# var_state_ctrl

Figure 1. Gate-type map (var_state_ctrl).
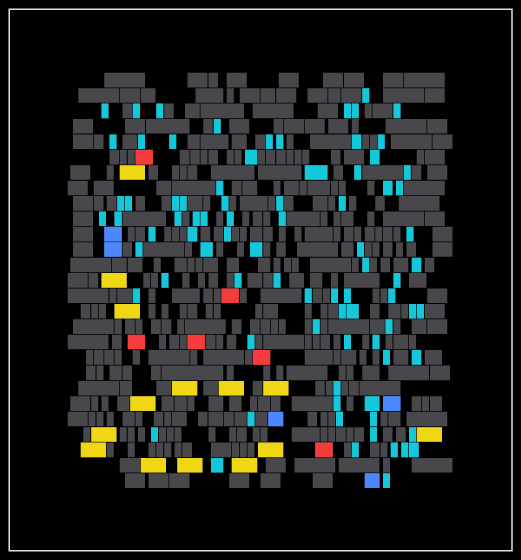
Figure 2. Signal wires on met2 (var_state_ctrl).
Scale bar: 20 µm.
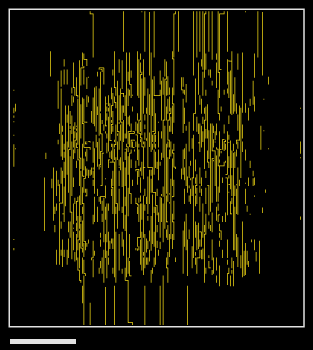
--- src/rtl/var_state_ctrl.sv ---
// Phase sequencer for a var_state array: decide -> imply -> analyze -> backtrack,
// owns the decision level and reports SAT/UNSAT/timeout through a start/done handshake.
module var_state_ctrl #(
  parameter int unsigned NUM_VARS  = 4,
  parameter int unsigned WIDTH_LVL = 10,
  parameter int unsigned MAX_IMPLY = 64
) (
  input  logic                  clk,
  input  logic                  rst,
  input  logic                  start_i,
  input  logic [NUM_VARS*3-1:0] var_value_i,
  input  logic                  find_imply_i,
  input  logic                  find_conflict_i,
  input  logic [WIDTH_LVL-1:0]  max_lvl_i,
  output logic [NUM_VARS-1:0]   index_decided_o,
  output logic [WIDTH_LVL-1:0]  cur_lvl_o,
  output logic                  apply_imply_o,
  output logic                  apply_analyze_o,
  output logic                  apply_bkt_o,
  output logic [WIDTH_LVL-1:0]  bkt_lvl_o,
  output logic                  busy_o,
  output logic                  done_o,
  output logic                  sat_o,
  output logic                  unsat_o,
  output logic                  timeout_o
);

  localparam int unsigned CNT_W = $clog2(MAX_IMPLY + 1);

  typedef enum logic [2:0] {
    S_IDLE, S_IMPLY, S_DECIDE, S_ANALYZE, S_ANA_WAIT, S_BKT, S_DONE
  } state_e;

  state_e               state_q, state_d;
  logic [WIDTH_LVL-1:0] cur_lvl_q, cur_lvl_d;
  logic [WIDTH_LVL-1:0] bkt_lvl_q, bkt_lvl_d;
  logic [CNT_W-1:0]     cnt_q, cnt_d;
  logic [NUM_VARS-1:0]  dec_q, dec_d;
  logic                 settle_q, settle_d;
  logic                 sat_q, sat_d;
  logic                 unsat_q, unsat_d;
  logic                 timeout_q, timeout_d;
  logic                 done_q, done_d;
  logic                 busy_q, busy_d;

  logic                 free_found;
  logic [NUM_VARS-1:0]  free_onehot;
  logic                 unused_value_bits;

  assign unused_value_bits = ^var_value_i;

  // Lowest-index unassigned variable (var0 sits in the MSBs).
  always_comb begin
    free_found  = 1'b0;
    free_onehot = '0;
    for (int unsigned i = 0; i < NUM_VARS; i++) begin
      if (!free_found && var_value_i[(NUM_VARS-1-i)*3 +: 2] == 2'b00) begin
        free_found                  = 1'b1;
        free_onehot[NUM_VARS-1-i]   = 1'b1;
      end
    end
  end

  // The cycle right after a decision is a settle cycle: the array has not yet
  // seen the decided variable, so its find_* flags are stale and ignored.
  always_comb begin
    state_d   = state_q;
    cur_lvl_d = cur_lvl_q;
    bkt_lvl_d = bkt_lvl_q;
    cnt_d     = cnt_q;
    dec_d     = '0;
    settle_d  = 1'b0;
    sat_d     = sat_q;
    unsat_d   = unsat_q;
    timeout_d = timeout_q;
    case (state_q)
      S_IDLE: begin
        if (start_i) begin
          state_d   = S_IMPLY;
          cur_lvl_d = '0;
          cnt_d     = '0;
          sat_d     = 1'b0;
          unsat_d   = 1'b0;
          timeout_d = 1'b0;
        end
      end
      S_IMPLY: begin
        if (settle_q) begin
          state_d = S_IMPLY;
        end else if (find_conflict_i) begin
          state_d = S_ANALYZE;
        end else if (find_imply_i) begin
          cnt_d = cnt_q + CNT_W'(1);
          if (cnt_q == CNT_W'(MAX_IMPLY - 1)) begin
            state_d   = S_DONE;
            timeout_d = 1'b1;
          end
        end else begin
          state_d = S_DECIDE;
          cnt_d   = '0;
        end
      end
      S_DECIDE: begin
        if (!free_found) begin
          state_d = S_DONE;
          sat_d   = 1'b1;
        end else if (cur_lvl_q == '1) begin
          state_d   = S_DONE;
          timeout_d = 1'b1;
        end else begin
          state_d   = S_IMPLY;
          dec_d     = free_onehot;
          cur_lvl_d = cur_lvl_q + WIDTH_LVL'(1);
          settle_d  = 1'b1;
        end
      end
      S_ANALYZE: begin
        if (cur_lvl_q == '0) begin
          state_d = S_DONE;
          unsat_d = 1'b1;
        end else begin
          state_d = S_ANA_WAIT;
        end
      end
      S_ANA_WAIT: begin
        bkt_lvl_d = (max_lvl_i >= cur_lvl_q) ? cur_lvl_q - WIDTH_LVL'(1) : max_lvl_i;
        state_d   = S_BKT;
      end
      S_BKT: begin
        cur_lvl_d = bkt_lvl_q;
        cnt_d     = '0;
        state_d   = S_IMPLY;
      end
      S_DONE: begin
        state_d = S_IDLE;
      end
      default: begin
        state_d = S_IDLE;
      end
    endcase
    done_d = (state_d == S_DONE);
    busy_d = (state_d != S_IDLE) && (state_d != S_DONE);
  end

  always_ff @(posedge clk) begin
    if (rst) begin
      state_q   <= S_IDLE;
      cur_lvl_q <= '0;
      bkt_lvl_q <= '0;
      cnt_q     <= '0;
      dec_q     <= '0;
      settle_q  <= 1'b0;
      sat_q     <= 1'b0;
      unsat_q   <= 1'b0;
      timeout_q <= 1'b0;
      done_q    <= 1'b0;
      busy_q    <= 1'b0;
    end else begin
      state_q   <= state_d;
      cur_lvl_q <= cur_lvl_d;
      bkt_lvl_q <= bkt_lvl_d;
      cnt_q     <= cnt_d;
      dec_q     <= dec_d;
      settle_q  <= settle_d;
      sat_q     <= sat_d;
      unsat_q   <= unsat_d;
      timeout_q <= timeout_d;
      done_q    <= done_d;
      busy_q    <= busy_d;
    end
  end

  // Array strobes decode the current state so the array acts in the same cycle.
  assign apply_imply_o   = !rst && (state_q == S_IMPLY) && !settle_q
                           && !find_conflict_i && find_imply_i;
  assign apply_analyze_o = !rst && (state_q == S_ANALYZE) && (cur_lvl_q != '0);
  assign apply_bkt_o     = !rst && (state_q == S_BKT);

  assign index_decided_o = dec_q;
  assign cur_lvl_o       = cur_lvl_q;
  assign bkt_lvl_o       = bkt_lvl_q;
  assign busy_o          = busy_q;
  assign done_o          = done_q;
  assign sat_o           = sat_q;
  assign unsat_o         = unsat_q;
  assign timeout_o       = timeout_q;

endmodule

--- config.mk ---
export PLATFORM = sky130hd
export DESIGN_NAME = var_state_ctrl
export DESIGN_NICKNAME = d
export VERILOG_FILES = /design/src/rtl/var_state_ctrl.sv
export SDC_FILE = /design/constraint.sdc
export NUM_CORES = 1
export LEC_CHECK = 0
export ABC_AREA = 1
export CORE_ASPECT_RATIO = 1.1
export CORE_MARGIN = 10
export CORE_UTILIZATION = 51
export DETAILED_ROUTE_END_ITERATION = 10
export HOLD_SLACK_MARGIN = 0.05
export MAX_ROUTING_LAYER = met4
export PLACE_DENSITY_LB_ADDON = 0.12
export SYNTH_ARGS = -nofsm -noshare
export SYNTH_HDL_FRONTEND = slang
export SYNTH_SLANG_ARGS = --single-unit
--- constraint.sdc ---
create_clock -name clk -period 1.9 [get_ports clk]
set_input_delay 0.285 -clock clk [delete_from_list [all_inputs] [get_ports clk]]
set_output_delay 0.285 -clock clk [all_outputs]
set_load 0.01 [all_outputs]
==> flow_metrics.env <==
# yosys + openroad results
export IMPL_status="finished clean"
export IMPL_fin_area_mm2=0.00356
export IMPL_ys_flops=40
export IMPL_worst_slack_ns=0.110
export IMPL_edf_count=0
export IMPL_die_w_um=88.5
export IMPL_ctsHoldBuffers=0
export IMPL_crit_type="reg2out"
export IMPL_placedCellCount=554
export IMPL_logic_gate_count=312
export IMPL_synthTopCellsByArea="dfxtp_1, nand2_1, nor2_1"
export IMPL_min_path_cells=2
export IMPL_ys_cells=423
export IMPL_hp_start="timeout_o"
export IMPL_dp_hpwl_um=6070
export IMPL_comb_area_share_pct=44.3
export IMPL_ys_flop_type="dfxtp_1"
export IMPL_reg2reg_slack_ns=0.15
export IMPL_top_usage_layer="met2"
export IMPL_hold_end="timeout_o"
export IMPL_pg_clk_uw=785
export IMPL_ctsResizeCount=4
export IMPL_met3_usage_pct=2.90
export IMPL_grt_pass1_vias=2862
## Picture notes: Figure 1
Key: XOR/XNOR gates = red [cells 6]; adder and majority cells = yellow [cells 14]; NOR gates = cyan [cells 82]; AND-OR and OR-AND gates = blue [cells 5]
Final Instance Count excl. Fillers: 562
Commonest Layout Cell: nand2_1

## Picture notes: Figure 2
The wires run mostly vertical. 437 nets have wire on it. The layer carries 3910 µm of wire.
routed vias: 3004
WL final: 7750 µm
met2 global-route usage: 33.6%


# mux8_1

## src/rtl/mux8_1.sv

```systemverilog
// 8:1 lane multiplexer built as a 2:1-of-4:1 tree, optionally followed by an
// enabled output register (define MUX8_1_OUTREG_EN to compile the register in).
module mux8_1 #(
  parameter int unsigned WIDTH = 64
) (
  input  logic               clk,
  input  logic               rst_n,
  input  logic               en,
  input  logic [2:0]         sel,
  input  logic [8*WIDTH-1:0] in,
  output logic [WIDTH-1:0]   out
);

  logic [WIDTH-1:0] lane [8];
  logic [WIDTH-1:0] lo_half;
  logic [WIDTH-1:0] hi_half;
  logic [WIDTH-1:0] out_d;

  for (genvar k = 0; k < 8; k++) begin : g_unpack
    assign lane[k] = in[k*WIDTH +: WIDTH];
  end

  // Each half picks with sel[1:0]; sel[2] then chooses between the halves.
  assign lo_half = lane[{1'b0, sel[1:0]}];
  assign hi_half = lane[{1'b1, sel[1:0]}];
  assign out_d   = sel[2] ? hi_half : lo_half;

`ifdef MUX8_1_OUTREG_EN
  logic [WIDTH-1:0] out_q;

  // NOTE: non-blocking assignment keeps the register update order-independent;
  // the async clear wins over any load happening in the same cycle.
  always_ff @(posedge clk or negedge rst_n) begin
    if (!rst_n) begin
      out_q <= '0;
    end else if (en) begin
      out_q <= out_d;
    end
  end

  assign out = out_q;
`else
  logic unused_ctrl;

  assign unused_ctrl = ^{clk, rst_n, en};
  assign out         = out_d;
`endif

endmodule

```

## config.mk

```make
export PLATFORM = sky130hd
export DESIGN_NAME = mux8_1
export DESIGN_NICKNAME = d
export VERILOG_FILES = /design/src/rtl/mux8_1.sv
export SDC_FILE = /design/constraint.sdc
export NUM_CORES = 1
export LEC_CHECK = 0
export CAP_MARGIN = 20
export CORE_AREA = 2 2 229 231
export DETAILED_ROUTE_END_ITERATION = 6
export DIE_AREA = 0 0 231 233
export GPL_TIMING_DRIVEN = 0
export MAX_ROUTING_LAYER = met4
export SYNTH_ARGS = -nofsm -noshare
export SYNTH_HDL_FRONTEND = slang
export SYNTH_SLANG_ARGS = --single-unit
```

## constraint.sdc

```tcl
create_clock -name vclk -period 4.4
set_input_delay 0.44 -clock vclk [all_inputs]
set_output_delay 0.44 -clock vclk [all_outputs]
set_load 0.01 [all_outputs]
```

Figure 3. Signal wires on met2 (mux8_1).
Scale bar: 50 µm.
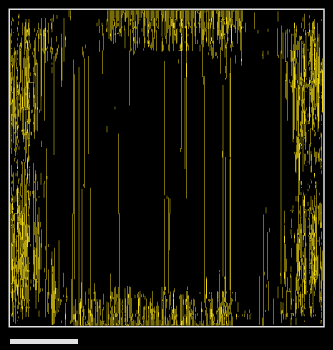
The layer holds 51% of the routed length. The wires run mostly vertical.
WL final: 33800 µm
met2 global-route usage: 21.5%
routed vias: 5247

Figure 4. Port wiring (mux8_1).
Scale bar: 50 µm.
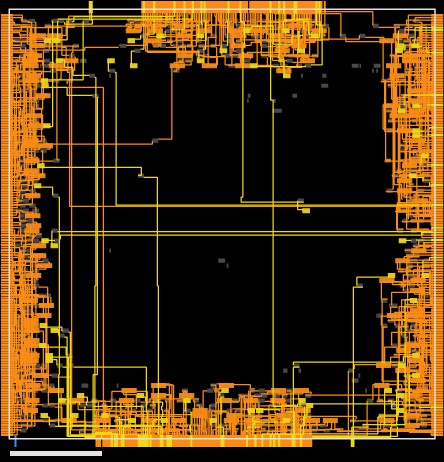
Key: `in` = orange [bits 512, direction input, end cells 128, buffers 512, wire 18600 µm]; `en` = blue [bits 1, direction input, end cells 0, buffers 0]; `out` = yellow [bits 64, direction output, end cells 64, buffers 64, wire 4620 µm]
port buffer count: 576
IO Pins: 582

==> flow_metrics.env <==
# yosys + openroad results
export IMPL_status="finished clean"
export IMPL_route_met3_wl_um=3190
export IMPL_crit_path_start_kind="input port"
export IMPL_final_util_pct=20.5
export IMPL_finalClockPeriodUsage_pct=77.7
export IMPL_die_height_um=233
export IMPL_hold_end="out[0]"
export IMPL_seq_area_um2=0
export IMPL_grt_overflow_total=0
export IMPL_ctsResizeCount=0
export IMPL_postRouteAntennaNets=0
export IMPL_die_w_um=231
export IMPL_slowest_stage="buf_1"
export IMPL_min_path_type="in2out"
export IMPL_first_pass_iters=4
export IMPL_clkPwrFrac_pct=0
export IMPL_crit_end="out[31]"
export IMPL_cts_setup_buffers=0

# flash_nor_par_ctrl

Figure 5. Signal wires on met2 (flash_nor_par_ctrl).
Scale bar: 20 µm.
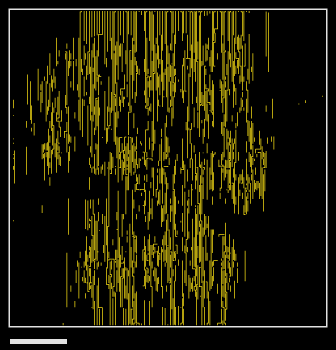
Figure 6. Gate-type map (flash_nor_par_ctrl).
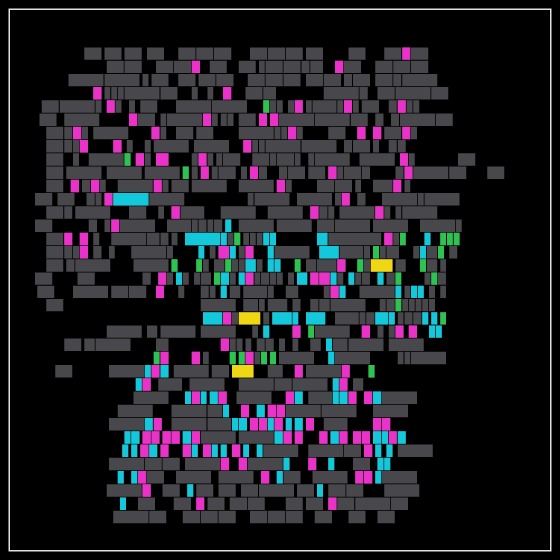
`config.mk`:
```
export PLATFORM = sky130hd
export DESIGN_NAME = flash_nor_par_ctrl
export DESIGN_NICKNAME = d
export VERILOG_FILES = /design/src/rtl/flash_nor_par_ctrl.sv
export SDC_FILE = /design/constraint.sdc
export NUM_CORES = 1
export LEC_CHECK = 0
export ABC_AREA = 1
export CAP_MARGIN = 20
export CORE_MARGIN = 5
export CORE_UTILIZATION = 40
export DETAILED_ROUTE_END_ITERATION = 7
export GPL_ROUTABILITY_DRIVEN = 0
export PLACE_DENSITY = 0.82
export SETUP_SLACK_MARGIN = 0.3
export SKIP_CTS_REPAIR_TIMING = 1
export SLEW_MARGIN = 20
export SYNTH_ARGS = -nofsm -noshare
export SYNTH_HDL_FRONTEND = slang
export SYNTH_SLANG_ARGS = --single-unit
```
`constraint.sdc`:
```
create_clock -name clk -period 5.1 [get_ports clk]
set_clock_uncertainty 0.2 [all_clocks]
set_input_delay 0.51 -clock clk [delete_from_list [all_inputs] [get_ports clk]]
set_output_delay 0.51 -clock clk [all_outputs]
set_load 0.01 [all_outputs]
```
`src/rtl/flash_nor_par_ctrl.sv`:
```
// Parallel NOR flash bus controller: turns single-word valid/ready requests into
// timed CE#/OE#/WE# cycles with optional WAIT-pin stretching and timeout.
module flash_nor_par_ctrl #(
  parameter int ADDR_W       = 24,
  parameter int DATA_W       = 16,
  parameter int T_SETUP      = 2,
  parameter int T_PULSE      = 8,
  parameter int T_HOLD       = 2,
  parameter int T_TURN       = 2,
  parameter bit WAIT_EN      = 1'b1,
  parameter bit WAIT_POL     = 1'b0,
  parameter int WAIT_TIMEOUT = 255
) (
  input  logic              clk,
  input  logic              reset,
  input  logic              req_valid,
  output logic              req_ready,
  input  logic              req_write,
  input  logic [ADDR_W-1:0] req_addr,
  input  logic [DATA_W-1:0] req_wdata,
  output logic              resp_valid,
  input  logic              resp_ready,
  output logic [DATA_W-1:0] resp_rdata,
  output logic              resp_err,
  output logic [ADDR_W-1:0] flash_addr,
  output logic [DATA_W-1:0] flash_dq_o,
  output logic              flash_dq_oe,
  input  logic [DATA_W-1:0] flash_dq_i,
  input  logic              flash_wait,
  output logic              flash_ce_n,
  output logic              flash_oe_n,
  output logic              flash_we_n
);

  localparam int T_MAX_SP = (T_SETUP > T_PULSE) ? T_SETUP : T_PULSE;
  localparam int T_MAX_HT = (T_HOLD > T_TURN) ? T_HOLD : T_TURN;
  localparam int T_MAX    = (T_MAX_SP > T_MAX_HT) ? T_MAX_SP : T_MAX_HT;
  localparam int CNT_W    = $clog2(T_MAX + 1);
  localparam int STR_W    = (WAIT_TIMEOUT > 0) ? $clog2(WAIT_TIMEOUT + 1) : 1;

  typedef enum logic [2:0] {
    S_IDLE  = 3'd0,
    S_SETUP = 3'd1,
    S_PULSE = 3'd2,
    S_HOLD  = 3'd3,
    S_RESP  = 3'd4,
    S_TURN  = 3'd5
  } state_t;

  state_t              state_r;
  logic [CNT_W-1:0]    cnt_r;
  logic [STR_W-1:0]    stretch_r;
  logic                write_r;
  logic [DATA_W-1:0]   rdata_r;
  logic                err_r;
  logic                wait_s1_r;
  logic                wait_s2_r;
  logic                wait_busy_s;

  // Two-flop synchroniser for the asynchronous WAIT pin, reset to "ready".
  always_ff @(posedge clk) begin
    if (reset) begin
      wait_s1_r <= ~WAIT_POL;
      wait_s2_r <= ~WAIT_POL;
    end else begin
      wait_s1_r <= flash_wait;
      wait_s2_r <= wait_s1_r;
    end
  end

  assign wait_busy_s = WAIT_EN && (wait_s2_r == WAIT_POL);

  // Bus-cycle sequencer; every pin and response output is registered here.
  always_ff @(posedge clk) begin
    if (reset) begin
      state_r     <= S_IDLE;
      cnt_r       <= '0;
      stretch_r   <= '0;
      write_r     <= 1'b0;
      rdata_r     <= '0;
      err_r       <= 1'b0;
      req_ready   <= 1'b0;
      resp_valid  <= 1'b0;
      resp_rdata  <= '0;
      resp_err    <= 1'b0;
      flash_addr  <= '0;
      flash_dq_o  <= '0;
      flash_dq_oe <= 1'b0;
      flash_ce_n  <= 1'b1;
      flash_oe_n  <= 1'b1;
      flash_we_n  <= 1'b1;
    end else begin
      case (state_r)
        S_IDLE: begin
          req_ready <= 1'b1;
          if (req_valid && req_ready) begin
            req_ready   <= 1'b0;
            state_r     <= S_SETUP;
            cnt_r       <= '0;
            stretch_r   <= '0;
            err_r       <= 1'b0;
            write_r     <= req_write;
            flash_addr  <= req_addr;
            flash_ce_n  <= 1'b0;
            flash_dq_o  <= req_write ? req_wdata : '0;
            flash_dq_oe <= req_write;
          end
        end
        S_SETUP: begin
          if (cnt_r == CNT_W'(T_SETUP - 1)) begin
            state_r    <= S_PULSE;
            cnt_r      <= '0;
            flash_oe_n <= write_r;
            flash_we_n <= ~write_r;
          end else begin
            cnt_r <= cnt_r + CNT_W'(1);
          end
        end
        S_PULSE: begin
          // On the last nominal pulse cycle a not-ready WAIT holds the strobe low
          // one more cycle, until the stretch counter saturates at the timeout.
          if (cnt_r != CNT_W'(T_PULSE - 1)) begin
            cnt_r <= cnt_r + CNT_W'(1);
          end else if (wait_busy_s && (stretch_r != STR_W'(WAIT_TIMEOUT))) begin
            stretch_r <= stretch_r + STR_W'(1);
          end else begin
            state_r    <= S_HOLD;
            cnt_r      <= '0;
            flash_oe_n <= 1'b1;
            flash_we_n <= 1'b1;
            rdata_r    <= write_r ? '0 : flash_dq_i;
            err_r      <= wait_busy_s;
          end
        end
        S_HOLD: begin
          if (cnt_r == CNT_W'(T_HOLD - 1)) begin
            state_r     <= S_RESP;
            cnt_r       <= '0;
            flash_ce_n  <= 1'b1;
            flash_dq_oe <= 1'b0;
            resp_valid  <= 1'b1;
            resp_rdata  <= rdata_r;
            resp_err    <= err_r;
          end else begin
            cnt_r <= cnt_r + CNT_W'(1);
          end
        end
        S_RESP: begin
          if (resp_ready) begin
            resp_valid <= 1'b0;
            state_r    <= S_TURN;
            cnt_r      <= '0;
          end
        end
        S_TURN: begin
          // Raise req_ready together with the return to IDLE so no cycle is lost.
          if (cnt_r == CNT_W'(T_TURN - 1)) begin
            state_r   <= S_IDLE;
            cnt_r     <= '0;
            req_ready <= 1'b1;
          end else begin
            cnt_r <= cnt_r + CNT_W'(1);
          end
        end
        default: begin
          state_r     <= S_IDLE;
          cnt_r       <= '0;
          req_ready   <= 1'b0;
          resp_valid  <= 1'b0;
          flash_dq_oe <= 1'b0;
          flash_ce_n  <= 1'b1;
          flash_oe_n  <= 1'b1;
          flash_we_n  <= 1'b1;
        end
      endcase
    end
  end

endmodule

```
==> flow_metrics.env <==
# yosys + openroad results
export IMPL_slew_viol_final=0
export IMPL_first_pass_iters=4
export IMPL_grt_pass1_wl_um=18900
export IMPL_path_cells="inv_2 -> nand2_2 -> nor2_8 -> nand2_4 -> nor2_8 -> inv_1 -> a21oi_1"
export IMPL_grt_pass1_vias=4045
export IMPL_route_detailed_drc=0
export IMPL_logic_gate_count=389
export IMPL_layout_drive_gt1_share_pct=6.54
export IMPL_crit_end="flash_dq_oe"
export IMPL_numClockSinks=98
export IMPL_signal_buffers=126
export IMPL_status="finished clean"
export IMPL_clkPwrFrac_pct=23.9
export IMPL_largest_class="flip-flops and latches"
export IMPL_r2r_start="state_r[1]"
export IMPL_combGateArea_mm2=0.00185
About Figure 5:
The layer carries 6050 µm of wire. The layer holds 53% of the routed length. 600 nets have wire on it.
met2 global-route usage: 33.5%
routed vias: 4013
WL final: 11300 µm

About Figure 6:
Key: NOR gates = cyan [cells 89]; adder and majority cells = yellow [cells 3]; inverters = green [cells 28]; inverting AOI/OAI gates = magenta [cells 111]
multi-input combinational area share: 33.4%
Commonest Layout Cell: nand2_1


# hold_meter_flat

==> config.mk <==
export PLATFORM = sky130hd
export DESIGN_NAME = hold_meter_flat
export DESIGN_NICKNAME = d
export VERILOG_FILES = /design/src/rtl/cpu_clk_pkg.sv /design/src/rtl/hold_meter_if.sv /design/src/rtl/run_len_tracker.sv /design/src/rtl/hold_meter.sv /design/src/flat_wrapper.sv
export SDC_FILE = /design/constraint.sdc
export NUM_CORES = 1
export LEC_CHECK = 0
export CAP_MARGIN = 5
export CORE_UTILIZATION = 35
export CTS_BUF_LIST = sky130_fd_sc_hd__clkbuf_8
export CTS_CLUSTER_DIAMETER = 30
export DETAILED_ROUTE_END_ITERATION = 10
export HOLD_SLACK_MARGIN = 0.12
export PLACE_DENSITY = 0.54
export SETUP_SLACK_MARGIN = 0.02
export SYNTH_ARGS = -nofsm -noshare
export SYNTH_HDL_FRONTEND = slang
export SYNTH_HIERARCHICAL = 1
export SYNTH_SLANG_ARGS = --single-unit
==> constraint.sdc <==
create_clock -name clock -period 4.63 [get_ports clock]
set_clock_uncertainty 0.15 [all_clocks]
set_input_delay 0.6945 -clock clock [delete_from_list [all_inputs] [get_ports clock]]
set_output_delay 0.6945 -clock clock [all_outputs]
set_load 0.01 [all_outputs]
==> src/rtl/cpu_clk_pkg.sv <==
// Shared CPU-clock definitions for the hold meter and the divider configuration logic.
// Latency: n/a (types, constants and a pure helper function only).
// Backpressure: n/a. All frequencies are in 0.1 MHz units, so 250 means 25.0 MHz.
package cpu_clk_pkg;

  // Width of every frequency field (fref, freq, freq_exp), in 0.1 MHz units.
  localparam int FREQ_W = 8;

  typedef logic [FREQ_W-1:0] freq_t;

  // Largest reportable frequency; measurements above this are clamped.
  localparam freq_t FREQ_MAX = '1;

  // A reference below 2 gives a window too short to mean anything.
  localparam freq_t FREF_MIN = freq_t'(2);

  typedef enum logic [1:0] {
    ST_IDLE    = 2'd0,
    ST_ARM     = 2'd1,
    ST_MEASURE = 2'd2,
    ST_REPORT  = 2'd3
  } state_t;

  // True when |meas - exp_f| exceeds tol. A 9-bit signed difference keeps
  // the full -255..+255 range without wrapping.
  function automatic logic freq_off_tol(freq_t meas, freq_t exp_f, int unsigned tol);
    logic signed [FREQ_W:0] diff;
    logic        [FREQ_W:0] mag;
    diff = $signed({1'b0, meas}) - $signed({1'b0, exp_f});
    mag  = diff[FREQ_W] ? $unsigned(-diff) : $unsigned(diff);
    return (32'(mag) > tol);
  endfunction

endpackage

==> src/rtl/hold_meter_if.sv <==
// Bundle of the hold meter's configuration, observed hold line and results.
// Latency: n/a (wires only).
// Backpressure: none; results are a one-cycle valid strobe with no ready.
interface hold_meter_if
  import cpu_clk_pkg::*;
#(
  parameter int STALL_W = 16
);
  logic               enable;
  logic               hold;
  freq_t              fref;
  freq_t              freq_exp;
  freq_t              freq_meas;
  logic [STALL_W-1:0] max_stall;
  logic               valid;
  logic               mismatch;
  logic               busy;
  logic               cfg_err;

  // Driver side: control logic / testbench.
  modport master (
    output enable, hold, fref, freq_exp,
    input  freq_meas, max_stall, valid, mismatch, busy, cfg_err
  );

  // Meter side.
  modport slave (
    input  enable, hold, fref, freq_exp,
    output freq_meas, max_stall, valid, mismatch, busy, cfg_err
  );
endinterface

==> src/rtl/run_len_tracker.sv <==
// Tracks the current and longest run of hold=0 samples, saturating at all-ones.
// Latency: max_o reflects a sample one cycle after it is taken.
// Backpressure: none; samples only when en_i is high, clr_i wins over en_i.
module run_len_tracker #(
  parameter int STALL_W = 16
) (
  input  logic               clock,
  input  logic               reset,
  input  logic               clr_i,
  input  logic               en_i,
  input  logic               hold_i,
  output logic [STALL_W-1:0] max_o
);

  logic [STALL_W-1:0] cur_q, cur_d;
  logic [STALL_W-1:0] max_q, max_d;

  // Next run length and running maximum, including the sample being taken now.
  always_comb begin
    cur_d = cur_q;
    max_d = max_q;
    if (en_i) begin
      if (hold_i) begin
        cur_d = '0;
      end else if (cur_q != '1) begin
        cur_d = cur_q + STALL_W'(1);
      end
      max_d = (cur_d > max_q) ? cur_d : max_q;
    end
  end

  // Run counters; cleared at the start of every window so runs never span two.
  always_ff @(posedge clock) begin
    if (reset || clr_i) begin
      cur_q <= '0;
      max_q <= '0;
    end else begin
      cur_q <= cur_d;
      max_q <= max_d;
    end
  end

  assign max_o = max_q;

endmodule

==> src/rtl/hold_meter.sv <==
// Measures effective CPU frequency from the hold line over fref<<AVG_LOG2 cycles.
// Latency: valid strobes fref_l<<AVG_LOG2 + 2 cycles after leaving IDLE, then every window+2.
// Backpressure: none; enable=0 aborts a window, results simply overwrite on each valid.
module hold_meter
  import cpu_clk_pkg::*;
#(
  parameter int          AVG_LOG2 = 2,
  parameter int unsigned TOL      = 2,
  parameter int          STALL_W  = 16
) (
  input  logic  clock,
  input  logic  reset,
  hold_meter_if.slave bus
);

  // Counters wide enough for 255 << AVG_LOG2 samples, so they cannot overflow.
  localparam int CNT_W   = FREQ_W + AVG_LOG2;
  // Half an LSB of the averaged result, for round-to-nearest.
  localparam int RND_ADD = (2 ** AVG_LOG2) / 2;

  state_t state_q, state_d;

  logic busy;
  logic arm_go;
  logic meas_step;
  logic meas_last;
  logic rpt_go;
  logic cfg_hit;

  freq_t            fref_l_q;
  freq_t            freq_exp_l_q;
  logic [CNT_W-1:0] cyc_q;
  logic [CNT_W-1:0] run_cnt_q;
  logic [CNT_W-1:0] win_len;

  logic [CNT_W:0]     rnd_sum;
  logic [CNT_W:0]     rnd_res;
  freq_t              freq_new;
  logic [STALL_W-1:0] max_run;

  freq_t              freq_meas_q;
  logic [STALL_W-1:0] max_stall_q;
  logic               valid_q;
  logic               mismatch_q;
  logic               cfg_err_q;

  assign win_len   = CNT_W'(fref_l_q) << AVG_LOG2;
  assign meas_last = (cyc_q == win_len - CNT_W'(1));

  // FSM state register.
  always_ff @(posedge clock) begin
    if (reset) begin
      state_q <= ST_IDLE;
    end else begin
      state_q <= state_d;
    end
  end

  // FSM next state: enable low aborts ARM/MEASURE but lets REPORT finish.
  always_comb begin
    state_d = state_q;
    case (state_q)
      ST_IDLE: begin
        if (bus.enable) state_d = ST_ARM;
      end
      ST_ARM: begin
        if (!bus.enable)              state_d = ST_IDLE;
        else if (bus.fref < FREF_MIN) state_d = ST_IDLE;
        else                          state_d = ST_MEASURE;
      end
      ST_MEASURE: begin
        if (!bus.enable)    state_d = ST_IDLE;
        else if (meas_last) state_d = ST_REPORT;
      end
      ST_REPORT: begin
        state_d = bus.enable ? ST_ARM : ST_IDLE;
      end
      default: state_d = ST_IDLE;
    endcase
  end

  // FSM outputs: per-state strobes driving the datapath.
  always_comb begin
    busy      = (state_q == ST_MEASURE);
    arm_go    = (state_q == ST_ARM) && bus.enable;
    meas_step = (state_q == ST_MEASURE) && bus.enable;
    rpt_go    = (state_q == ST_REPORT);
    cfg_hit   = arm_go && (bus.fref < FREF_MIN);
  end

  // Window bookkeeping: latch config at ARM, count samples and run cycles in MEASURE.
  always_ff @(posedge clock) begin
    if (reset) begin
      fref_l_q     <= '0;
      freq_exp_l_q <= '0;
      cyc_q        <= '0;
      run_cnt_q    <= '0;
    end else if (arm_go) begin
      fref_l_q     <= bus.fref;
      freq_exp_l_q <= bus.freq_exp;
      cyc_q        <= '0;
      run_cnt_q    <= '0;
    end else if (meas_step) begin
      cyc_q        <= cyc_q + CNT_W'(1);
      run_cnt_q    <= run_cnt_q + CNT_W'(bus.hold);
    end
  end

  run_len_tracker #(
    .STALL_W (STALL_W)
  ) u_run_len (
    .clock  (clock),
    .reset  (reset),
    .clr_i  (arm_go),
    .en_i   (meas_step),
    .hold_i (bus.hold),
    .max_o  (max_run)
  );

  // Average the run count back to 0.1 MHz units, rounded and clamped.
  always_comb begin
    rnd_sum  = {1'b0, run_cnt_q} + (CNT_W+1)'(RND_ADD);
    rnd_res  = rnd_sum >> AVG_LOG2;
    freq_new = (rnd_res > (CNT_W+1)'(FREQ_MAX)) ? FREQ_MAX : rnd_res[FREQ_W-1:0];
  end

  // Result registers: written only by REPORT, so an aborted window leaves them as they were.
  always_ff @(posedge clock) begin
    if (reset) begin
      freq_meas_q <= '0;
      max_stall_q <= '0;
      valid_q     <= 1'b0;
      mismatch_q  <= 1'b0;
    end else begin
      valid_q <= rpt_go;
      if (rpt_go) begin
        freq_meas_q <= freq_new;
        max_stall_q <= max_run;
        mismatch_q  <= freq_off_tol(freq_new, freq_exp_l_q, TOL);
      end
    end
  end

  // Config error: set by a bad fref at ARM, held until enable is dropped.
  always_ff @(posedge clock) begin
    if (reset) begin
      cfg_err_q <= 1'b0;
    end else if (!bus.enable) begin
      cfg_err_q <= 1'b0;
    end else if (cfg_hit) begin
      cfg_err_q <= 1'b1;
    end
  end

  assign bus.freq_meas = freq_meas_q;
  assign bus.max_stall = max_stall_q;
  assign bus.valid     = valid_q;
  assign bus.mismatch  = mismatch_q;
  assign bus.busy      = busy;
  assign bus.cfg_err   = cfg_err_q;

endmodule

==> src/flat_wrapper.sv <==
// flat-port wrapper written by rule: the top's interface ports become plain ports
module hold_meter_flat import cpu_clk_pkg::*;
#(
  parameter int          AVG_LOG2 = 2,
  parameter int unsigned TOL      = 2,
  parameter int          STALL_W  = 16
)
  (clock, reset, bus_enable, bus_hold, bus_fref, bus_freq_exp, bus_freq_meas, bus_max_stall, bus_valid, bus_mismatch, bus_busy, bus_cfg_err);
  hold_meter_if #(.STALL_W(STALL_W)) bus_i ();
  input  logic clock;
  input  logic reset;
  input wire logic [$bits(bus_i.enable)-1:0] bus_enable;
  input wire logic [$bits(bus_i.hold)-1:0] bus_hold;
  input wire logic [$bits(bus_i.fref)-1:0] bus_fref;
  input wire logic [$bits(bus_i.freq_exp)-1:0] bus_freq_exp;
  output wire logic [$bits(bus_i.freq_meas)-1:0] bus_freq_meas;
  output wire logic [$bits(bus_i.max_stall)-1:0] bus_max_stall;
  output wire logic [$bits(bus_i.valid)-1:0] bus_valid;
  output wire logic [$bits(bus_i.mismatch)-1:0] bus_mismatch;
  output wire logic [$bits(bus_i.busy)-1:0] bus_busy;
  output wire logic [$bits(bus_i.cfg_err)-1:0] bus_cfg_err;
  assign bus_i.enable = bus_enable;
  assign bus_i.hold = bus_hold;
  assign bus_i.fref = bus_fref;
  assign bus_i.freq_exp = bus_freq_exp;
  assign bus_freq_meas = bus_i.freq_meas;
  assign bus_max_stall = bus_i.max_stall;
  assign bus_valid = bus_i.valid;
  assign bus_mismatch = bus_i.mismatch;
  assign bus_busy = bus_i.busy;
  assign bus_cfg_err = bus_i.cfg_err;
  hold_meter #(.AVG_LOG2(AVG_LOG2), .TOL(TOL), .STALL_W(STALL_W)) u_core (.clock(clock), .reset(reset), .bus(bus_i));
endmodule
Figure 7. Congestion heat map (hold_meter_flat).
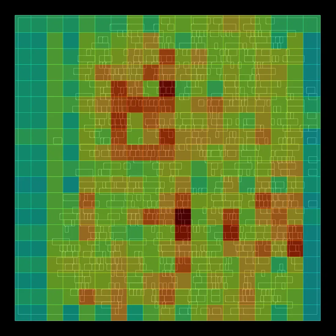
met3 usage: 3.32%
GR peak layer: met2

==> flow_metrics.env <==
# yosys + openroad results
export IMPL_status="finished clean"
export IMPL_worst_slew_pin_slew_ns=0.882
export IMPL_powerComb_uw=172
export IMPL_ff_count=97
export IMPL_largest_class="combinational gates"
export IMPL_cp_num_cells=10
export IMPL_hold_end="u_core/bus.max_stall[1]"
export IMPL_die_height_um=132
export IMPL_synth_top_cell_by_area="dfxtp_1"
export IMPL_top_layer="met4"
export IMPL_area_growth_pct=14.4
export IMPL_pre_cts_slack_ns=0.539
export IMPL_warnings=26
export IMPL_seq_cell_share_pct=28.9
export IMPL_ys_area_mm2=0.00588
export IMPL_route_met3_wl_um=654
export IMPL_first_pass_iters=5
export IMPL_crit_path_start_kind="flip-flop"
export IMPL_worstPathRequired_ns=4.78
export IMPL_cts_root_buffer="clkbuf_8"
export IMPL_use_met1_pct=24.8
export IMPL_clkbuf_count=10
export IMPL_grt_overflow_total=0
export IMPL_postRouteAntennaNets=0
export IMPL_numClockSinks=97
export IMPL_routabilityCongestion=0.857
export IMPL_min_path_cells=2
export IMPL_placementRows=47
export IMPL_diodes=0
export IMPL_dr_wl_met2_um=6140
export IMPL_compound_area_share_pct=18.7
export IMPL_route_detailed_drc=0
export IMPL_ctsResizeCount=0
export IMPL_ys_sh_xor_pct=5.62
export IMPL_edf_count=0
export IMPL_slew_headroom_pct=41.2
export IMPL_placed_area_mm2=0.00650
export IMPL_drv_cap=0
export IMPL_grt_usage_pct=17.3
export IMPL_cp_max_fo=16
export IMPL_top_logic_kind="simple AND/OR/NAND/NOR gates"
export IMPL_slowest_stage="a31oi_4"
export IMPL_ys_top_cells_by_count="nand2_1, dfxtp_1, a21oi_1"
export IMPL_reg2reg_slack_ns=0.64

# wb_sram_responder

Figure 8. Metal 3 (wb_sram_responder).
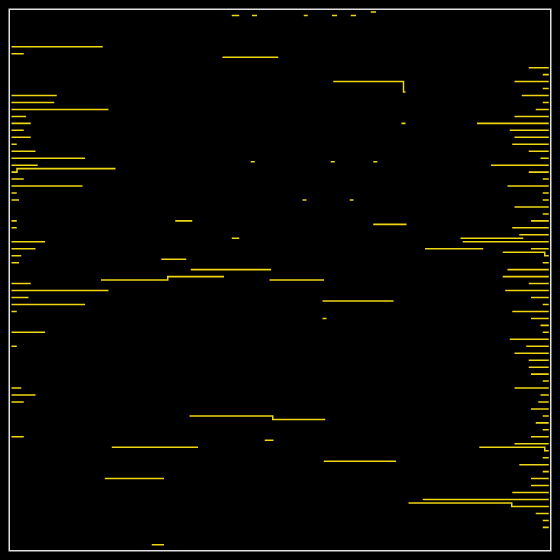
Figure 9. Gate-type map (wb_sram_responder).
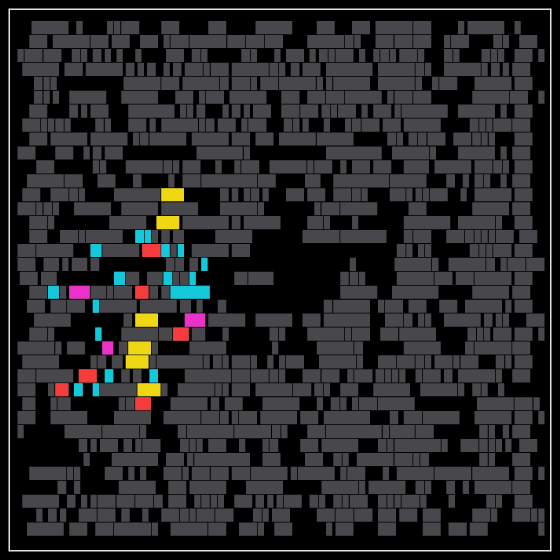
Figure 10. Where the registers sit (wb_sram_responder).
Scale bar: 20 µm. Other sequential cells in the stronger gray, the rest of the logic in the fainter gray.
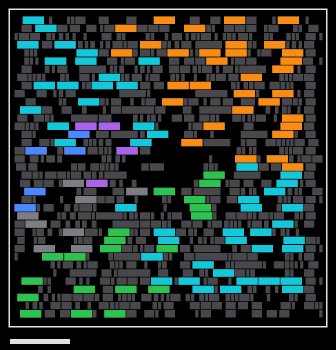
===== src/rtl/wb_sram_responder.sv =====
// Wishbone stb/nak responder for the external 48-bit asynchronous SRAM.
// Each accepted request runs one fixed-length SRAM cycle: SETUP, ACCESS x WAIT, DONE.
module wb_sram_responder #(
   parameter int ADDR_BITS  = 20,
   parameter int READ_WAIT  = 2,
   parameter int WRITE_WAIT = 2
) (
   input  logic                 clk,
   input  logic                 rst,
   input  logic                 wb_stb,
   input  logic [31:0]          wb_addr,
   input  logic [3:0]           wb_we,
   input  logic [31:0]          wb_din,
   output logic [47:0]          wb_dout,
   output logic                 wb_nak,
   output logic [ADDR_BITS-1:0] sram_addr,
   input  logic [47:0]          sram_dq_i,
   output logic [47:0]          sram_dq_o,
   output logic                 sram_dq_oe,
   output logic                 sram_ce_n,
   output logic                 sram_oe_n,
   output logic                 sram_we_n,
   output logic [5:0]           sram_be_n
);

   typedef enum logic [1:0] {IDLE, SETUP, ACCESS, DONE} state_t;

   typedef struct packed {
      logic       wr;
      logic [3:0] be;
   } req_t;

   localparam logic [3:0] RD_CNT = 4'(READ_WAIT);
   localparam logic [3:0] WR_CNT = 4'(WRITE_WAIT);

   state_t     state;
   req_t       req;
   logic [3:0] cnt;

   // Address bits above ADDR_BITS wrap silently.
   logic unused_addr_hi;
   assign unused_addr_hi = ^wb_addr[31:ADDR_BITS];

   always_ff @(posedge clk) begin
      if (rst) begin
         state      <= IDLE;
         req        <= '0;
         cnt        <= '0;
         wb_nak     <= 1'b0;
         wb_dout    <= '0;
         sram_addr  <= '0;
         sram_dq_o  <= '0;
         sram_dq_oe <= 1'b0;
         sram_ce_n  <= 1'b1;
         sram_oe_n  <= 1'b1;
         sram_we_n  <= 1'b1;
         sram_be_n  <= 6'h3F;
      end else begin
         case (state)
            IDLE: begin
               wb_nak     <= 1'b0;
               sram_ce_n  <= 1'b1;
               sram_oe_n  <= 1'b1;
               sram_we_n  <= 1'b1;
               sram_dq_oe <= 1'b0;
               sram_be_n  <= 6'h3F;
               if (wb_stb) begin
                  req.wr    <= |wb_we;
                  req.be    <= wb_we;
                  sram_addr <= wb_addr[ADDR_BITS-1:0];
                  wb_nak    <= 1'b1;
                  sram_ce_n <= 1'b0;
                  if (|wb_we) begin
                     sram_dq_o  <= {16'h0, wb_din};
                     sram_dq_oe <= 1'b1;
                     sram_be_n  <= {2'b11, ~wb_we};
                  end else begin
                     sram_oe_n <= 1'b0;
                     sram_be_n <= 6'h00;
                  end
                  state <= SETUP;
               end
            end

            SETUP: begin
               if (req.wr) begin
                  cnt       <= WR_CNT;
                  sram_we_n <= 1'b0;
                  state     <= ACCESS;
               end else if (RD_CNT == 4'd0) begin
                  // Zero-wait read: SETUP is the sampling cycle.
                  wb_dout   <= sram_dq_i;
                  wb_nak    <= 1'b0;
                  sram_oe_n <= 1'b1;
                  state     <= DONE;
               end else begin
                  cnt   <= RD_CNT;
                  state <= ACCESS;
               end
            end

            ACCESS: begin
               if (cnt <= 4'd1) begin
                  if (!req.wr)
                     wb_dout <= sram_dq_i;
                  cnt       <= '0;
                  wb_nak    <= 1'b0;
                  sram_oe_n <= 1'b1;
                  sram_we_n <= 1'b1;
                  state     <= DONE;
               end else begin
                  cnt <= cnt - 4'd1;
               end
            end

            DONE: begin
               // Write data was held through DONE; release everything now.
               sram_ce_n  <= 1'b1;
               sram_dq_oe <= 1'b0;
               sram_be_n  <= 6'h3F;
               state      <= IDLE;
            end

            default: state <= IDLE;
         endcase
      end
   end

endmodule


===== config.mk =====
export PLATFORM = sky130hd
export DESIGN_NAME = wb_sram_responder
export DESIGN_NICKNAME = d
export VERILOG_FILES = /design/src/rtl/wb_sram_responder.sv
export SDC_FILE = /design/constraint.sdc
export NUM_CORES = 1
export LEC_CHECK = 0
export CORE_UTILIZATION = 41
export CTS_CLUSTER_SIZE = 12
export DETAILED_ROUTE_END_ITERATION = 6
export PLACE_DENSITY_LB_ADDON = 0.1
export SETUP_SLACK_MARGIN = 0.1
export SYNTH_ARGS = -nofsm -noshare
export SYNTH_HDL_FRONTEND = slang
export SYNTH_SLANG_ARGS = --single-unit

===== constraint.sdc =====
create_clock -name clk -period 5 [get_ports clk]
set_clock_uncertainty 0.15 [all_clocks]
set_input_delay 0.5 -clock clk [delete_from_list [all_inputs] [get_ports clk]]
set_output_delay 0.5 -clock clk [all_outputs]
set_load 0.05 [all_outputs]

==> flow_metrics.env <==
# yosys + openroad results
export IMPL_die_height_um=105
export IMPL_path_cells="inv_1 -> ha_1 -> and2_1 -> nand2_1 -> nand2_1 -> a21oi_2"
export IMPL_grt_pass1_vias=3993
export IMPL_compound_area_share_pct=15.3
export IMPL_clk_latency_ns=0.51
export IMPL_reg_top3="wb_dout (48), sram_dq_o (32), sram_addr (20)"
export IMPL_die_w_um=105
export IMPL_min_path_cells=2
export IMPL_use_met2_pct=40.5
export IMPL_postRouteAntennaNets=0
export IMPL_worstPathRequired_ns=5.20
export IMPL_nets=871
export IMPL_ys_area_mm2=0.00439
export IMPL_clockNetworkAreaShare_pct=8.80
export IMPL_synthAdderAreaFrac_pct=1.71
export IMPL_slew_headroom_pct=21.1
export IMPL_drt_iter0_drc=168
export IMPL_clkPwrFrac_pct=31.1
export IMPL_grt_max_degree=113
export IMPL_placed_area_mm2=0.00650
export IMPL_antenna_found_initial=0
export IMPL_cts_tree="done"
export IMPL_mux_area_share_pct=0
export IMPL_clkbuf_count=21
export IMPL_logic_gate_count=383
export IMPL_r2r_start="state[0]"
export IMPL_ctsResizeCount=0
export IMPL_lay_top_cells="clkdlybuf4s50_1, nand2_1, dfxtp_1"
export IMPL_synthDominantCellAreaShare_pct=53.4
export IMPL_largest_reg_flops=48
export IMPL_synthTopCellsByArea="dfxtp_1, nand2_1, a21oi_1"
export IMPL_combGateArea_mm2=0.00177
export IMPL_reg2regPathDepth=6
export IMPL_status="finished clean"
export IMPL_worstPathArrival_ns=3.12
export IMPL_use_met1_pct=24.7
export IMPL_critPathTopFamily="simple AND/OR/NAND/NOR gates"
export IMPL_fp_dieArea_mm2=0.0111
export IMPL_hold_violations=0
Notes on Figure 8 above:
The wires run mostly horizontal. The layer holds 5.9% of the routed length.
routed vias: 4256
WL final: 12400 µm
met3 usage: 7.11%

Notes on Figure 9 above:
Key: NOR gates = cyan [cells 17, where left middle]; AND and OR gates = magenta [cells 3]; AND-OR and OR-AND gates = red [cells 6]; adder and majority cells = yellow [cells 6]
multi-input combinational area share: 24.8%
Final Instance Count excl. Fillers: 894
Commonest Layout Cell: clkdlybuf4s50_1

Notes on Figure 10 above:
Key: `sram_be_n` = blue [flops 5, where left middle]; `cnt` = purple [flops 4]; `sram_addr` = green [flops 20]; `sram_dq_o` = orange [flops 32]; `wb_dout` = cyan [flops 48, where spread over the die]
Seq area share: 32.9%
Core Util, Final: 68.7%
Storage cell area: 0.00234 mm²


# eth_rx_fcs_strip

File: config.mk
export PLATFORM = sky130hd
export DESIGN_NAME = eth_rx_fcs_strip
export DESIGN_NICKNAME = d
export VERILOG_FILES = /design/src/rtl/eth_pkg.sv /design/src/rtl/shift_register_nr.sv /design/src/rtl/eth_rx_fcs_strip.sv
export SDC_FILE = /design/constraint.sdc
export NUM_CORES = 1
export LEC_CHECK = 0
export CORE_MARGIN = 1.5
export CORE_UTILIZATION = 45
export CTS_BUF_LIST = sky130_fd_sc_hd__clkbuf_2 sky130_fd_sc_hd__clkbuf_4 sky130_fd_sc_hd__clkbuf_8
export CTS_CLUSTER_DIAMETER = 200
export DETAILED_ROUTE_END_ITERATION = 8
export PLACE_DENSITY = 0.66
export SYNTH_ARGS = -nofsm -noshare
export SYNTH_HDL_FRONTEND = slang
export SYNTH_SLANG_ARGS = --single-unit
File: constraint.sdc
create_clock -name clk -period 2.61 [get_ports clk]
set_clock_uncertainty 0.2 [all_clocks]
set_input_delay 0.522 -clock clk [delete_from_list [all_inputs] [get_ports clk]]
set_output_delay 0.522 -clock clk [all_outputs]
set_load 0.005 [all_outputs]
File: src/rtl/eth_pkg.sv
`default_nettype none
// ============================================================================
// Package : eth_pkg
// Brief   : Shared Ethernet RX constants, FSM encoding and CRC-32 byte update.
// Rev     : 1.0
// ============================================================================
package eth_pkg;

    localparam logic [31:0] CRC32_POLY_REFL = 32'hEDB8_8320;
    localparam logic [31:0] CRC32_INIT      = 32'hFFFF_FFFF;
    localparam logic [31:0] CRC32_RESIDUE   = 32'hDEBB_20E3;
    localparam int          FCS_BYTES       = 4;

    typedef enum logic [1:0] {
        ST_IDLE = 2'd0,
        ST_FILL = 2'd1,
        ST_RUN  = 2'd2
    } rx_state_t;

    // Reflected (LSB-first) CRC-32 advanced by one byte, no final inversion.
    function automatic logic [31:0] crc32_byte(input logic [31:0] crc, input logic [7:0] data);
        logic [31:0] c;
        c = crc ^ {24'h0, data};
        for (int i = 0; i < 8; i++) begin
            c = c[0] ? ((c >> 1) ^ CRC32_POLY_REFL) : (c >> 1);
        end
        return c;
    endfunction

endpackage
`default_nettype wire

File: src/rtl/shift_register_nr.sv
`default_nettype none
// ============================================================================
// Module : shift_register_nr
// Brief  : Enable-gated shift register without reset; data_out is the oldest stage.
// Rev    : 1.0
// ============================================================================
module shift_register_nr #(
    parameter int DATAW = 8,
    parameter int DEPTH = 4
) (
    input  logic             clk,
    input  logic             enable,
    input  logic [DATAW-1:0] data_in,
    output logic [DATAW-1:0] data_out
);

    logic [DATAW-1:0] r_stage [DEPTH];

    always_ff @(posedge clk) begin
        if (enable) begin
            r_stage[0] <= data_in;
            for (int i = 1; i < DEPTH; i++) begin
                r_stage[i] <= r_stage[i-1];
            end
        end
    end

    assign data_out = r_stage[DEPTH-1];

endmodule
`default_nettype wire

File: src/rtl/eth_rx_fcs_strip.sv
`default_nettype none
// ============================================================================
// Module : eth_rx_fcs_strip
// Brief  : Strips the trailing FCS from an RX byte stream and flags bad frames.
// Rev    : 1.0
// ============================================================================
module eth_rx_fcs_strip #(
    parameter int FCS_BYTES = eth_pkg::FCS_BYTES,
    parameter bit CHECK_FCS = 1'b1
) (
    input  logic       clk,
    input  logic       rst,
    input  logic [7:0] s_data,
    input  logic       s_valid,
    input  logic       s_last,
    input  logic       s_error,
    output logic [7:0] m_data,
    output logic       m_valid,
    output logic       m_last,
    output logic       m_user,
    output logic       stat_fcs_bad,
    output logic       stat_runt
);

    import eth_pkg::*;

    localparam logic [2:0] c_fill_full = 3'(FCS_BYTES);

    rx_state_t   r_state;
    logic [2:0]  r_fill;
    logic [31:0] r_crc;
    logic        r_err;

    logic [7:0]  w_oldest;
    logic [31:0] w_crc_next;
    logic        w_crc_bad;
    logic        w_err;
    logic [2:0]  w_fill_inc;

    shift_register_nr #(
        .DATAW (8),
        .DEPTH (FCS_BYTES)
    ) u_delay (
        .clk      (clk),
        .enable   (s_valid),
        .data_in  (s_data),
        .data_out (w_oldest)
    );

    assign w_crc_next = crc32_byte(r_crc, s_data);
    assign w_crc_bad  = CHECK_FCS && (w_crc_next != CRC32_RESIDUE);
    assign w_err      = r_err | s_error;
    assign w_fill_inc = r_fill + 3'd1;

    always_ff @(posedge clk) begin
        if (rst) begin
            r_state      <= ST_IDLE;
            r_fill       <= 3'd0;
            r_crc        <= CRC32_INIT;
            r_err        <= 1'b0;
            m_data       <= 8'h00;
            m_valid      <= 1'b0;
            m_last       <= 1'b0;
            m_user       <= 1'b0;
            stat_fcs_bad <= 1'b0;
            stat_runt    <= 1'b0;
        end else begin
            m_valid      <= 1'b0;
            m_last       <= 1'b0;
            m_user       <= 1'b0;
            stat_fcs_bad <= 1'b0;
            stat_runt    <= 1'b0;
            if (s_valid) begin
                if (r_state == ST_RUN) begin
                    m_valid <= 1'b1;
                    m_data  <= w_oldest;
                end
                if (s_last) begin
                    // Frame closes here; the delay line keeps stale FCS bytes but fill=0 hides them.
                    r_state <= ST_IDLE;
                    r_fill  <= 3'd0;
                    r_crc   <= CRC32_INIT;
                    r_err   <= 1'b0;
                    if (r_state == ST_RUN) begin
                        m_last       <= 1'b1;
                        m_user       <= w_crc_bad | w_err;
                        stat_fcs_bad <= w_crc_bad;
                    end else begin
                        stat_runt <= 1'b1;
                    end
                end else begin
                    r_crc <= w_crc_next;
                    r_err <= w_err;
                    if (r_state != ST_RUN) begin
                        r_fill  <= w_fill_inc;
                        r_state <= (w_fill_inc == c_fill_full) ? ST_RUN : ST_FILL;
                    end
                end
            end
        end
    end

endmodule
`default_nettype wire

Figure 11. Where the registers sit (eth_rx_fcs_strip).
Scale bar: 20 µm. Other sequential cells in the stronger gray, the rest of the logic in the fainter gray.
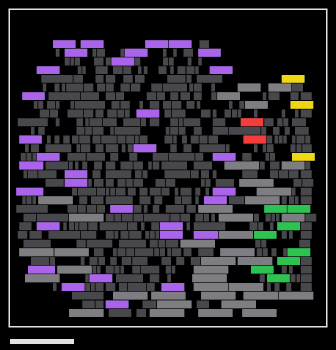
Key: `m_data` = green [flops 8, where bottom right]; `r_crc` = purple [flops 32]; `r_fill` = yellow [flops 3]; `r_state` = red [flops 2]
Storage cell area: 0.00199 mm²
sequential cell power: 1680 µW
Core Util, Final: 62.0%

Figure 12. Gate-type map (eth_rx_fcs_strip).
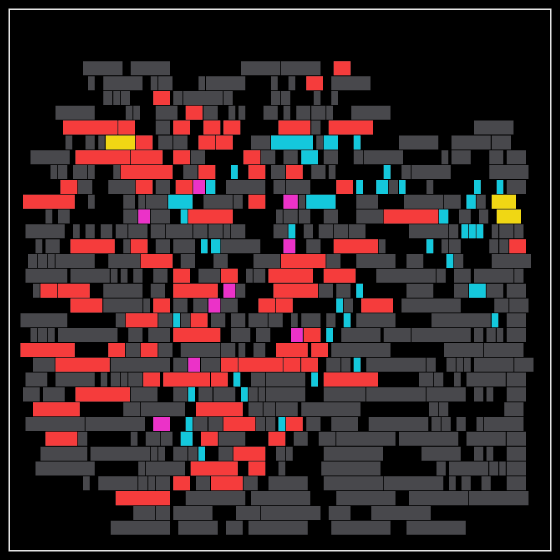
Key: NOR gates = cyan [cells 41]; AND and OR gates = magenta [cells 9]; adder and majority cells = yellow [cells 3]; XOR/XNOR gates = red [cells 81]
multi-input combinational area share: 41.6%
Commonest Layout Cell: buf_4
Final Instance Count excl. Fillers: 594

==> flow_metrics.env <==
# yosys + openroad results
export IMPL_postSynthSeqShare_pct=47.7
export IMPL_status="finished clean"
export IMPL_finalCriticalPeriod_ns=2.53
export IMPL_postRouteAntennaNets=0
export IMPL_die_height_um=99.1
export IMPL_syn_inst=385
export IMPL_use_met2_pct=34.4
export IMPL_lay_top_cells="buf_4, nand2_1, dfxtp_1"
export IMPL_hold_end="u_delay.r_stage[3][1]"
export IMPL_setup_tns_ns=0
export IMPL_vias=3032
export IMPL_logic_gate_count=282
export IMPL_ios=26
export IMPL_placed_area_mm2=0.00497
export IMPL_warnings=27
export IMPL_synth_async_sr_flop_share_pct=0
export IMPL_finalClockPeriodUsage_pct=96.9
export IMPL_fill_cells=726
export IMPL_drt_met1_wl_um=4080
export IMPL_routabilityCongestion=0.889
export IMPL_port_buffers=25
export IMPL_route_met3_wl_um=368

# pc_fetch_unit_flat

Figure 13. Where the registers sit (pc_fetch_unit_flat).
Scale bar: 20 µm. Other sequential cells in the stronger gray, the rest of the logic in the fainter gray.
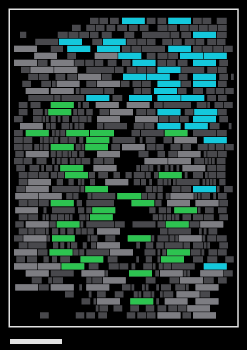
==> src/rtl/mips_fetch_pkg.sv <==
// rtl/mips_fetch_pkg.sv - shared constants and helpers for the instruction-fetch front end
package mips_fetch_pkg;

    localparam int          PC_W         = 32;
    localparam logic [31:0] RESET_PC_DEF = 32'h0000_3000;
    localparam logic [31:0] NOP          = 32'h0000_0000;

    function automatic logic [PC_W-1:0] align_word(input logic [PC_W-1:0] a);
        return {a[PC_W-1:2], 2'b00};
    endfunction

endpackage

==> src/rtl/pc_fetch_unit_if.sv <==
// rtl/pc_fetch_unit_if.sv - fetch-side bus: im_4k port, redirect input, decode handshake
interface pc_fetch_unit_if #(
    parameter int ADDR_W = 10
);
    import mips_fetch_pkg::*;

    logic [ADDR_W-1:0] imem_addr;
    logic [PC_W-1:0]   imem_rdata;
    logic              redirect_valid;
    logic [PC_W-1:0]   redirect_pc;
    logic              instr_valid;
    logic              instr_ready;
    logic [PC_W-1:0]   instr_pc;
    logic [PC_W-1:0]   instr;
    logic              misalign_err;

    modport master (
        output imem_addr, instr_valid, instr_pc, instr, misalign_err,
        input  imem_rdata, redirect_valid, redirect_pc, instr_ready
    );

    modport slave (
        input  imem_addr, instr_valid, instr_pc, instr, misalign_err,
        output imem_rdata, redirect_valid, redirect_pc, instr_ready
    );

endinterface

==> src/rtl/pc_fetch_unit_pc_next_sel.sv <==
// rtl/pc_fetch_unit_pc_next_sel.sv - next-PC and im_4k address selection, redirect first
module pc_next_sel
    import mips_fetch_pkg::*;
#(
    parameter int ADDR_W = 10
) (
    input  logic [PC_W-1:0]   pc_q,
    input  logic [ADDR_W-1:0] pend_addr,
    input  logic              hold,
    input  logic              redirect_valid,
    input  logic [PC_W-1:0]   redirect_pc,
    output logic [PC_W-1:0]   pc_d,
    output logic [ADDR_W-1:0] imem_addr,
    output logic              misalign
);

    always_comb begin
        pc_d = pc_q;
        if (redirect_valid) begin
            pc_d = align_word(redirect_pc);
        end else if (!hold) begin
            pc_d = pc_q + 32'd4;
        end
    end

    // While stalled, re-read the pending word so imem_rdata still holds it on release.
    assign imem_addr = hold ? pend_addr : pc_q[ADDR_W+1:2];
    assign misalign  = redirect_valid & (redirect_pc[1:0] != 2'b00);

endmodule

==> src/rtl/pc_fetch_unit.sv <==
// rtl/pc_fetch_unit.sv - PC owner, im_4k read pipeline and decode output register
module pc_fetch_unit
    import mips_fetch_pkg::*;
#(
    parameter logic [31:0] RESET_PC = RESET_PC_DEF,
    parameter int          ADDR_W   = 10
) (
    input  logic           clk,
    input  logic           rst,
    pc_fetch_unit_if.master bus
);

    logic [PC_W-1:0] pc_q;
    logic [PC_W-1:0] pc_d;
    logic            pend_q;
    logic [PC_W-1:0] pend_pc_q;
    logic            out_valid_q;
    logic [PC_W-1:0] out_pc_q;
    logic [PC_W-1:0] out_instr_q;
    logic            misalign_q;
    logic            misalign;
    logic            accept;
    logic            hold;

    assign accept = pend_q & (~out_valid_q | bus.instr_ready);
    assign hold   = pend_q & ~accept;

    pc_next_sel #(
        .ADDR_W (ADDR_W)
    ) u_pc_next_sel (
        .pc_q           (pc_q),
        .pend_addr      (pend_pc_q[ADDR_W+1:2]),
        .hold           (hold),
        .redirect_valid (bus.redirect_valid),
        .redirect_pc    (bus.redirect_pc),
        .pc_d           (pc_d),
        .imem_addr      (bus.imem_addr),
        .misalign       (misalign)
    );

    always_ff @(posedge clk or negedge rst) begin
        if (!rst) begin
            pc_q        <= RESET_PC;
            pend_q      <= 1'b0;
            pend_pc_q   <= '0;
            out_valid_q <= 1'b0;
            out_pc_q    <= '0;
            out_instr_q <= NOP;
            misalign_q  <= 1'b0;
        end else begin
            pc_q       <= pc_d;
            misalign_q <= misalign;
            // A redirect discards both the in-flight read and the presented word.
            if (bus.redirect_valid) begin
                pend_q      <= 1'b0;
                out_valid_q <= 1'b0;
            end else begin
                if (!hold) begin
                    pend_q    <= 1'b1;
                    pend_pc_q <= pc_q;
                end
                if (accept) begin
                    out_valid_q <= 1'b1;
                    out_pc_q    <= pend_pc_q;
                    out_instr_q <= bus.imem_rdata;
                end else if (out_valid_q && bus.instr_ready) begin
                    out_valid_q <= 1'b0;
                end
            end
        end
    end

    assign bus.instr_valid  = out_valid_q;
    assign bus.instr_pc     = out_pc_q;
    assign bus.instr        = out_instr_q;
    assign bus.misalign_err = misalign_q;

endmodule

==> src/flat_wrapper.sv <==
// flat-port wrapper written by rule: the top's interface ports become plain ports
module pc_fetch_unit_flat import mips_fetch_pkg::*;
#(
    parameter logic [31:0] RESET_PC = RESET_PC_DEF,
    parameter int          ADDR_W   = 10
)
  (clk, rst, bus_imem_addr, bus_instr_valid, bus_instr_pc, bus_instr, bus_misalign_err, bus_imem_rdata, bus_redirect_valid, bus_redirect_pc, bus_instr_ready);
  pc_fetch_unit_if #(.ADDR_W(ADDR_W)) bus_i ();
  input  logic clk;
  input  logic rst;
  output wire logic [$bits(bus_i.imem_addr)-1:0] bus_imem_addr;
  output wire logic [$bits(bus_i.instr_valid)-1:0] bus_instr_valid;
  output wire logic [$bits(bus_i.instr_pc)-1:0] bus_instr_pc;
  output wire logic [$bits(bus_i.instr)-1:0] bus_instr;
  output wire logic [$bits(bus_i.misalign_err)-1:0] bus_misalign_err;
  input wire logic [$bits(bus_i.imem_rdata)-1:0] bus_imem_rdata;
  input wire logic [$bits(bus_i.redirect_valid)-1:0] bus_redirect_valid;
  input wire logic [$bits(bus_i.redirect_pc)-1:0] bus_redirect_pc;
  input wire logic [$bits(bus_i.instr_ready)-1:0] bus_instr_ready;
  assign bus_imem_addr = bus_i.imem_addr;
  assign bus_instr_valid = bus_i.instr_valid;
  assign bus_instr_pc = bus_i.instr_pc;
  assign bus_instr = bus_i.instr;
  assign bus_misalign_err = bus_i.misalign_err;
  assign bus_i.imem_rdata = bus_imem_rdata;
  assign bus_i.redirect_valid = bus_redirect_valid;
  assign bus_i.redirect_pc = bus_redirect_pc;
  assign bus_i.instr_ready = bus_instr_ready;
  pc_fetch_unit #(.RESET_PC(RESET_PC), .ADDR_W(ADDR_W)) u_core (.clk(clk), .rst(rst), .bus(bus_i));
endmodule
==> config.mk <==
export PLATFORM = sky130hd
export DESIGN_NAME = pc_fetch_unit_flat
export DESIGN_NICKNAME = d
export VERILOG_FILES = /design/src/rtl/mips_fetch_pkg.sv /design/src/rtl/pc_fetch_unit_if.sv /design/src/rtl/pc_fetch_unit_pc_next_sel.sv /design/src/rtl/pc_fetch_unit.sv /design/src/flat_wrapper.sv
export SDC_FILE = /design/constraint.sdc
export NUM_CORES = 1
export LEC_CHECK = 0
export CORE_ASPECT_RATIO = 1.4
export CORE_UTILIZATION = 52
export CTS_CLUSTER_SIZE = 40
export DETAILED_ROUTE_END_ITERATION = 7
export PLACE_DENSITY = 0.85
export SLEW_MARGIN = 20
export SYNTH_ARGS = -nofsm -noshare
export SYNTH_HDL_FRONTEND = slang
export SYNTH_SLANG_ARGS = --single-unit
==> constraint.sdc <==
create_clock -name clk -period 3.87 [get_ports clk]
set_input_delay 0.5805 -clock clk [delete_from_list [all_inputs] [get_ports clk]]
set_output_delay 0.5805 -clock clk [all_outputs]
set_load 0.05 [all_outputs]
==> flow_metrics.env <==
# yosys + openroad results
export IMPL_comb_power_share_pct=27.7
export IMPL_worst_slew_pin_slew_ns=0.931
export IMPL_grt_overflow_total=0
export IMPL_finalCriticalPeriod_ns=3.46
export IMPL_grt_pass1_vias=4207
export IMPL_crit_end="bus_imem_addr[7]"
export IMPL_top_logic_kind="multiplexers"
export IMPL_synth_async_sr_flop_share_pct=100
export IMPL_vias=4159
export IMPL_warnings=26
export IMPL_fmax_mhz=289
export IMPL_clk_path_buf_depth=2
export IMPL_cp_num_cells=5
export IMPL_p_int_uw=3290
export IMPL_ys_flops=125
export IMPL_hold_violations=0
export IMPL_status="finished clean"
export IMPL_powerDensity_mw_per_mm2=638
export IMPL_core_area_mm2=0.0100
export IMPL_synth_top_cell_by_area="dfrtp_1"
export IMPL_powerComb_uw=1350
Notes on Figure 13 above:
Key: `u_core.bus.instr` = cyan [flops 32]; `u_core.pc_q` = green [flops 30]
Another 63 sequential cells are not colored.
Core Util, Final: 76.1%
Storage cell area: 0.00313 mm²
sequential cell power: 1700 µW
Seq area share: 41.1%


# branch_hist_queue

[config.mk]
export PLATFORM = sky130hd
export DESIGN_NAME = branch_hist_queue
export DESIGN_NICKNAME = d
export VERILOG_FILES = /design/src/rtl/branch_hist_queue.sv
export SDC_FILE = /design/constraint.sdc
export NUM_CORES = 1
export LEC_CHECK = 0
export ABC_AREA = 0
export CORE_MARGIN = 4
export CORE_UTILIZATION = 40
export DETAILED_ROUTE_END_ITERATION = 7
export PLACE_DENSITY_LB_ADDON = 0.2
export SLEW_MARGIN = 10
export SYNTH_ARGS = -nofsm -noshare
export SYNTH_HDL_FRONTEND = slang
export SYNTH_SLANG_ARGS = --single-unit
[constraint.sdc]
create_clock -name clk -period 18.5 [get_ports clk]
set_clock_uncertainty 0.05 [all_clocks]
set_input_delay 3.7 -clock clk [delete_from_list [all_inputs] [get_ports clk]]
set_output_delay 3.7 -clock clk [all_outputs]
set_load 0.03 [all_outputs]
[src/rtl/branch_hist_queue.sv]
// In-order record queue between the fetch-stage history predictor and the
// execute-stage resolver: pops the head on resolve and emits a registered update.
module branch_hist_queue #(
  parameter int DEPTH      = 8,
  parameter int WIDTH_HIST = 10,
  parameter int WIDTH_ADDR = 32
) (
  input  logic                    clk,
  input  logic                    reset,
  input  logic                    enq_valid,
  output logic                    enq_ready,
  input  logic [WIDTH_ADDR-1:0]   enq_pc,
  input  logic [WIDTH_HIST-1:0]   enq_hist,
  input  logic                    enq_pred_taken,
  input  logic [WIDTH_ADDR-1:0]   enq_pred_next_pc,
  input  logic                    res_valid,
  input  logic                    res_taken,
  input  logic [WIDTH_ADDR-1:0]   res_next_pc,
  output logic                    upd_valid,
  output logic [WIDTH_ADDR-1:0]   upd_pc,
  output logic [WIDTH_HIST-1:0]   upd_hist,
  output logic                    upd_taken,
  output logic                    mispred,
  output logic [WIDTH_ADDR-1:0]   redirect_pc,
  output logic [$clog2(DEPTH):0]  count,
  output logic                    err_underflow
);

  localparam int AW = $clog2(DEPTH);
  localparam int PW = AW + 1;

  logic [WIDTH_ADDR-1:0] pc_mem    [DEPTH];
  logic [WIDTH_HIST-1:0] hist_mem  [DEPTH];
  logic                  ptkn_mem  [DEPTH];
  logic [WIDTH_ADDR-1:0] pnext_mem [DEPTH];

  logic [PW-1:0]         rptr_q, rptr_d, wptr_q, wptr_d;
  logic                  err_q, err_d;
  logic                  upd_valid_q, mispred_q, upd_taken_q;
  logic [WIDTH_ADDR-1:0] upd_pc_q, redirect_q;
  logic [WIDTH_HIST-1:0] upd_hist_q;

  logic          empty, full, do_enq, do_pop, mis;
  logic [AW-1:0] head, tail;

  assign head   = rptr_q[AW-1:0];
  assign tail   = wptr_q[AW-1:0];
  assign empty  = (wptr_q == rptr_q);
  assign full   = (head == tail) && (wptr_q[AW] != rptr_q[AW]);
  assign do_enq = enq_valid & ~full;
  assign do_pop = res_valid & ~empty;
  assign mis    = do_pop & ((res_next_pc != pnext_mem[head]) |
                            (res_taken != ptkn_mem[head]));

  // A mispredict squashes every younger record, including one arriving now.
  always_comb begin
    rptr_d = rptr_q;
    wptr_d = wptr_q;
    err_d  = err_q | (res_valid & empty);
    if (do_pop) rptr_d = rptr_q + PW'(1);
    if (mis) wptr_d = rptr_q + PW'(1);
    else if (do_enq) wptr_d = wptr_q + PW'(1);
  end

  always_ff @(posedge clk) begin
    if (do_enq && !mis && !reset) begin
      pc_mem[tail]    <= enq_pc;
      hist_mem[tail]  <= enq_hist;
      ptkn_mem[tail]  <= enq_pred_taken;
      pnext_mem[tail] <= enq_pred_next_pc;
    end
  end

  always_ff @(posedge clk) begin
    if (reset) begin
      rptr_q      <= '0;
      wptr_q      <= '0;
      err_q       <= 1'b0;
      upd_valid_q <= 1'b0;
      mispred_q   <= 1'b0;
      upd_taken_q <= 1'b0;
      upd_pc_q    <= '0;
      upd_hist_q  <= '0;
      redirect_q  <= '0;
    end else begin
      rptr_q      <= rptr_d;
      wptr_q      <= wptr_d;
      err_q       <= err_d;
      upd_valid_q <= do_pop;
      mispred_q   <= mis;
      // Update payload holds its last value between pops.
      if (do_pop) begin
        upd_pc_q    <= pc_mem[head];
        upd_hist_q  <= hist_mem[head];
        upd_taken_q <= res_taken;
        redirect_q  <= res_next_pc;
      end
    end
  end

  assign enq_ready     = ~full;
  assign count         = wptr_q - rptr_q;
  assign upd_valid     = upd_valid_q;
  assign mispred       = mispred_q;
  assign upd_taken     = upd_taken_q;
  assign upd_pc        = upd_pc_q;
  assign upd_hist      = upd_hist_q;
  assign redirect_pc   = redirect_q;
  assign err_underflow = err_q;

endmodule
==> flow_metrics.env <==
# yosys + openroad results
export IMPL_crit_type="in2reg"
export IMPL_synthDominantCellAreaShare_pct=68.8
export IMPL_ys_flops=689
export IMPL_status="finished clean"
export IMPL_drv_cap=0
export IMPL_drt_met1_wl_um=27600
export IMPL_logic_gate_count=640
export IMPL_power_group_top="registers"
export IMPL_route_detailed_drc=0
export IMPL_fill_cells=5339
export IMPL_fp_dieArea_mm2=0.0696
export IMPL_grt_max_degree=74
export IMPL_reg2regPathDepth=10
export IMPL_postSynthSeqShare_pct=75.7
export IMPL_worst_slack_ns=11.44
export IMPL_crit_path_max_incr_delay_ns=0.89
export IMPL_dr_wl_met2_um=29000
export IMPL_hold_end="redirect_pc[22]"
export IMPL_leakagePower_uw=0.00986
export IMPL_taps=855
export IMPL_reg_top3="pc_mem (256), pnext_mem (256), hist_mem (80)"
export IMPL_lay_top_cells="edfxtp_1, clkdlybuf4s50_1, nand2_1"
export IMPL_ys_sh_simple_pct=4.34
export IMPL_grt_pass1_vias=14145
export IMPL_first_pass_iters=5
export IMPL_combGateArea_mm2=0.00605
export IMPL_p_int_uw=3130
export IMPL_endpoint_kind="flip-flop"
export IMPL_synthTopCellsByArea="edfxtp_1, mux4_2, dfxtp_1"
export IMPL_ios=195
export IMPL_warnings=26
export IMPL_hp_start="redirect_pc[22]"
export IMPL_synth_area_per_cell_um2=18.5
export IMPL_routabilityCongestion=0.798
export IMPL_fin_area_mm2=0.0314
Figure 14. Gate-type map (branch_hist_queue).
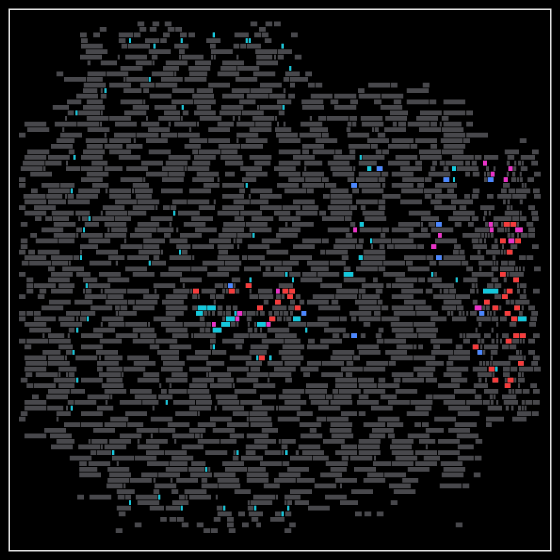
Key: NOR gates = cyan [cells 70]; AND and OR gates = magenta [cells 17]; XOR/XNOR gates = red [cells 34]; AND-OR and OR-AND gates = blue [cells 11, where right middle]
Final Instance Count excl. Fillers: 2551
multi-input combinational area share: 19.2%
Commonest Layout Cell: edfxtp_1

Figure 15. Congestion heat map (branch_hist_queue).
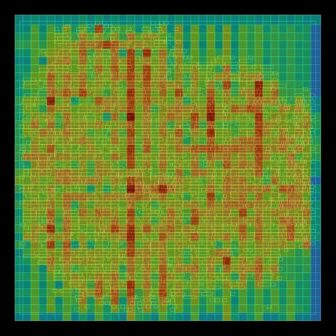
GR peak layer: met2
met3 usage: 3.70%
gr usage total: 17.3%

Figure 16. Where the registers sit (branch_hist_queue).
Scale bar: 100 µm. Other sequential cells in the stronger gray, the rest of the logic in the fainter gray.
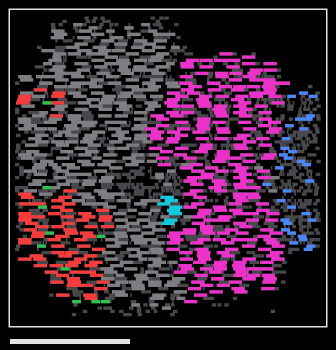
Key: `pnext_mem` = magenta [flops 256]; `hist_mem` = red [flops 80]; `ptkn_mem` = cyan [flops 8]; `redirect_pc` = blue [flops 32, where right middle]; `upd_hist` = green [flops 10]
Another 303 sequential cells are not colored.
sequential cell power: 1950 µW
Storage cell area: 0.0198 mm²
Seq area share: 63.1%
Core Util, Final: 48.6%


# io_input_responder

### config.mk
export PLATFORM = sky130hd
export DESIGN_NAME = io_input_responder
export DESIGN_NICKNAME = d
export VERILOG_FILES = /design/src/rtl/io_input_responder.sv
export SDC_FILE = /design/constraint.sdc
export NUM_CORES = 1
export LEC_CHECK = 0
export ABC_AREA = 0
export CORE_ASPECT_RATIO = 0.8
export CORE_MARGIN = 3
export CORE_UTILIZATION = 52
export CTS_BUF_LIST = sky130_fd_sc_hd__clkbuf_2 sky130_fd_sc_hd__clkbuf_4 sky130_fd_sc_hd__clkbuf_8
export CTS_CLUSTER_SIZE = 16
export DETAILED_ROUTE_END_ITERATION = 16
export PLACE_DENSITY_LB_ADDON = 0.25
export RECOVER_POWER = 50
export SLEW_MARGIN = 20
export SYNTH_ARGS = -nofsm -noshare
export SYNTH_HDL_FRONTEND = slang
export SYNTH_SLANG_ARGS = --single-unit
export TNS_END_PERCENT = 1
### constraint.sdc
create_clock -name clock -period 2.9 [get_ports clock]
set_clock_uncertainty 0.2 [all_clocks]
set_input_delay 0.435 -clock clock [delete_from_list [all_inputs] [get_ports clock]]
set_output_delay 0.435 -clock clock [all_outputs]
set_load 0.05 [all_outputs]
### src/rtl/io_input_responder.sv
// io_input_responder: answers the CPU input handshake. Waits for a debounced
// press and release of the confirm key, then returns the board switches as a
// 32-bit word. The word is captured at the press and done is raised after the
// release.
// Optional build macro INPUT_SIGN_EXTEND_EN: sign-extend the switch word
// instead of zero-extending it.
//
// state        | meaning
// -------------+-----------------------------------------------------------
// IDLE         | no transaction; waits for request
// WAIT_PRESS   | request seen; waits for a fresh debounced key press
// WAIT_RELEASE | switches captured; waits for the debounced key release
// DONE         | done asserted; waits for request to drop
module io_input_responder #(
   parameter int DEBOUNCE_CYCLES = 50000,
   parameter int SW_WIDTH        = 18
) (
   input  logic                clock,
   input  logic                reset,
   input  logic                request,
   input  logic [SW_WIDTH-1:0] sw,
   input  logic                key_confirm,
   output logic [31:0]         data_out,
   output logic                done,
   output logic                busy
);

   localparam int CNT_W = (DEBOUNCE_CYCLES > 2) ? $clog2(DEBOUNCE_CYCLES) : 1;
   localparam logic [CNT_W-1:0] CNT_LAST = CNT_W'(DEBOUNCE_CYCLES - 1);

   typedef enum logic [1:0] {
      IDLE         = 2'd0,
      WAIT_PRESS   = 2'd1,
      WAIT_RELEASE = 2'd2,
      DONE         = 2'd3
   } stateT;

   stateT               state;
   stateT               nextState;
   logic                captureEn;
   logic [1:0]          keySync;
   logic [SW_WIDTH-1:0] swSync1;
   logic [SW_WIDTH-1:0] swSync2;
   logic                keyStable;
   logic [CNT_W-1:0]    debCnt;
   logic                keyDiffers;
   logic                keyFlip;
   logic                pressEvent;
   logic                releaseEvent;
   logic [31:0]         swExtended;
   logic                doneReg;

   // Two-flop synchronizers; the key idles released (1), switches idle low.
   always_ff @(posedge clock or negedge reset) begin
      if (!reset) begin
         keySync <= 2'b11;
         swSync1 <= '0;
         swSync2 <= '0;
      end else begin
         keySync <= {keySync[0], key_confirm};
         swSync1 <= sw;
         swSync2 <= swSync1;
      end
   end

   // The flip is decided in the cycle before the stable level changes, so the
   // press/release pulses line up with the edge that updates keyStable.
   assign keyDiffers   = (keySync[1] != keyStable);
   assign keyFlip      = keyDiffers && (debCnt == CNT_LAST);
   assign pressEvent   = keyFlip && !keySync[1];
   assign releaseEvent = keyFlip &&  keySync[1];

   // Debounce: count consecutive cycles the synced key differs from the stable level.
   always_ff @(posedge clock or negedge reset) begin
      if (!reset) begin
         keyStable <= 1'b1;
         debCnt    <= '0;
      end else if (!keyDiffers) begin
         debCnt    <= '0;
      end else if (keyFlip) begin
         keyStable <= keySync[1];
         debCnt    <= '0;
      end else begin
         debCnt    <= debCnt + 1'b1;
      end
   end

`ifdef INPUT_SIGN_EXTEND_EN
   assign swExtended = {{(32-SW_WIDTH){swSync2[SW_WIDTH-1]}}, swSync2};
`else
   assign swExtended = {{(32-SW_WIDTH){1'b0}}, swSync2};
`endif

   // State register.
   always_ff @(posedge clock or negedge reset) begin
      if (!reset) begin
         state <= IDLE;
      end else begin
         state <= nextState;
      end
   end

   // Next-state logic; a falling request always wins over a key event.
   always_comb begin
      nextState = state;
      captureEn = 1'b0;
      case (state)
         IDLE: begin
            if (request) nextState = WAIT_PRESS;
         end
         WAIT_PRESS: begin
            if (!request) begin
               nextState = IDLE;
            end else if (pressEvent) begin
               nextState = WAIT_RELEASE;
               captureEn = 1'b1;
            end
         end
         WAIT_RELEASE: begin
            if (!request) begin
               nextState = IDLE;
            end else if (releaseEvent) begin
               nextState = DONE;
            end
         end
         DONE: begin
            if (!request) nextState = IDLE;
         end
         default: nextState = IDLE;
      endcase
   end

   // Captured word and done flag; done rises the cycle after DONE is entered
   // and falls on the same edge that leaves DONE.
   always_ff @(posedge clock or negedge reset) begin
      if (!reset) begin
         data_out <= '0;
         doneReg  <= 1'b0;
      end else begin
         if (captureEn) data_out <= swExtended;
         doneReg <= (state == DONE) && request;
      end
   end

   assign done = doneReg;
   assign busy = (state == WAIT_PRESS) || (state == WAIT_RELEASE);

endmodule

Figure 17. Where the registers sit (io_input_responder).
Scale bar: 20 µm. Other sequential cells in the stronger gray, the rest of the logic in the fainter gray.
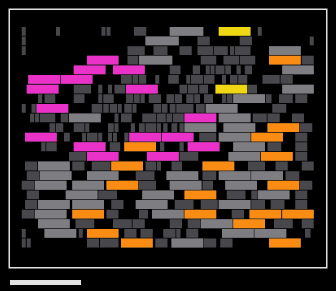
Key: `state` = yellow [flops 2]; `data_out` = orange [flops 18]; `debCnt` = magenta [flops 16]
Another 40 sequential cells are not colored.
Seq area share: 54.9%
Storage cell area: 0.00191 mm²
sequential cell power: 1120 µW
Core Util, Final: 67.1%

Figure 18. Signal wires on met2 (io_input_responder).
Scale bar: 20 µm.
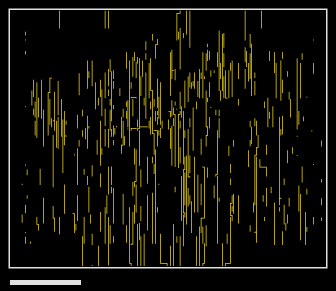
The longest straight run is 26.5 µm. The layer holds 46% of the routed length. 234 nets have wire on it.
WL final: 4420 µm
routed vias: 1596
met2 global-route usage: 23.1%

==> flow_metrics.env <==
# yosys + openroad results
export IMPL_clk_path_buf_depth=2
export IMPL_setup_viol_count_final=0
export IMPL_inv_count=7
export IMPL_violations="capacitance limit, slew limit"
export IMPL_status="finished with violations"
export IMPL_top_usage_layer="met2"
export IMPL_path_buffers=1
export IMPL_cts_root_buffer="clkbuf_8"
export IMPL_min_path_type="reg2reg"
export IMPL_largest_class="flip-flops and latches"
export IMPL_logic_gate_count=119
export IMPL_ys_types=35
export IMPL_drv_cap=1
export IMPL_die_height_um=72.7
export IMPL_slew_viol_final=77
export IMPL_numClockSinks=76

# instr_dispatch_unit

Figure 19. Where the registers sit (instr_dispatch_unit).
Scale bar: 50 µm. Other sequential cells in the stronger gray, the rest of the logic in the fainter gray.
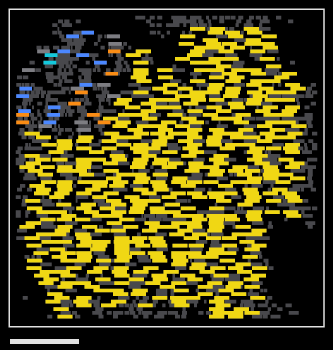
Figure 20. Congestion heat map (instr_dispatch_unit).
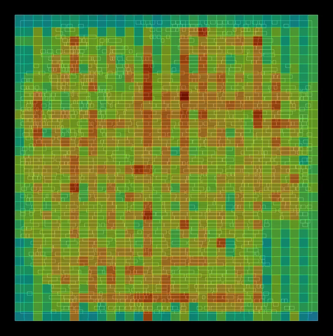
Figure 21. Gate-type map (instr_dispatch_unit).
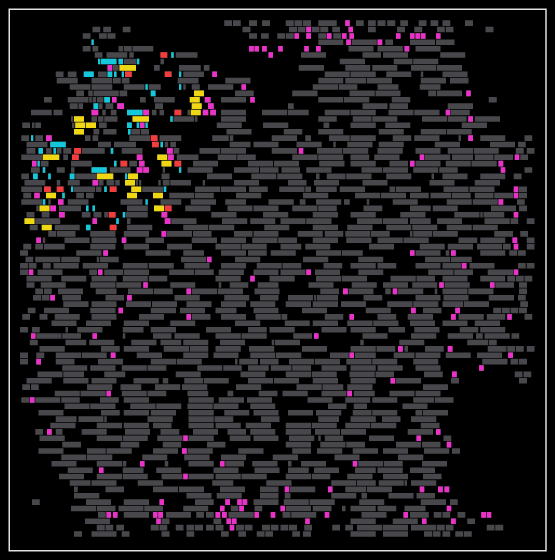
File: src/rtl/instr_dispatch_unit.sv
// Instruction dispatch unit: accepts one 32-bit instruction stream and spreads
// it over NUM_CORES first-word-fall-through FIFOs, one FIFO per downstream core.
// The default policy is round-robin that skips full cores.
// Optional macro DISPATCH_AFFINITY_EN: in_instr[31:30] selects the target core.
// That mode needs NUM_CORES == 4.
module instr_dispatch_unit #(
  parameter int NUM_CORES  = 4,
  parameter int FIFO_DEPTH = 4,
  parameter int CNT_W      = $clog2(FIFO_DEPTH + 1)
) (
  input  logic                         clock,
  input  logic                         reset,
  input  logic                         flush,
  input  logic                         in_valid,
  input  logic [31:0]                  in_instr,
  output logic                         in_ready,
  output logic [32*NUM_CORES-1:0]      core_instr,
  output logic [NUM_CORES-1:0]         core_valid,
  input  logic [NUM_CORES-1:0]         core_ready,
  output logic [CNT_W*NUM_CORES-1:0]   core_count,
  output logic [1:0]                   dispatched_core
);

  localparam int PTR_W = (FIFO_DEPTH > 1) ? $clog2(FIFO_DEPTH) : 1;
  localparam int IDX_W = (NUM_CORES > 1) ? $clog2(NUM_CORES) : 1;

  logic [IDX_W-1:0]     r_rr_ptr;
  logic [1:0]           r_disp;
  logic [NUM_CORES-1:0] w_full;
  logic [NUM_CORES-1:0] w_push;
  logic [NUM_CORES-1:0] w_pop;
  logic [IDX_W-1:0]     w_target;
  logic                 w_found;
  logic                 w_accept;
  logic [IDX_W-1:0]     w_rr_next;

`ifdef DISPATCH_AFFINITY_EN
  // Target core comes from the top two instruction bits.
  // A full target stalls the whole stream, even when other cores have space.
  always_comb begin
    w_target = in_instr[31:30];
    w_found  = !w_full[in_instr[31:30]];
  end
`else
  logic [IDX_W:0] w_scan_idx;

  // Pick the first non-full core, starting at rr_ptr and wrapping modulo NUM_CORES.
  // The scan runs from the highest offset down, so the lowest offset wins.
  always_comb begin
    w_target   = '0;
    w_found    = 1'b0;
    w_scan_idx = '0;
    for (int i = NUM_CORES - 1; i >= 0; i--) begin
      w_scan_idx = {1'b0, r_rr_ptr} + (IDX_W+1)'(i);
      if (w_scan_idx >= (IDX_W+1)'(NUM_CORES))
        w_scan_idx = w_scan_idx - (IDX_W+1)'(NUM_CORES);
      if (!w_full[w_scan_idx[IDX_W-1:0]]) begin
        w_target = w_scan_idx[IDX_W-1:0];
        w_found  = 1'b1;
      end
    end
  end
`endif

  assign in_ready        = w_found & ~flush;
  assign w_accept        = in_valid & in_ready;
  assign w_rr_next       = (w_target == IDX_W'(NUM_CORES - 1)) ? '0 : w_target + IDX_W'(1);
  assign dispatched_core = r_disp;

  // Round-robin pointer and last-dispatch register.
  // In affinity mode the pointer is held at zero.
  always_ff @(posedge clock or posedge reset) begin
    if (reset) begin
      r_rr_ptr <= '0;
      r_disp   <= '0;
    end else if (flush) begin
      r_rr_ptr <= '0;
    end else if (w_accept) begin
`ifndef DISPATCH_AFFINITY_EN
      r_rr_ptr <= w_rr_next;
`endif
      r_disp   <= 2'(w_target);
    end
  end

  genvar gi;
  generate
    for (gi = 0; gi < NUM_CORES; gi++) begin : g_core
      logic [31:0]      r_mem [FIFO_DEPTH];
      logic [PTR_W-1:0] r_wptr;
      logic [PTR_W-1:0] r_rptr;
      logic [CNT_W-1:0] r_count;

      assign w_full[gi]     = (r_count == CNT_W'(FIFO_DEPTH));
      assign core_valid[gi] = (r_count != '0);
      assign w_push[gi]     = w_accept && (w_target == IDX_W'(gi));
      assign w_pop[gi]      = core_valid[gi] & core_ready[gi];
      assign core_instr[32*gi +: 32]       = core_valid[gi] ? r_mem[r_rptr] : 32'h0;
      assign core_count[CNT_W*gi +: CNT_W] = r_count;

      // Entry storage.
      // It has no reset because a stale entry is never visible while the count is zero.
      always_ff @(posedge clock) begin
        if (w_push[gi])
          r_mem[r_wptr] <= in_instr;
      end

      // Pointers and occupancy.
      // When a push and a pop happen together, both pointers move and the count holds.
      always_ff @(posedge clock or posedge reset) begin
        if (reset) begin
          r_wptr  <= '0;
          r_rptr  <= '0;
          r_count <= '0;
        end else if (flush) begin
          r_wptr  <= '0;
          r_rptr  <= '0;
          r_count <= '0;
        end else begin
          if (w_push[gi])
            r_wptr <= r_wptr + PTR_W'(1);
          if (w_pop[gi])
            r_rptr <= r_rptr + PTR_W'(1);
          case ({w_push[gi], w_pop[gi]})
            2'b10:   r_count <= r_count + CNT_W'(1);
            2'b01:   r_count <= r_count - CNT_W'(1);
            default: r_count <= r_count;
          endcase
        end
      end
    end
  endgenerate

endmodule

File: config.mk
export PLATFORM = sky130hd
export DESIGN_NAME = instr_dispatch_unit
export DESIGN_NICKNAME = d
export VERILOG_FILES = /design/src/rtl/instr_dispatch_unit.sv
export SDC_FILE = /design/constraint.sdc
export NUM_CORES = 1
export LEC_CHECK = 0
export CAP_MARGIN = 20
export CORE_AREA = 4 4 224 226
export DETAILED_ROUTE_END_ITERATION = 7
export DIE_AREA = 0 0 228 230
export GPL_TIMING_DRIVEN = 1
export SYNTH_ARGS = -nofsm -noshare
export SYNTH_HDL_FRONTEND = slang
export SYNTH_SLANG_ARGS = --single-unit
File: constraint.sdc
create_clock -name clock -period 4.9 [get_ports clock]
set_clock_uncertainty 0.1 [all_clocks]
set_input_delay 0.735 -clock clock [delete_from_list [all_inputs] [get_ports clock]]
set_output_delay 0.735 -clock clock [all_outputs]
set_load 0.01 [all_outputs]
==> flow_metrics.env <==
# yosys + openroad results
export IMPL_status="finished clean"
export IMPL_crit_start="g_core[0].r_rptr[0]"
export IMPL_vias=10363
export IMPL_nets=1311
export IMPL_die_w_um=228
export IMPL_cts_max_level=2
export IMPL_worst_slack_ns=1.03
export IMPL_clk_latency_ns=0.59
export IMPL_core_area_mm2=0.0483
export IMPL_cts_setup_buffers=0
export IMPL_p_int_uw=9850
export IMPL_fp_utilization_pct=44.6
export IMPL_synth_nets=1099
export IMPL_p_sw_share_pct=29.0
export IMPL_route_met3_wl_um=2720
Notes on Figure 19 above:
Key: `g_core.r_mem` = yellow [flops 512, where spread over the die]; `r_rr_ptr` = cyan [flops 2]; `g_core.r_count` = blue [flops 12, where top left]; `g_core.r_wptr` = orange [flops 8]
Seq area share: 62.5%
Storage cell area: 0.0162 mm²
Core Util, Final: 53.6%
sequential cell power: 5560 µW

Notes on Figure 20 above:
GR Util met1: 26.8%
met2 global-route usage: 29.7%
met3 usage: 3.38%
GR peak layer: met2

Notes on Figure 21 above:
Key: adder and majority cells = yellow [cells 24, where top left]; AND and OR gates = magenta [cells 154, where spread over the die]; NOR gates = cyan [cells 48, where top left]; XOR/XNOR gates = red [cells 16]
multi-input combinational area share: 19.9%
Final Instance Count excl. Fillers: 1910


# reg_dump_flat

`src/rtl/reg_dump_pkg.sv`:
```
// reg_dump_pkg
// Shared definitions for the register-file dump block:
//   - RF geometry constants (also used where the RF itself is instantiated)
//   - dump FSM state encoding
package reg_dump_pkg;

  localparam int RF_ADDR_W = 4;
  localparam int RF_DATA_W = 8;

  // IDLE: waiting for start
  // SCAN: walking addresses, one capture per accepted/empty output slot
  // LAST: final beat is held, waiting for it to be accepted
  typedef enum logic [1:0] {
    ST_IDLE = 2'd0,
    ST_SCAN = 2'd1,
    ST_LAST = 2'd2
  } state_e;

endpackage

```
`src/rtl/reg_dump_if.sv`:
```
// reg_dump_if
// Output stream of the register-file dump.
//   out_valid : beat present on out_data/out_addr/out_last
//   out_ready : consumer can take the beat
//   out_data  : RF contents
//   out_addr  : RF index of out_data
//   out_last  : beat belongs to the highest RF address
//
// Handshake: a beat transfers at a rising clk edge where out_valid and
// out_ready are both 1. Once out_valid is raised, the producer holds it and
// all payload fields stable until that transfer (only abort or reset may
// withdraw it). out_ready may change freely and does not depend on out_valid.
interface reg_dump_if
  import reg_dump_pkg::*;
#(
  parameter int ADDR_W = RF_ADDR_W,
  parameter int DATA_W = RF_DATA_W
);

  logic              out_valid;
  logic              out_ready;
  logic [DATA_W-1:0] out_data;
  logic [ADDR_W-1:0] out_addr;
  logic              out_last;

  modport master (
    output out_valid,
    output out_data,
    output out_addr,
    output out_last,
    input  out_ready
  );

  modport slave (
    input  out_valid,
    input  out_data,
    input  out_addr,
    input  out_last,
    output out_ready
  );

endinterface

```
`src/rtl/reg_dump_out_reg.sv`:
```
// dump_out_reg
// Single-entry valid/ready holding register for one dump beat.
// Ports:
//   clk, reset   : clock, synchronous active-high reset
//   load_i       : capture data_i/addr_i/last_i (only meaningful when can_load_o)
//   flush_i      : drop any held beat (takes priority over load and drain)
//   data_i       : beat payload
//   addr_i       : beat address
//   last_i       : beat is the final one
//   ready_i      : downstream ready
//   can_load_o   : slot is empty or is being emptied this cycle
//   valid_o      : beat held
//   data_o       : held payload
//   addr_o       : held address
//   last_o       : held last flag
module dump_out_reg #(
  parameter int ADDR_W = 4,
  parameter int DATA_W = 8
) (
  input  logic              clk,
  input  logic              reset,
  input  logic              load_i,
  input  logic              flush_i,
  input  logic [DATA_W-1:0] data_i,
  input  logic [ADDR_W-1:0] addr_i,
  input  logic              last_i,
  input  logic              ready_i,
  output logic              can_load_o,
  output logic              valid_o,
  output logic [DATA_W-1:0] data_o,
  output logic [ADDR_W-1:0] addr_o,
  output logic              last_o
);

  logic              valid_q, valid_d;
  logic [DATA_W-1:0] data_q, data_d;
  logic [ADDR_W-1:0] addr_q, addr_d;
  logic              last_q, last_d;

  always_comb begin
    can_load_o = !valid_q || ready_i;
  end

  // Priority: flush, then load, then drain on handshake, else hold.
  // Data and address are not cleared on drain; only valid/last drop.
  always_comb begin
    valid_d = valid_q;
    data_d  = data_q;
    addr_d  = addr_q;
    last_d  = last_q;
    if (flush_i) begin
      valid_d = 1'b0;
      last_d  = 1'b0;
    end else if (load_i && can_load_o) begin
      valid_d = 1'b1;
      data_d  = data_i;
      addr_d  = addr_i;
      last_d  = last_i;
    end else if (valid_q && ready_i) begin
      valid_d = 1'b0;
      last_d  = 1'b0;
    end
  end

  always_ff @(posedge clk) begin
    if (reset) begin
      valid_q <= 1'b0;
      data_q  <= '0;
      addr_q  <= '0;
      last_q  <= 1'b0;
    end else begin
      valid_q <= valid_d;
      data_q  <= data_d;
      addr_q  <= addr_d;
      last_q  <= last_d;
    end
  end

  assign valid_o = valid_q;
  assign data_o  = data_q;
  assign addr_o  = addr_q;
  assign last_o  = last_q;

endmodule

```
`src/rtl/reg_dump.sv`:
```
// reg_dump
// Sequential reader for the register file. On start it walks every RF
// address 0 .. 2**addr_w-1 through a combinational read port and streams
// each word out with its address and a last flag. Never writes the RF.
// Ports:
//   clk, reset : clock, synchronous active-high reset
//   start      : request a dump (sampled only in IDLE)
//   abort      : cancel a dump in progress, no done pulse
//   rf_addr_o  : RF read address (the scan pointer)
//   rf_data_i  : RF read data, combinational from rf_addr_o
//   out_if     : output beat stream (master side)
//   busy       : dump in progress (SCAN or LAST)
//   done       : one-cycle pulse after the last beat is accepted
//   state_o    : current FSM state, for observation
module reg_dump
  import reg_dump_pkg::*;
#(
  parameter int addr_w = RF_ADDR_W,
  parameter int data_w = RF_DATA_W
) (
  input  logic              clk,
  input  logic              reset,
  input  logic              start,
  input  logic              abort,
  output logic [addr_w-1:0] rf_addr_o,
  input  logic [data_w-1:0] rf_data_i,
  reg_dump_if.master        out_if,
  output logic              busy,
  output logic              done,
  output state_e            state_o
);

  localparam logic [addr_w-1:0] PTR_MAX = '1;

  state_e            state_q, state_d;
  logic [addr_w-1:0] ptr_q, ptr_d;
  logic              done_q, done_d;

  logic              can_load;
  logic              capture;
  logic              flush;
  logic              last_accept;
  logic              ptr_at_max;
  logic              out_valid;
  logic [data_w-1:0] out_data;
  logic [addr_w-1:0] out_addr;
  logic              out_last;

  assign ptr_at_max = (ptr_q == PTR_MAX);

  // State register
  always_ff @(posedge clk) begin
    if (reset) begin
      state_q <= ST_IDLE;
    end else begin
      state_q <= state_d;
    end
  end

  // Next-state logic. abort outranks the capture/handshake in SCAN and LAST.
  always_comb begin
    state_d = state_q;
    case (state_q)
      ST_IDLE: if (start) state_d = ST_SCAN;
      ST_SCAN: begin
        if (abort)                        state_d = ST_IDLE;
        else if (can_load && ptr_at_max)  state_d = ST_LAST;
      end
      ST_LAST: begin
        if (abort)                         state_d = ST_IDLE;
        else if (out_valid && out_if.out_ready) state_d = ST_IDLE;
      end
      default: state_d = ST_IDLE;
    endcase
  end

  // Output / datapath control
  always_comb begin
    busy        = (state_q != ST_IDLE);
    capture     = (state_q == ST_SCAN) && can_load && !abort;
    flush       = busy && abort;
    last_accept = (state_q == ST_LAST) && out_valid && out_if.out_ready && !abort;
    done_d      = last_accept;
    ptr_d       = ptr_q;
    case (state_q)
      ST_IDLE: ptr_d = '0;
      ST_SCAN: begin
        if (abort)                     ptr_d = '0;
        // At the top address the pointer parks until LAST completes.
        else if (capture && !ptr_at_max) ptr_d = ptr_q + 1'b1;
      end
      ST_LAST: if (abort || last_accept) ptr_d = '0;
      default: ptr_d = '0;
    endcase
  end

  always_ff @(posedge clk) begin
    if (reset) begin
      ptr_q  <= '0;
      done_q <= 1'b0;
    end else begin
      ptr_q  <= ptr_d;
      done_q <= done_d;
    end
  end

  dump_out_reg #(
    .ADDR_W (addr_w),
    .DATA_W (data_w)
  ) u_out_reg (
    .clk        (clk),
    .reset      (reset),
    .load_i     (capture),
    .flush_i    (flush),
    .data_i     (rf_data_i),
    .addr_i     (ptr_q),
    .last_i     (ptr_at_max),
    .ready_i    (out_if.out_ready),
    .can_load_o (can_load),
    .valid_o    (out_valid),
    .data_o     (out_data),
    .addr_o     (out_addr),
    .last_o     (out_last)
  );

  assign out_if.out_valid = out_valid;
  assign out_if.out_data  = out_data;
  assign out_if.out_addr  = out_addr;
  assign out_if.out_last  = out_last;

  assign rf_addr_o = ptr_q;
  assign done      = done_q;
  assign state_o   = state_q;

endmodule

```
`src/flat_wrapper.sv`:
```
// flat-port wrapper written by rule: the top's interface ports become plain ports
module reg_dump_flat import reg_dump_pkg::*;
#(
  parameter int addr_w = RF_ADDR_W,
  parameter int data_w = RF_DATA_W
)
  (clk, reset, start, abort, rf_addr_o, rf_data_i, busy, done, state_o, out_if_out_valid, out_if_out_data, out_if_out_addr, out_if_out_last, out_if_out_ready);
  reg_dump_if #(.ADDR_W((RF_ADDR_W)), .DATA_W((RF_DATA_W))) out_if_i ();
  input  logic clk;
  input  logic reset;
  input  logic start;
  input  logic abort;
  output logic [addr_w-1:0] rf_addr_o;
  input  logic [data_w-1:0] rf_data_i;
  output logic busy;
  output logic done;
  output state_e state_o;
  output wire logic [$bits(out_if_i.out_valid)-1:0] out_if_out_valid;
  output wire logic [$bits(out_if_i.out_data)-1:0] out_if_out_data;
  output wire logic [$bits(out_if_i.out_addr)-1:0] out_if_out_addr;
  output wire logic [$bits(out_if_i.out_last)-1:0] out_if_out_last;
  input wire logic [$bits(out_if_i.out_ready)-1:0] out_if_out_ready;
  assign out_if_out_valid = out_if_i.out_valid;
  assign out_if_out_data = out_if_i.out_data;
  assign out_if_out_addr = out_if_i.out_addr;
  assign out_if_out_last = out_if_i.out_last;
  assign out_if_i.out_ready = out_if_out_ready;
  reg_dump #(.addr_w(addr_w), .data_w(data_w)) u_core (.clk(clk), .reset(reset), .start(start), .abort(abort), .rf_addr_o(rf_addr_o), .rf_data_i(rf_data_i), .out_if(out_if_i), .busy(busy), .done(done), .state_o(state_o));
endmodule
```
`config.mk`:
```
export PLATFORM = sky130hd
export DESIGN_NAME = reg_dump_flat
export DESIGN_NICKNAME = d
export VERILOG_FILES = /design/src/rtl/reg_dump_pkg.sv /design/src/rtl/reg_dump_if.sv /design/src/rtl/reg_dump_out_reg.sv /design/src/rtl/reg_dump.sv /design/src/flat_wrapper.sv
export SDC_FILE = /design/constraint.sdc
export NUM_CORES = 1
export LEC_CHECK = 0
export CORE_ASPECT_RATIO = 0.9
export CORE_MARGIN = 2
export CORE_UTILIZATION = 27
export DETAILED_ROUTE_END_ITERATION = 10
export GPL_TIMING_DRIVEN = 0
export PLACE_DENSITY_LB_ADDON = 0.15
export SLEW_MARGIN = 0
export SYNTH_ARGS = -nofsm -noshare
export SYNTH_HDL_FRONTEND = slang
export SYNTH_SLANG_ARGS = --single-unit
export TNS_END_PERCENT = 30
```
`constraint.sdc`:
```
create_clock -name clk -period 1.9 [get_ports clk]
set_clock_uncertainty 0.05 [all_clocks]
set_input_delay 0.285 -clock clk [delete_from_list [all_inputs] [get_ports clk]]
set_output_delay 0.285 -clock clk [all_outputs]
set_load 0.005 [all_outputs]
```
Figure 22. Signal wires on met2 (reg_dump_flat).
Scale bar: 20 µm.
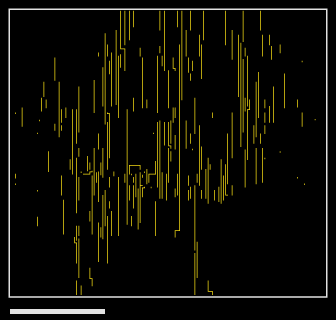
129 nets have wire on it. The longest straight run is 39.1 µm. The wires run mostly vertical.
WL final: 2250 µm
routed vias: 889
met2 global-route usage: 20.1%

==> flow_metrics.env <==
# yosys + openroad results
export IMPL_grt_max_degree=13
export IMPL_cts_tree="done"
export IMPL_ys_flops=21
export IMPL_min_path_type="in2reg"
export IMPL_leakagePower_uw=0.000459
export IMPL_signal_buffers=36
export IMPL_ys_top_cells_by_count="nand2_1, dfxtp_1, a21oi_1"
export IMPL_ios=35
export IMPL_grt_overflow_total=0
export IMPL_avgViaCountPerCell=4.70
export IMPL_clockNetworkAreaShare_pct=3.39
export IMPL_pg_clk_uw=293
export IMPL_powerComb_uw=101
export IMPL_reg2regPathDepth=5
export IMPL_r2r_start="u_core.rf_addr_o[0]"
export IMPL_ys_sh_simple_pct=25.8
export IMPL_ctsResizeCount=0
export IMPL_crit_path_max_incr_delay_ns=0.50
export IMPL_placedCellCount=186
export IMPL_crit_type="reg2out"
export IMPL_endpoint_kind="primary output"
export IMPL_cp_num_cells=3
export IMPL_clkbuf_count=3
export IMPL_mappedNetlistArea_um2=947
export IMPL_largest_reg_flops=8
export IMPL_synth_top_cell_by_area="dfxtp_1"
export IMPL_status="finished clean"
export IMPL_holdWs_ns=0.215
export IMPL_synth_nets=124
export IMPL_fin_area_mm2=0.00137
export IMPL_logic_gate_count=83
export IMPL_area_growth_pct=44.1

# tlb_fill_ctrl

## config.mk

```make
export PLATFORM = sky130hd
export DESIGN_NAME = tlb_fill_ctrl
export DESIGN_NICKNAME = d
export VERILOG_FILES = /design/src/rtl/cpu_defs_pkg.sv /design/src/rtl/eq_checker.sv /design/src/rtl/tlb_fill_ctrl_victim_sel.sv /design/src/rtl/tlb_fill_ctrl.sv
export SDC_FILE = /design/constraint.sdc
export NUM_CORES = 1
export LEC_CHECK = 0
export CAP_MARGIN = 25
export CORE_UTILIZATION = 50
export DETAILED_ROUTE_END_ITERATION = 16
export PLACE_DENSITY_LB_ADDON = 0.25
export SETUP_SLACK_MARGIN = 0.4
export SYNTH_ARGS = -nofsm -noshare
export SYNTH_HDL_FRONTEND = slang
export SYNTH_SLANG_ARGS = --single-unit
```

## constraint.sdc

```tcl
create_clock -name clk -period 2.8 [get_ports clk]
set_input_delay 0.56 -clock clk [delete_from_list [all_inputs] [get_ports clk]]
set_output_delay 0.56 -clock clk [all_outputs]
set_load 0.1 [all_outputs]
```

## src/rtl/cpu_defs_pkg.sv

```systemverilog
// cpu_defs: shared TLB geometry, entry field offsets, fill-FSM states and entry builder.
package cpu_defs;
  localparam int TLB_ENTRIES = 8;
  localparam int TLB_ENTRY_W = 27;
  localparam int TLB_VPN_HI  = 26;
  localparam int TLB_VPN_LO  = 7;
  localparam int TLB_PFN_HI  = 6;
  localparam int TLB_PFN_LO  = 4;
  localparam int TLB_V       = 3;
  localparam int TLB_P       = 2;
  localparam int TLB_RW      = 1;
  localparam int TLB_PCD     = 0;
  typedef enum logic [1:0] {S_IDLE, S_PROBE, S_WRITE, S_FLUSH} tlb_state_t;
  typedef struct packed {
    logic [19:0] vpn;
    logic [2:0]  pfn;
    logic        present;
    logic        rw;
    logic        pcd;
  } tlb_req_t;
  function automatic logic [TLB_ENTRY_W-1:0] mk_entry(input tlb_req_t r);
    return {r.vpn, r.pfn, 1'b1, r.present, r.rw, r.pcd};
  endfunction
endpackage

```

## src/rtl/eq_checker.sv

```systemverilog
// eq_checker: W-bit equality comparator.
//   i_a, i_b : operands
//   o_eq     : 1 when i_a == i_b
module eq_checker #(
  parameter int W = 20
) (
  input  logic [W-1:0] i_a,
  input  logic [W-1:0] i_b,
  output logic         o_eq
);
  assign o_eq = (i_a == i_b);
endmodule

```

## src/rtl/tlb_fill_ctrl_victim_sel.sv

```systemverilog
// tlb_victim_sel: picks the install slot -- lowest valid VPN hit, else lowest free slot, else round-robin victim.
//   i_valid      : per-entry valid bits
//   i_match      : per-entry raw VPN-compare results (qualified with valid here)
//   i_rr_ptr     : round-robin victim pointer
//   o_idx        : selected entry index
//   o_use_victim : 1 when o_idx came from i_rr_ptr (caller advances the pointer)
module tlb_victim_sel
  import cpu_defs::*;
(
  input  logic [TLB_ENTRIES-1:0] i_valid,
  input  logic [TLB_ENTRIES-1:0] i_match,
  input  logic [2:0]             i_rr_ptr,
  output logic [2:0]             o_idx,
  output logic                   o_use_victim
);
  // Loops run high-to-low so the lowest qualifying index is written last and wins;
  // the hit loop runs after the free-slot loop so a hit overrides a free slot.
  always_comb begin
    o_idx        = i_rr_ptr;
    o_use_victim = 1'b1;
    for (int i = TLB_ENTRIES - 1; i >= 0; i--)
      if (!i_valid[i]) begin
        o_idx        = 3'(i);
        o_use_victim = 1'b0;
      end
    for (int i = TLB_ENTRIES - 1; i >= 0; i--)
      if (i_valid[i] && i_match[i]) begin
        o_idx        = 3'(i);
        o_use_victim = 1'b0;
      end
  end
endmodule

```

## src/rtl/tlb_fill_ctrl.sv

```systemverilog
// tlb_fill_ctrl: sole writer of the 8-entry instruction TLB; installs entries and flushes on CR3 writes.
//   clk, rst_n            : clock, asynchronous active-low reset
//   wr_valid/wr_ready     : install handshake; wr_vpn/pfn/present/rw/pcd carry the entry
//   wr_done, wr_idx       : one-cycle completion pulse and the index written
//   flush_req, flush_busy : invalidate-all request and in-progress flag
//   TLB                   : packed entries, entry i at [27*i+26:27*i], straight from registers
// Build option TLB_INIT_EN: reset loads the array from INIT_TLB instead of zeros.
module tlb_fill_ctrl
  import cpu_defs::*;
#(
  parameter int                             N_ENTRIES = 8,
  parameter int                             ENTRY_W   = 27,
  parameter logic [N_ENTRIES*ENTRY_W-1:0]   INIT_TLB  = '0
) (
  input  logic                           clk,
  input  logic                           rst_n,
  input  logic                           wr_valid,
  output logic                           wr_ready,
  input  logic [19:0]                    wr_vpn,
  input  logic [2:0]                     wr_pfn,
  input  logic                           wr_present,
  input  logic                           wr_rw,
  input  logic                           wr_pcd,
  output logic                           wr_done,
  output logic [2:0]                     wr_idx,
  input  logic                           flush_req,
  output logic                           flush_busy,
  output logic [N_ENTRIES*ENTRY_W-1:0]   TLB
);
`ifdef TLB_INIT_EN
  localparam logic [N_ENTRIES*ENTRY_W-1:0] RST_IMG = INIT_TLB;
`else
  // INIT_TLB is deliberately ignored in this build; masking keeps it referenced.
  localparam logic [N_ENTRIES*ENTRY_W-1:0] RST_IMG = INIT_TLB & {(N_ENTRIES*ENTRY_W){1'b0}};
`endif
  tlb_state_t          r_state, w_state_nxt;
  logic [ENTRY_W-1:0]  r_ent [N_ENTRIES];
  tlb_req_t            r_req;
  logic [2:0]          r_rr_ptr, r_fcnt, r_idx;
  logic                r_done, r_flush_pend;
  logic [N_ENTRIES-1:0] w_valid, w_match;
  logic [2:0]          w_sel_idx;
  logic                w_use_victim, w_flush_go, w_accept;

  for (genvar g = 0; g < N_ENTRIES; g++) begin : g_ent
    assign TLB[g*ENTRY_W +: ENTRY_W] = r_ent[g];
    assign w_valid[g] = r_ent[g][TLB_V];
    eq_checker #(.W(20)) u_eq (
      .i_a  (r_ent[g][TLB_VPN_HI:TLB_VPN_LO]),
      .i_b  (r_req.vpn),
      .o_eq (w_match[g])
    );
  end

  tlb_victim_sel u_sel (
    .i_valid      (w_valid),
    .i_match      (w_match),
    .i_rr_ptr     (r_rr_ptr),
    .o_idx        (w_sel_idx),
    .o_use_victim (w_use_victim)
  );

  // A flush latched during PROBE/WRITE blocks new installs until it has run.
  // wr_ready is gated by rst_n so it reads 0 while reset is held.
  always_comb begin
    w_flush_go  = (r_state == S_IDLE) && (flush_req || r_flush_pend);
    wr_ready    = rst_n && (r_state == S_IDLE) && !flush_req && !r_flush_pend;
    w_accept    = wr_valid && wr_ready;
    w_state_nxt = w_flush_go                             ? S_FLUSH :
                  w_accept                               ? S_PROBE :
                  (r_state == S_PROBE)                   ? S_WRITE :
                  (r_state == S_WRITE)                   ? S_IDLE  :
                  (r_state == S_FLUSH && r_fcnt == 3'd7) ? S_IDLE  : r_state;
  end

  always_ff @(posedge clk or negedge rst_n)
    if (!rst_n) r_state <= S_IDLE;
    else        r_state <= w_state_nxt;

  always_ff @(posedge clk or negedge rst_n) begin
    if (!rst_n) begin
      for (int i = 0; i < N_ENTRIES; i++) r_ent[i] <= RST_IMG[i*ENTRY_W +: ENTRY_W];
      r_req        <= '0;
      r_rr_ptr     <= '0;
      r_fcnt       <= '0;
      r_idx        <= '0;
      r_done       <= 1'b0;
      r_flush_pend <= 1'b0;
    end else begin
      r_done <= (r_state == S_WRITE);
      if (w_accept) r_req <= {wr_vpn, wr_pfn, wr_present, wr_rw, wr_pcd};
      if (w_flush_go) begin
        r_fcnt       <= '0;
        r_flush_pend <= 1'b0;
      end else if ((r_state == S_PROBE || r_state == S_WRITE) && flush_req)
        r_flush_pend <= 1'b1;
      if (r_state == S_PROBE) begin
        r_idx <= w_sel_idx;
        if (w_use_victim) r_rr_ptr <= r_rr_ptr + 3'd1;
      end
      if (r_state == S_WRITE) r_ent[r_idx] <= mk_entry(r_req);
      if (r_state == S_FLUSH) begin
        r_ent[r_fcnt][TLB_V] <= 1'b0;
        r_fcnt               <= r_fcnt + 3'd1;
        if (r_fcnt == 3'd7) r_rr_ptr <= '0;
      end
    end
  end

  assign wr_done    = r_done;
  assign wr_idx     = r_idx;
  assign flush_busy = (r_state == S_FLUSH);
endmodule

```

Figure 23. Signal wires on met2 (tlb_fill_ctrl).
Scale bar: 50 µm.
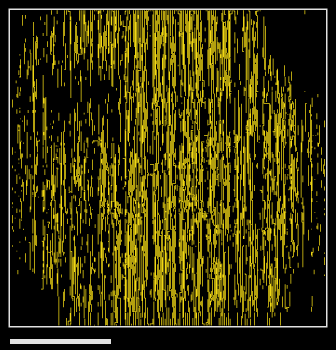
The layer holds 47% of the routed length. The layer carries 16600 µm of wire. 1106 nets have wire on it. The longest straight run is 92.0 µm.
WL final: 35600 µm
met2 global-route usage: 45.9%
routed vias: 8283

==> flow_metrics.env <==
# yosys + openroad results
export IMPL_status="finished clean"
export IMPL_nets=1193
export IMPL_diodes=0
export IMPL_ctsHoldBuffers=0
export IMPL_synth_nets=943
export IMPL_ys_top_cells_by_count="dfrtp_1, mux2_1, xnor2_1"
export IMPL_syn_inst=906
export IMPL_crit_path_start_kind="flip-flop"
export IMPL_crit_path_max_incr_delay_ns=0.60
export IMPL_finalClockSkew_ns=0.0256
export IMPL_ff_count=255
export IMPL_reg2regPathDepth=6
export IMPL_grt_overflow_total=0
export IMPL_top_usage_layer="met2"
export IMPL_ys_warn_count=0
export IMPL_r2r_end="wr_idx[0]"
export IMPL_cts_root_buffer="clkbuf_16"
export IMPL_slew_headroom_pct=53.8
export IMPL_fp_utilization_pct=50.7
export IMPL_area_growth_pct=29.8
export IMPL_crit_start="r_req[13]"
export IMPL_r2r_start="r_req[13]"
export IMPL_layout_drive_gt1_share_pct=39.4
export IMPL_core_area_mm2=0.0234
export IMPL_synthAdderAreaFrac_pct=0.738
export IMPL_clk_latency_ns=0.55
export IMPL_ys_sh_simple_pct=7.24
export IMPL_clkbuf_count=42
export IMPL_cp_max_fo=17
export IMPL_drv_cap=0
export IMPL_taps=319
export IMPL_fill_cells=1859
export IMPL_grt_usage_pct=29.3
export IMPL_antenna_found_initial=0
export IMPL_top_layer="met4"
export IMPL_mux_area_share_pct=21.7
export IMPL_ys_sh_xor_pct=11.4
Figure 24. Gate-type map (tlb_fill_ctrl).
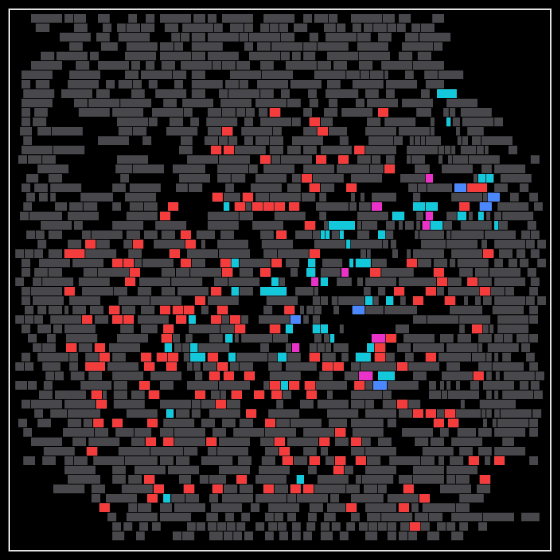
Key: AND and OR gates = magenta [cells 9]; NOR gates = cyan [cells 47]; XOR/XNOR gates = red [cells 155]; AND-OR and OR-AND gates = blue [cells 6, where right middle]
Commonest Layout Cell: buf_4
multi-input combinational area share: 34.3%
Final Instance Count excl. Fillers: 1494


# instr_fetch_stage

## src/rtl/instr_fetch_stage.sv

```systemverilog
// MIPS instruction fetch stage with IF/ID pipeline register.
// Owns the PC and drives a req/ready instruction memory port.
module instr_fetch_stage #(
    parameter logic [31:0] RESET_PC = 32'h0000_0000,
    parameter logic [31:0] PC_STEP  = 32'd4
) (
    input  logic        clk,
    input  logic        rst_n,
    output logic        imem_req,
    output logic [31:0] imem_addr,
    input  logic        imem_ready,
    input  logic [31:0] imem_rdata,
    input  logic        stall,
    input  logic        redirect,
    input  logic [31:0] redirect_pc,
    output logic        id_valid,
    output logic [31:0] id_instr,
    output logic [15:0] id_imm16,
    output logic [31:0] id_pc_plus4
);

    typedef enum logic [1:0] {
        S_IDLE,
        S_FETCH,
        S_HOLD,
        S_DISCARD
    } state_e;

    state_e      state_q, state_d;
    logic [31:0] pc_q, pc_d;
    logic [31:0] pc_next;
    logic [31:0] inflight_addr_q, inflight_addr_d;
    logic [31:0] skid_instr_q, skid_instr_d;
    logic [31:0] skid_pc_plus4_q, skid_pc_plus4_d;
    logic        id_valid_q, id_valid_d;
    logic [31:0] id_instr_q, id_instr_d;
    logic [31:0] id_pc_plus4_q, id_pc_plus4_d;

    assign pc_next     = pc_q + PC_STEP;
    assign imem_req    = (state_q == S_FETCH) || (state_q == S_DISCARD);
    // A dropped request must keep presenting its original address until it completes.
    assign imem_addr   = (state_q == S_DISCARD) ? inflight_addr_q : pc_q;
    assign id_valid    = id_valid_q;
    assign id_instr    = id_instr_q;
    assign id_imm16    = id_instr_q[15:0];
    assign id_pc_plus4 = id_pc_plus4_q;

    always_comb begin
        state_d         = state_q;
        pc_d            = pc_q;
        inflight_addr_d = inflight_addr_q;
        skid_instr_d    = skid_instr_q;
        skid_pc_plus4_d = skid_pc_plus4_q;
        id_valid_d      = stall ? id_valid_q : 1'b0;
        id_instr_d      = id_instr_q;
        id_pc_plus4_d   = id_pc_plus4_q;

        case (state_q)
            S_IDLE: begin
                state_d = S_FETCH;
            end
            S_FETCH: begin
                if (imem_ready && !redirect) begin
                    pc_d = pc_next;
                    if (!stall || !id_valid_q) begin
                        id_valid_d    = 1'b1;
                        id_instr_d    = imem_rdata;
                        id_pc_plus4_d = pc_next;
                    end else begin
                        skid_instr_d    = imem_rdata;
                        skid_pc_plus4_d = pc_next;
                        state_d         = S_HOLD;
                    end
                end else if (redirect && !imem_ready) begin
                    inflight_addr_d = pc_q;
                    state_d         = S_DISCARD;
                end
            end
            S_HOLD: begin
                if (!stall && !redirect) begin
                    id_valid_d    = 1'b1;
                    id_instr_d    = skid_instr_q;
                    id_pc_plus4_d = skid_pc_plus4_q;
                    state_d       = S_FETCH;
                end
            end
            S_DISCARD: begin
                if (imem_ready) begin
                    state_d = S_FETCH;
                end
            end
            default: begin
                state_d = S_IDLE;
            end
        endcase

        // Redirect outranks stall: flush IF/ID and the skid word, retarget the PC.
        if (redirect) begin
            pc_d            = redirect_pc;
            id_valid_d      = 1'b0;
            skid_instr_d    = 32'd0;
            skid_pc_plus4_d = 32'd0;
            if (state_q == S_HOLD) begin
                state_d = S_FETCH;
            end
        end
    end

    always_ff @(posedge clk or negedge rst_n) begin
        if (!rst_n) begin
            state_q         <= S_IDLE;
            pc_q            <= RESET_PC;
            inflight_addr_q <= 32'd0;
            skid_instr_q    <= 32'd0;
            skid_pc_plus4_q <= 32'd0;
            id_valid_q      <= 1'b0;
            id_instr_q      <= 32'd0;
            id_pc_plus4_q   <= 32'd0;
        end else begin
            state_q         <= state_d;
            pc_q            <= pc_d;
            inflight_addr_q <= inflight_addr_d;
            skid_instr_q    <= skid_instr_d;
            skid_pc_plus4_q <= skid_pc_plus4_d;
            id_valid_q      <= id_valid_d;
            id_instr_q      <= id_instr_d;
            id_pc_plus4_q   <= id_pc_plus4_d;
        end
    end

endmodule
```

## config.mk

```make
export PLATFORM = sky130hd
export DESIGN_NAME = instr_fetch_stage
export DESIGN_NICKNAME = d
export VERILOG_FILES = /design/src/rtl/instr_fetch_stage.sv
export SDC_FILE = /design/constraint.sdc
export NUM_CORES = 1
export LEC_CHECK = 0
export CAP_MARGIN = 20
export CORE_MARGIN = 8
export CORE_UTILIZATION = 45
export CTS_CLUSTER_SIZE = 12
export DETAILED_ROUTE_END_ITERATION = 10
export PLACE_DENSITY_LB_ADDON = 0.2
export SETUP_SLACK_MARGIN = 0.3
export SYNTH_ARGS = -nofsm -noshare
export SYNTH_HDL_FRONTEND = slang
export SYNTH_SLANG_ARGS = --single-unit
```

## constraint.sdc

```tcl
create_clock -name clk -period 3.15 [get_ports clk]
set_input_delay 0.4725 -clock clk [delete_from_list [all_inputs] [get_ports clk]]
set_output_delay 0.4725 -clock clk [all_outputs]
set_load 0.03 [all_outputs]
```

Figure 25. Port wiring (instr_fetch_stage).
Scale bar: 50 µm.
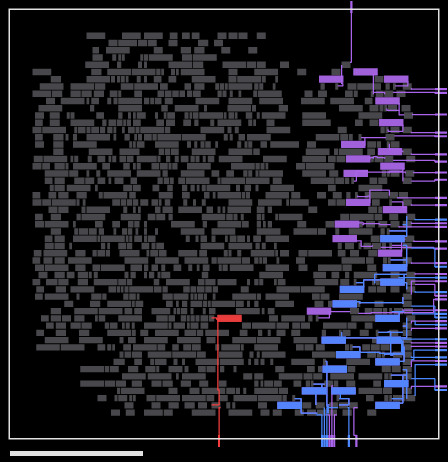
Key: `id_valid` = red [bits 1, direction output, end cells 1, buffers 1, wire 59.2 µm]; `id_instr` = purple [bits 32, direction output, end cells 32, buffers 32, wire 909 µm]; `id_imm16` = blue [bits 16, direction output, end cells 16, buffers 16, wire 514 µm]
IO Pins: 183
port buffer count: 182

==> flow_metrics.env <==
# yosys + openroad results
export IMPL_synth_nets=972
export IMPL_grt_setup_unrepaired="no"
export IMPL_die_w_um=161
export IMPL_synthAdderAreaFrac_pct=0.798
export IMPL_antenna_found_initial=0
export IMPL_routed_wl_um=23600
export IMPL_synth_area_per_cell_um2=10.5
export IMPL_numClockSinks=195
export IMPL_final_util_pct=58.3
export IMPL_ys_flop_type="dfrtp_1"
export IMPL_top_usage_layer="met2"
export IMPL_setup_tns_ns=0
export IMPL_crit_type="reg2out"
export IMPL_status="finished clean"
export IMPL_placed_area_mm2=0.0115
export IMPL_drt_met1_wl_um=11700
export IMPL_route_met3_wl_um=1300
export IMPL_synthTopCellsByArea="dfrtp_1, mux2_2, o21ai_0"
export IMPL_top_layer="met4"
export IMPL_grt_overflow_total=0
export IMPL_crit_path_max_incr_delay_ns=0.59
export IMPL_final_common_cell="dfrtp_1"
export IMPL_compound_area_share_pct=13.5
export IMPL_clk_latency_ns=0.43
export IMPL_pre_cts_slack_ns=0.474


==> gallery <==
Congestion heat map.
image #1
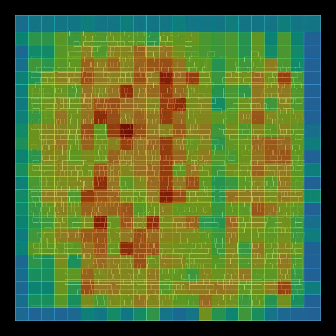
image #2
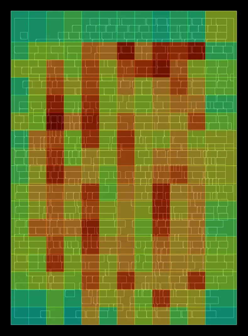
image #3
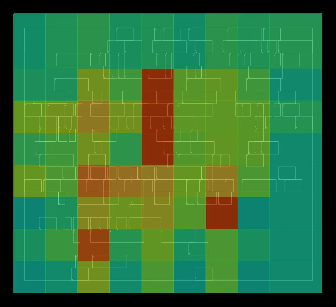
image #4
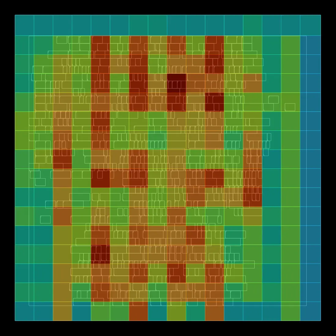
image #5
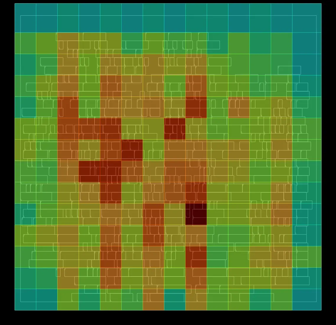
image #6
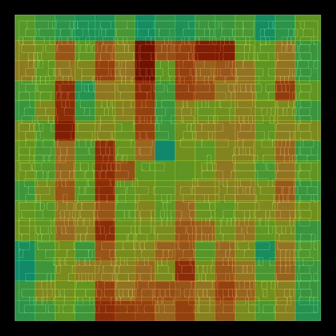
- lowest utilization: image #3
- lowest track usage: image #3
Image #2 comes from pc_fetch_unit_flat.
Image #5 comes from eth_rx_fcs_strip.
Image #6 comes from wb_sram_responder.
Image #1 comes from instr_fetch_stage.
Image #4 comes from flash_nor_par_ctrl.
Image #3 comes from reg_dump_flat.


==> gallery <==
Metal 3.
panel A
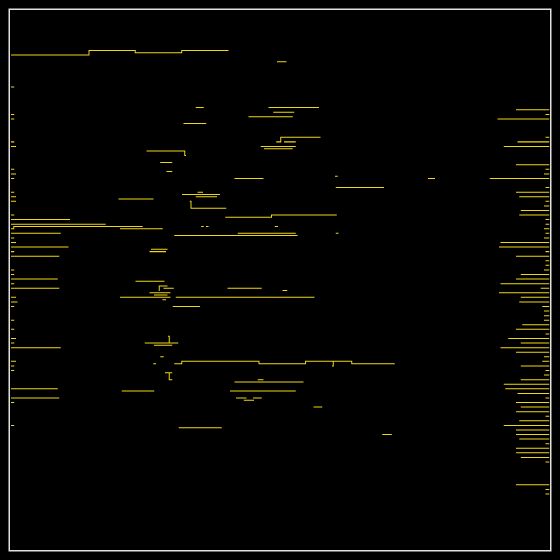
panel B
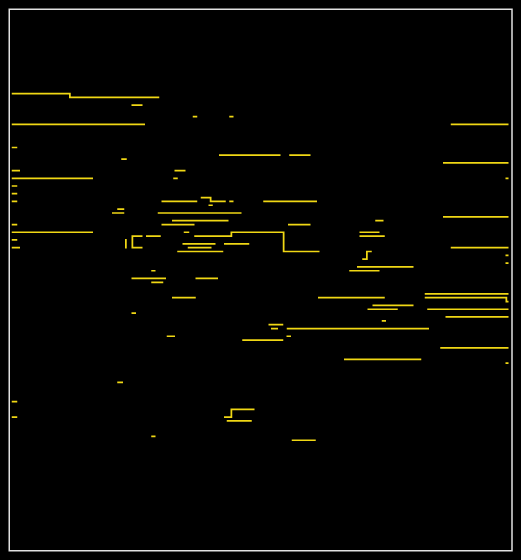
panel C
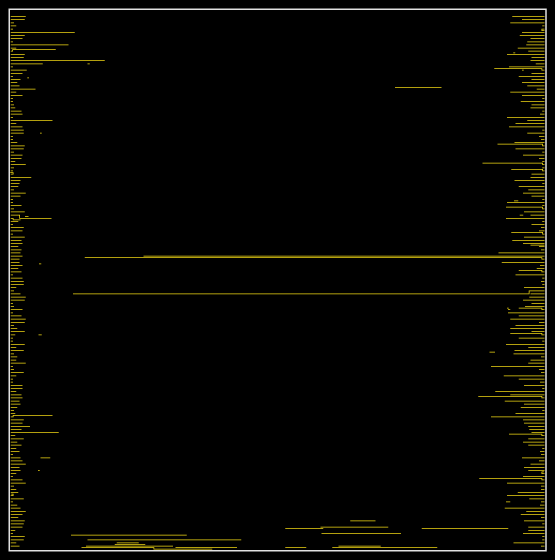
panel D
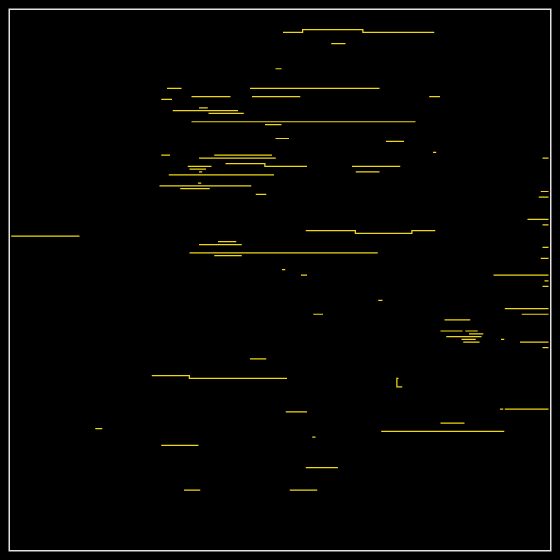
panel E
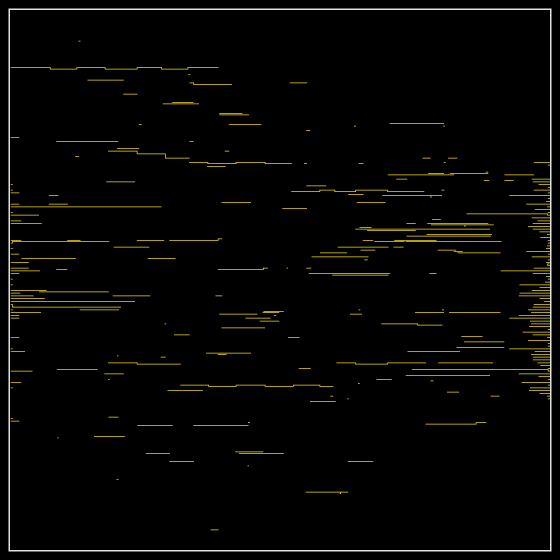
panel F
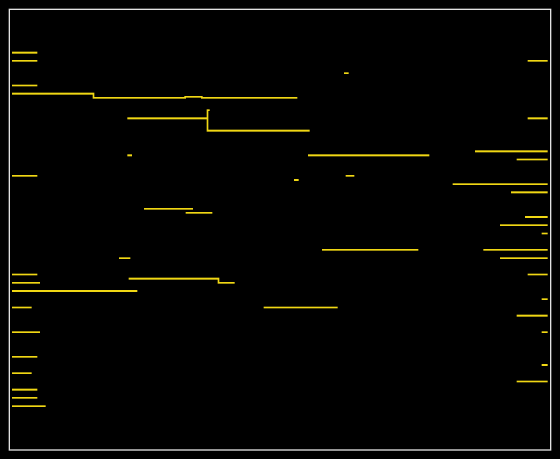
- panel C = mux8_1
- panel A = instr_fetch_stage
- panel E = branch_hist_queue
- panel D = hold_meter_flat
- panel B = var_state_ctrl
- panel F = io_input_responder

Key to panel D:
The wires run mostly horizontal. The layer carries 655 µm of wire. 59 nets have wire on it. The longest straight run is 54.3 µm.

Power figures rest on the tool's default switching activity, not on a simulated workload.
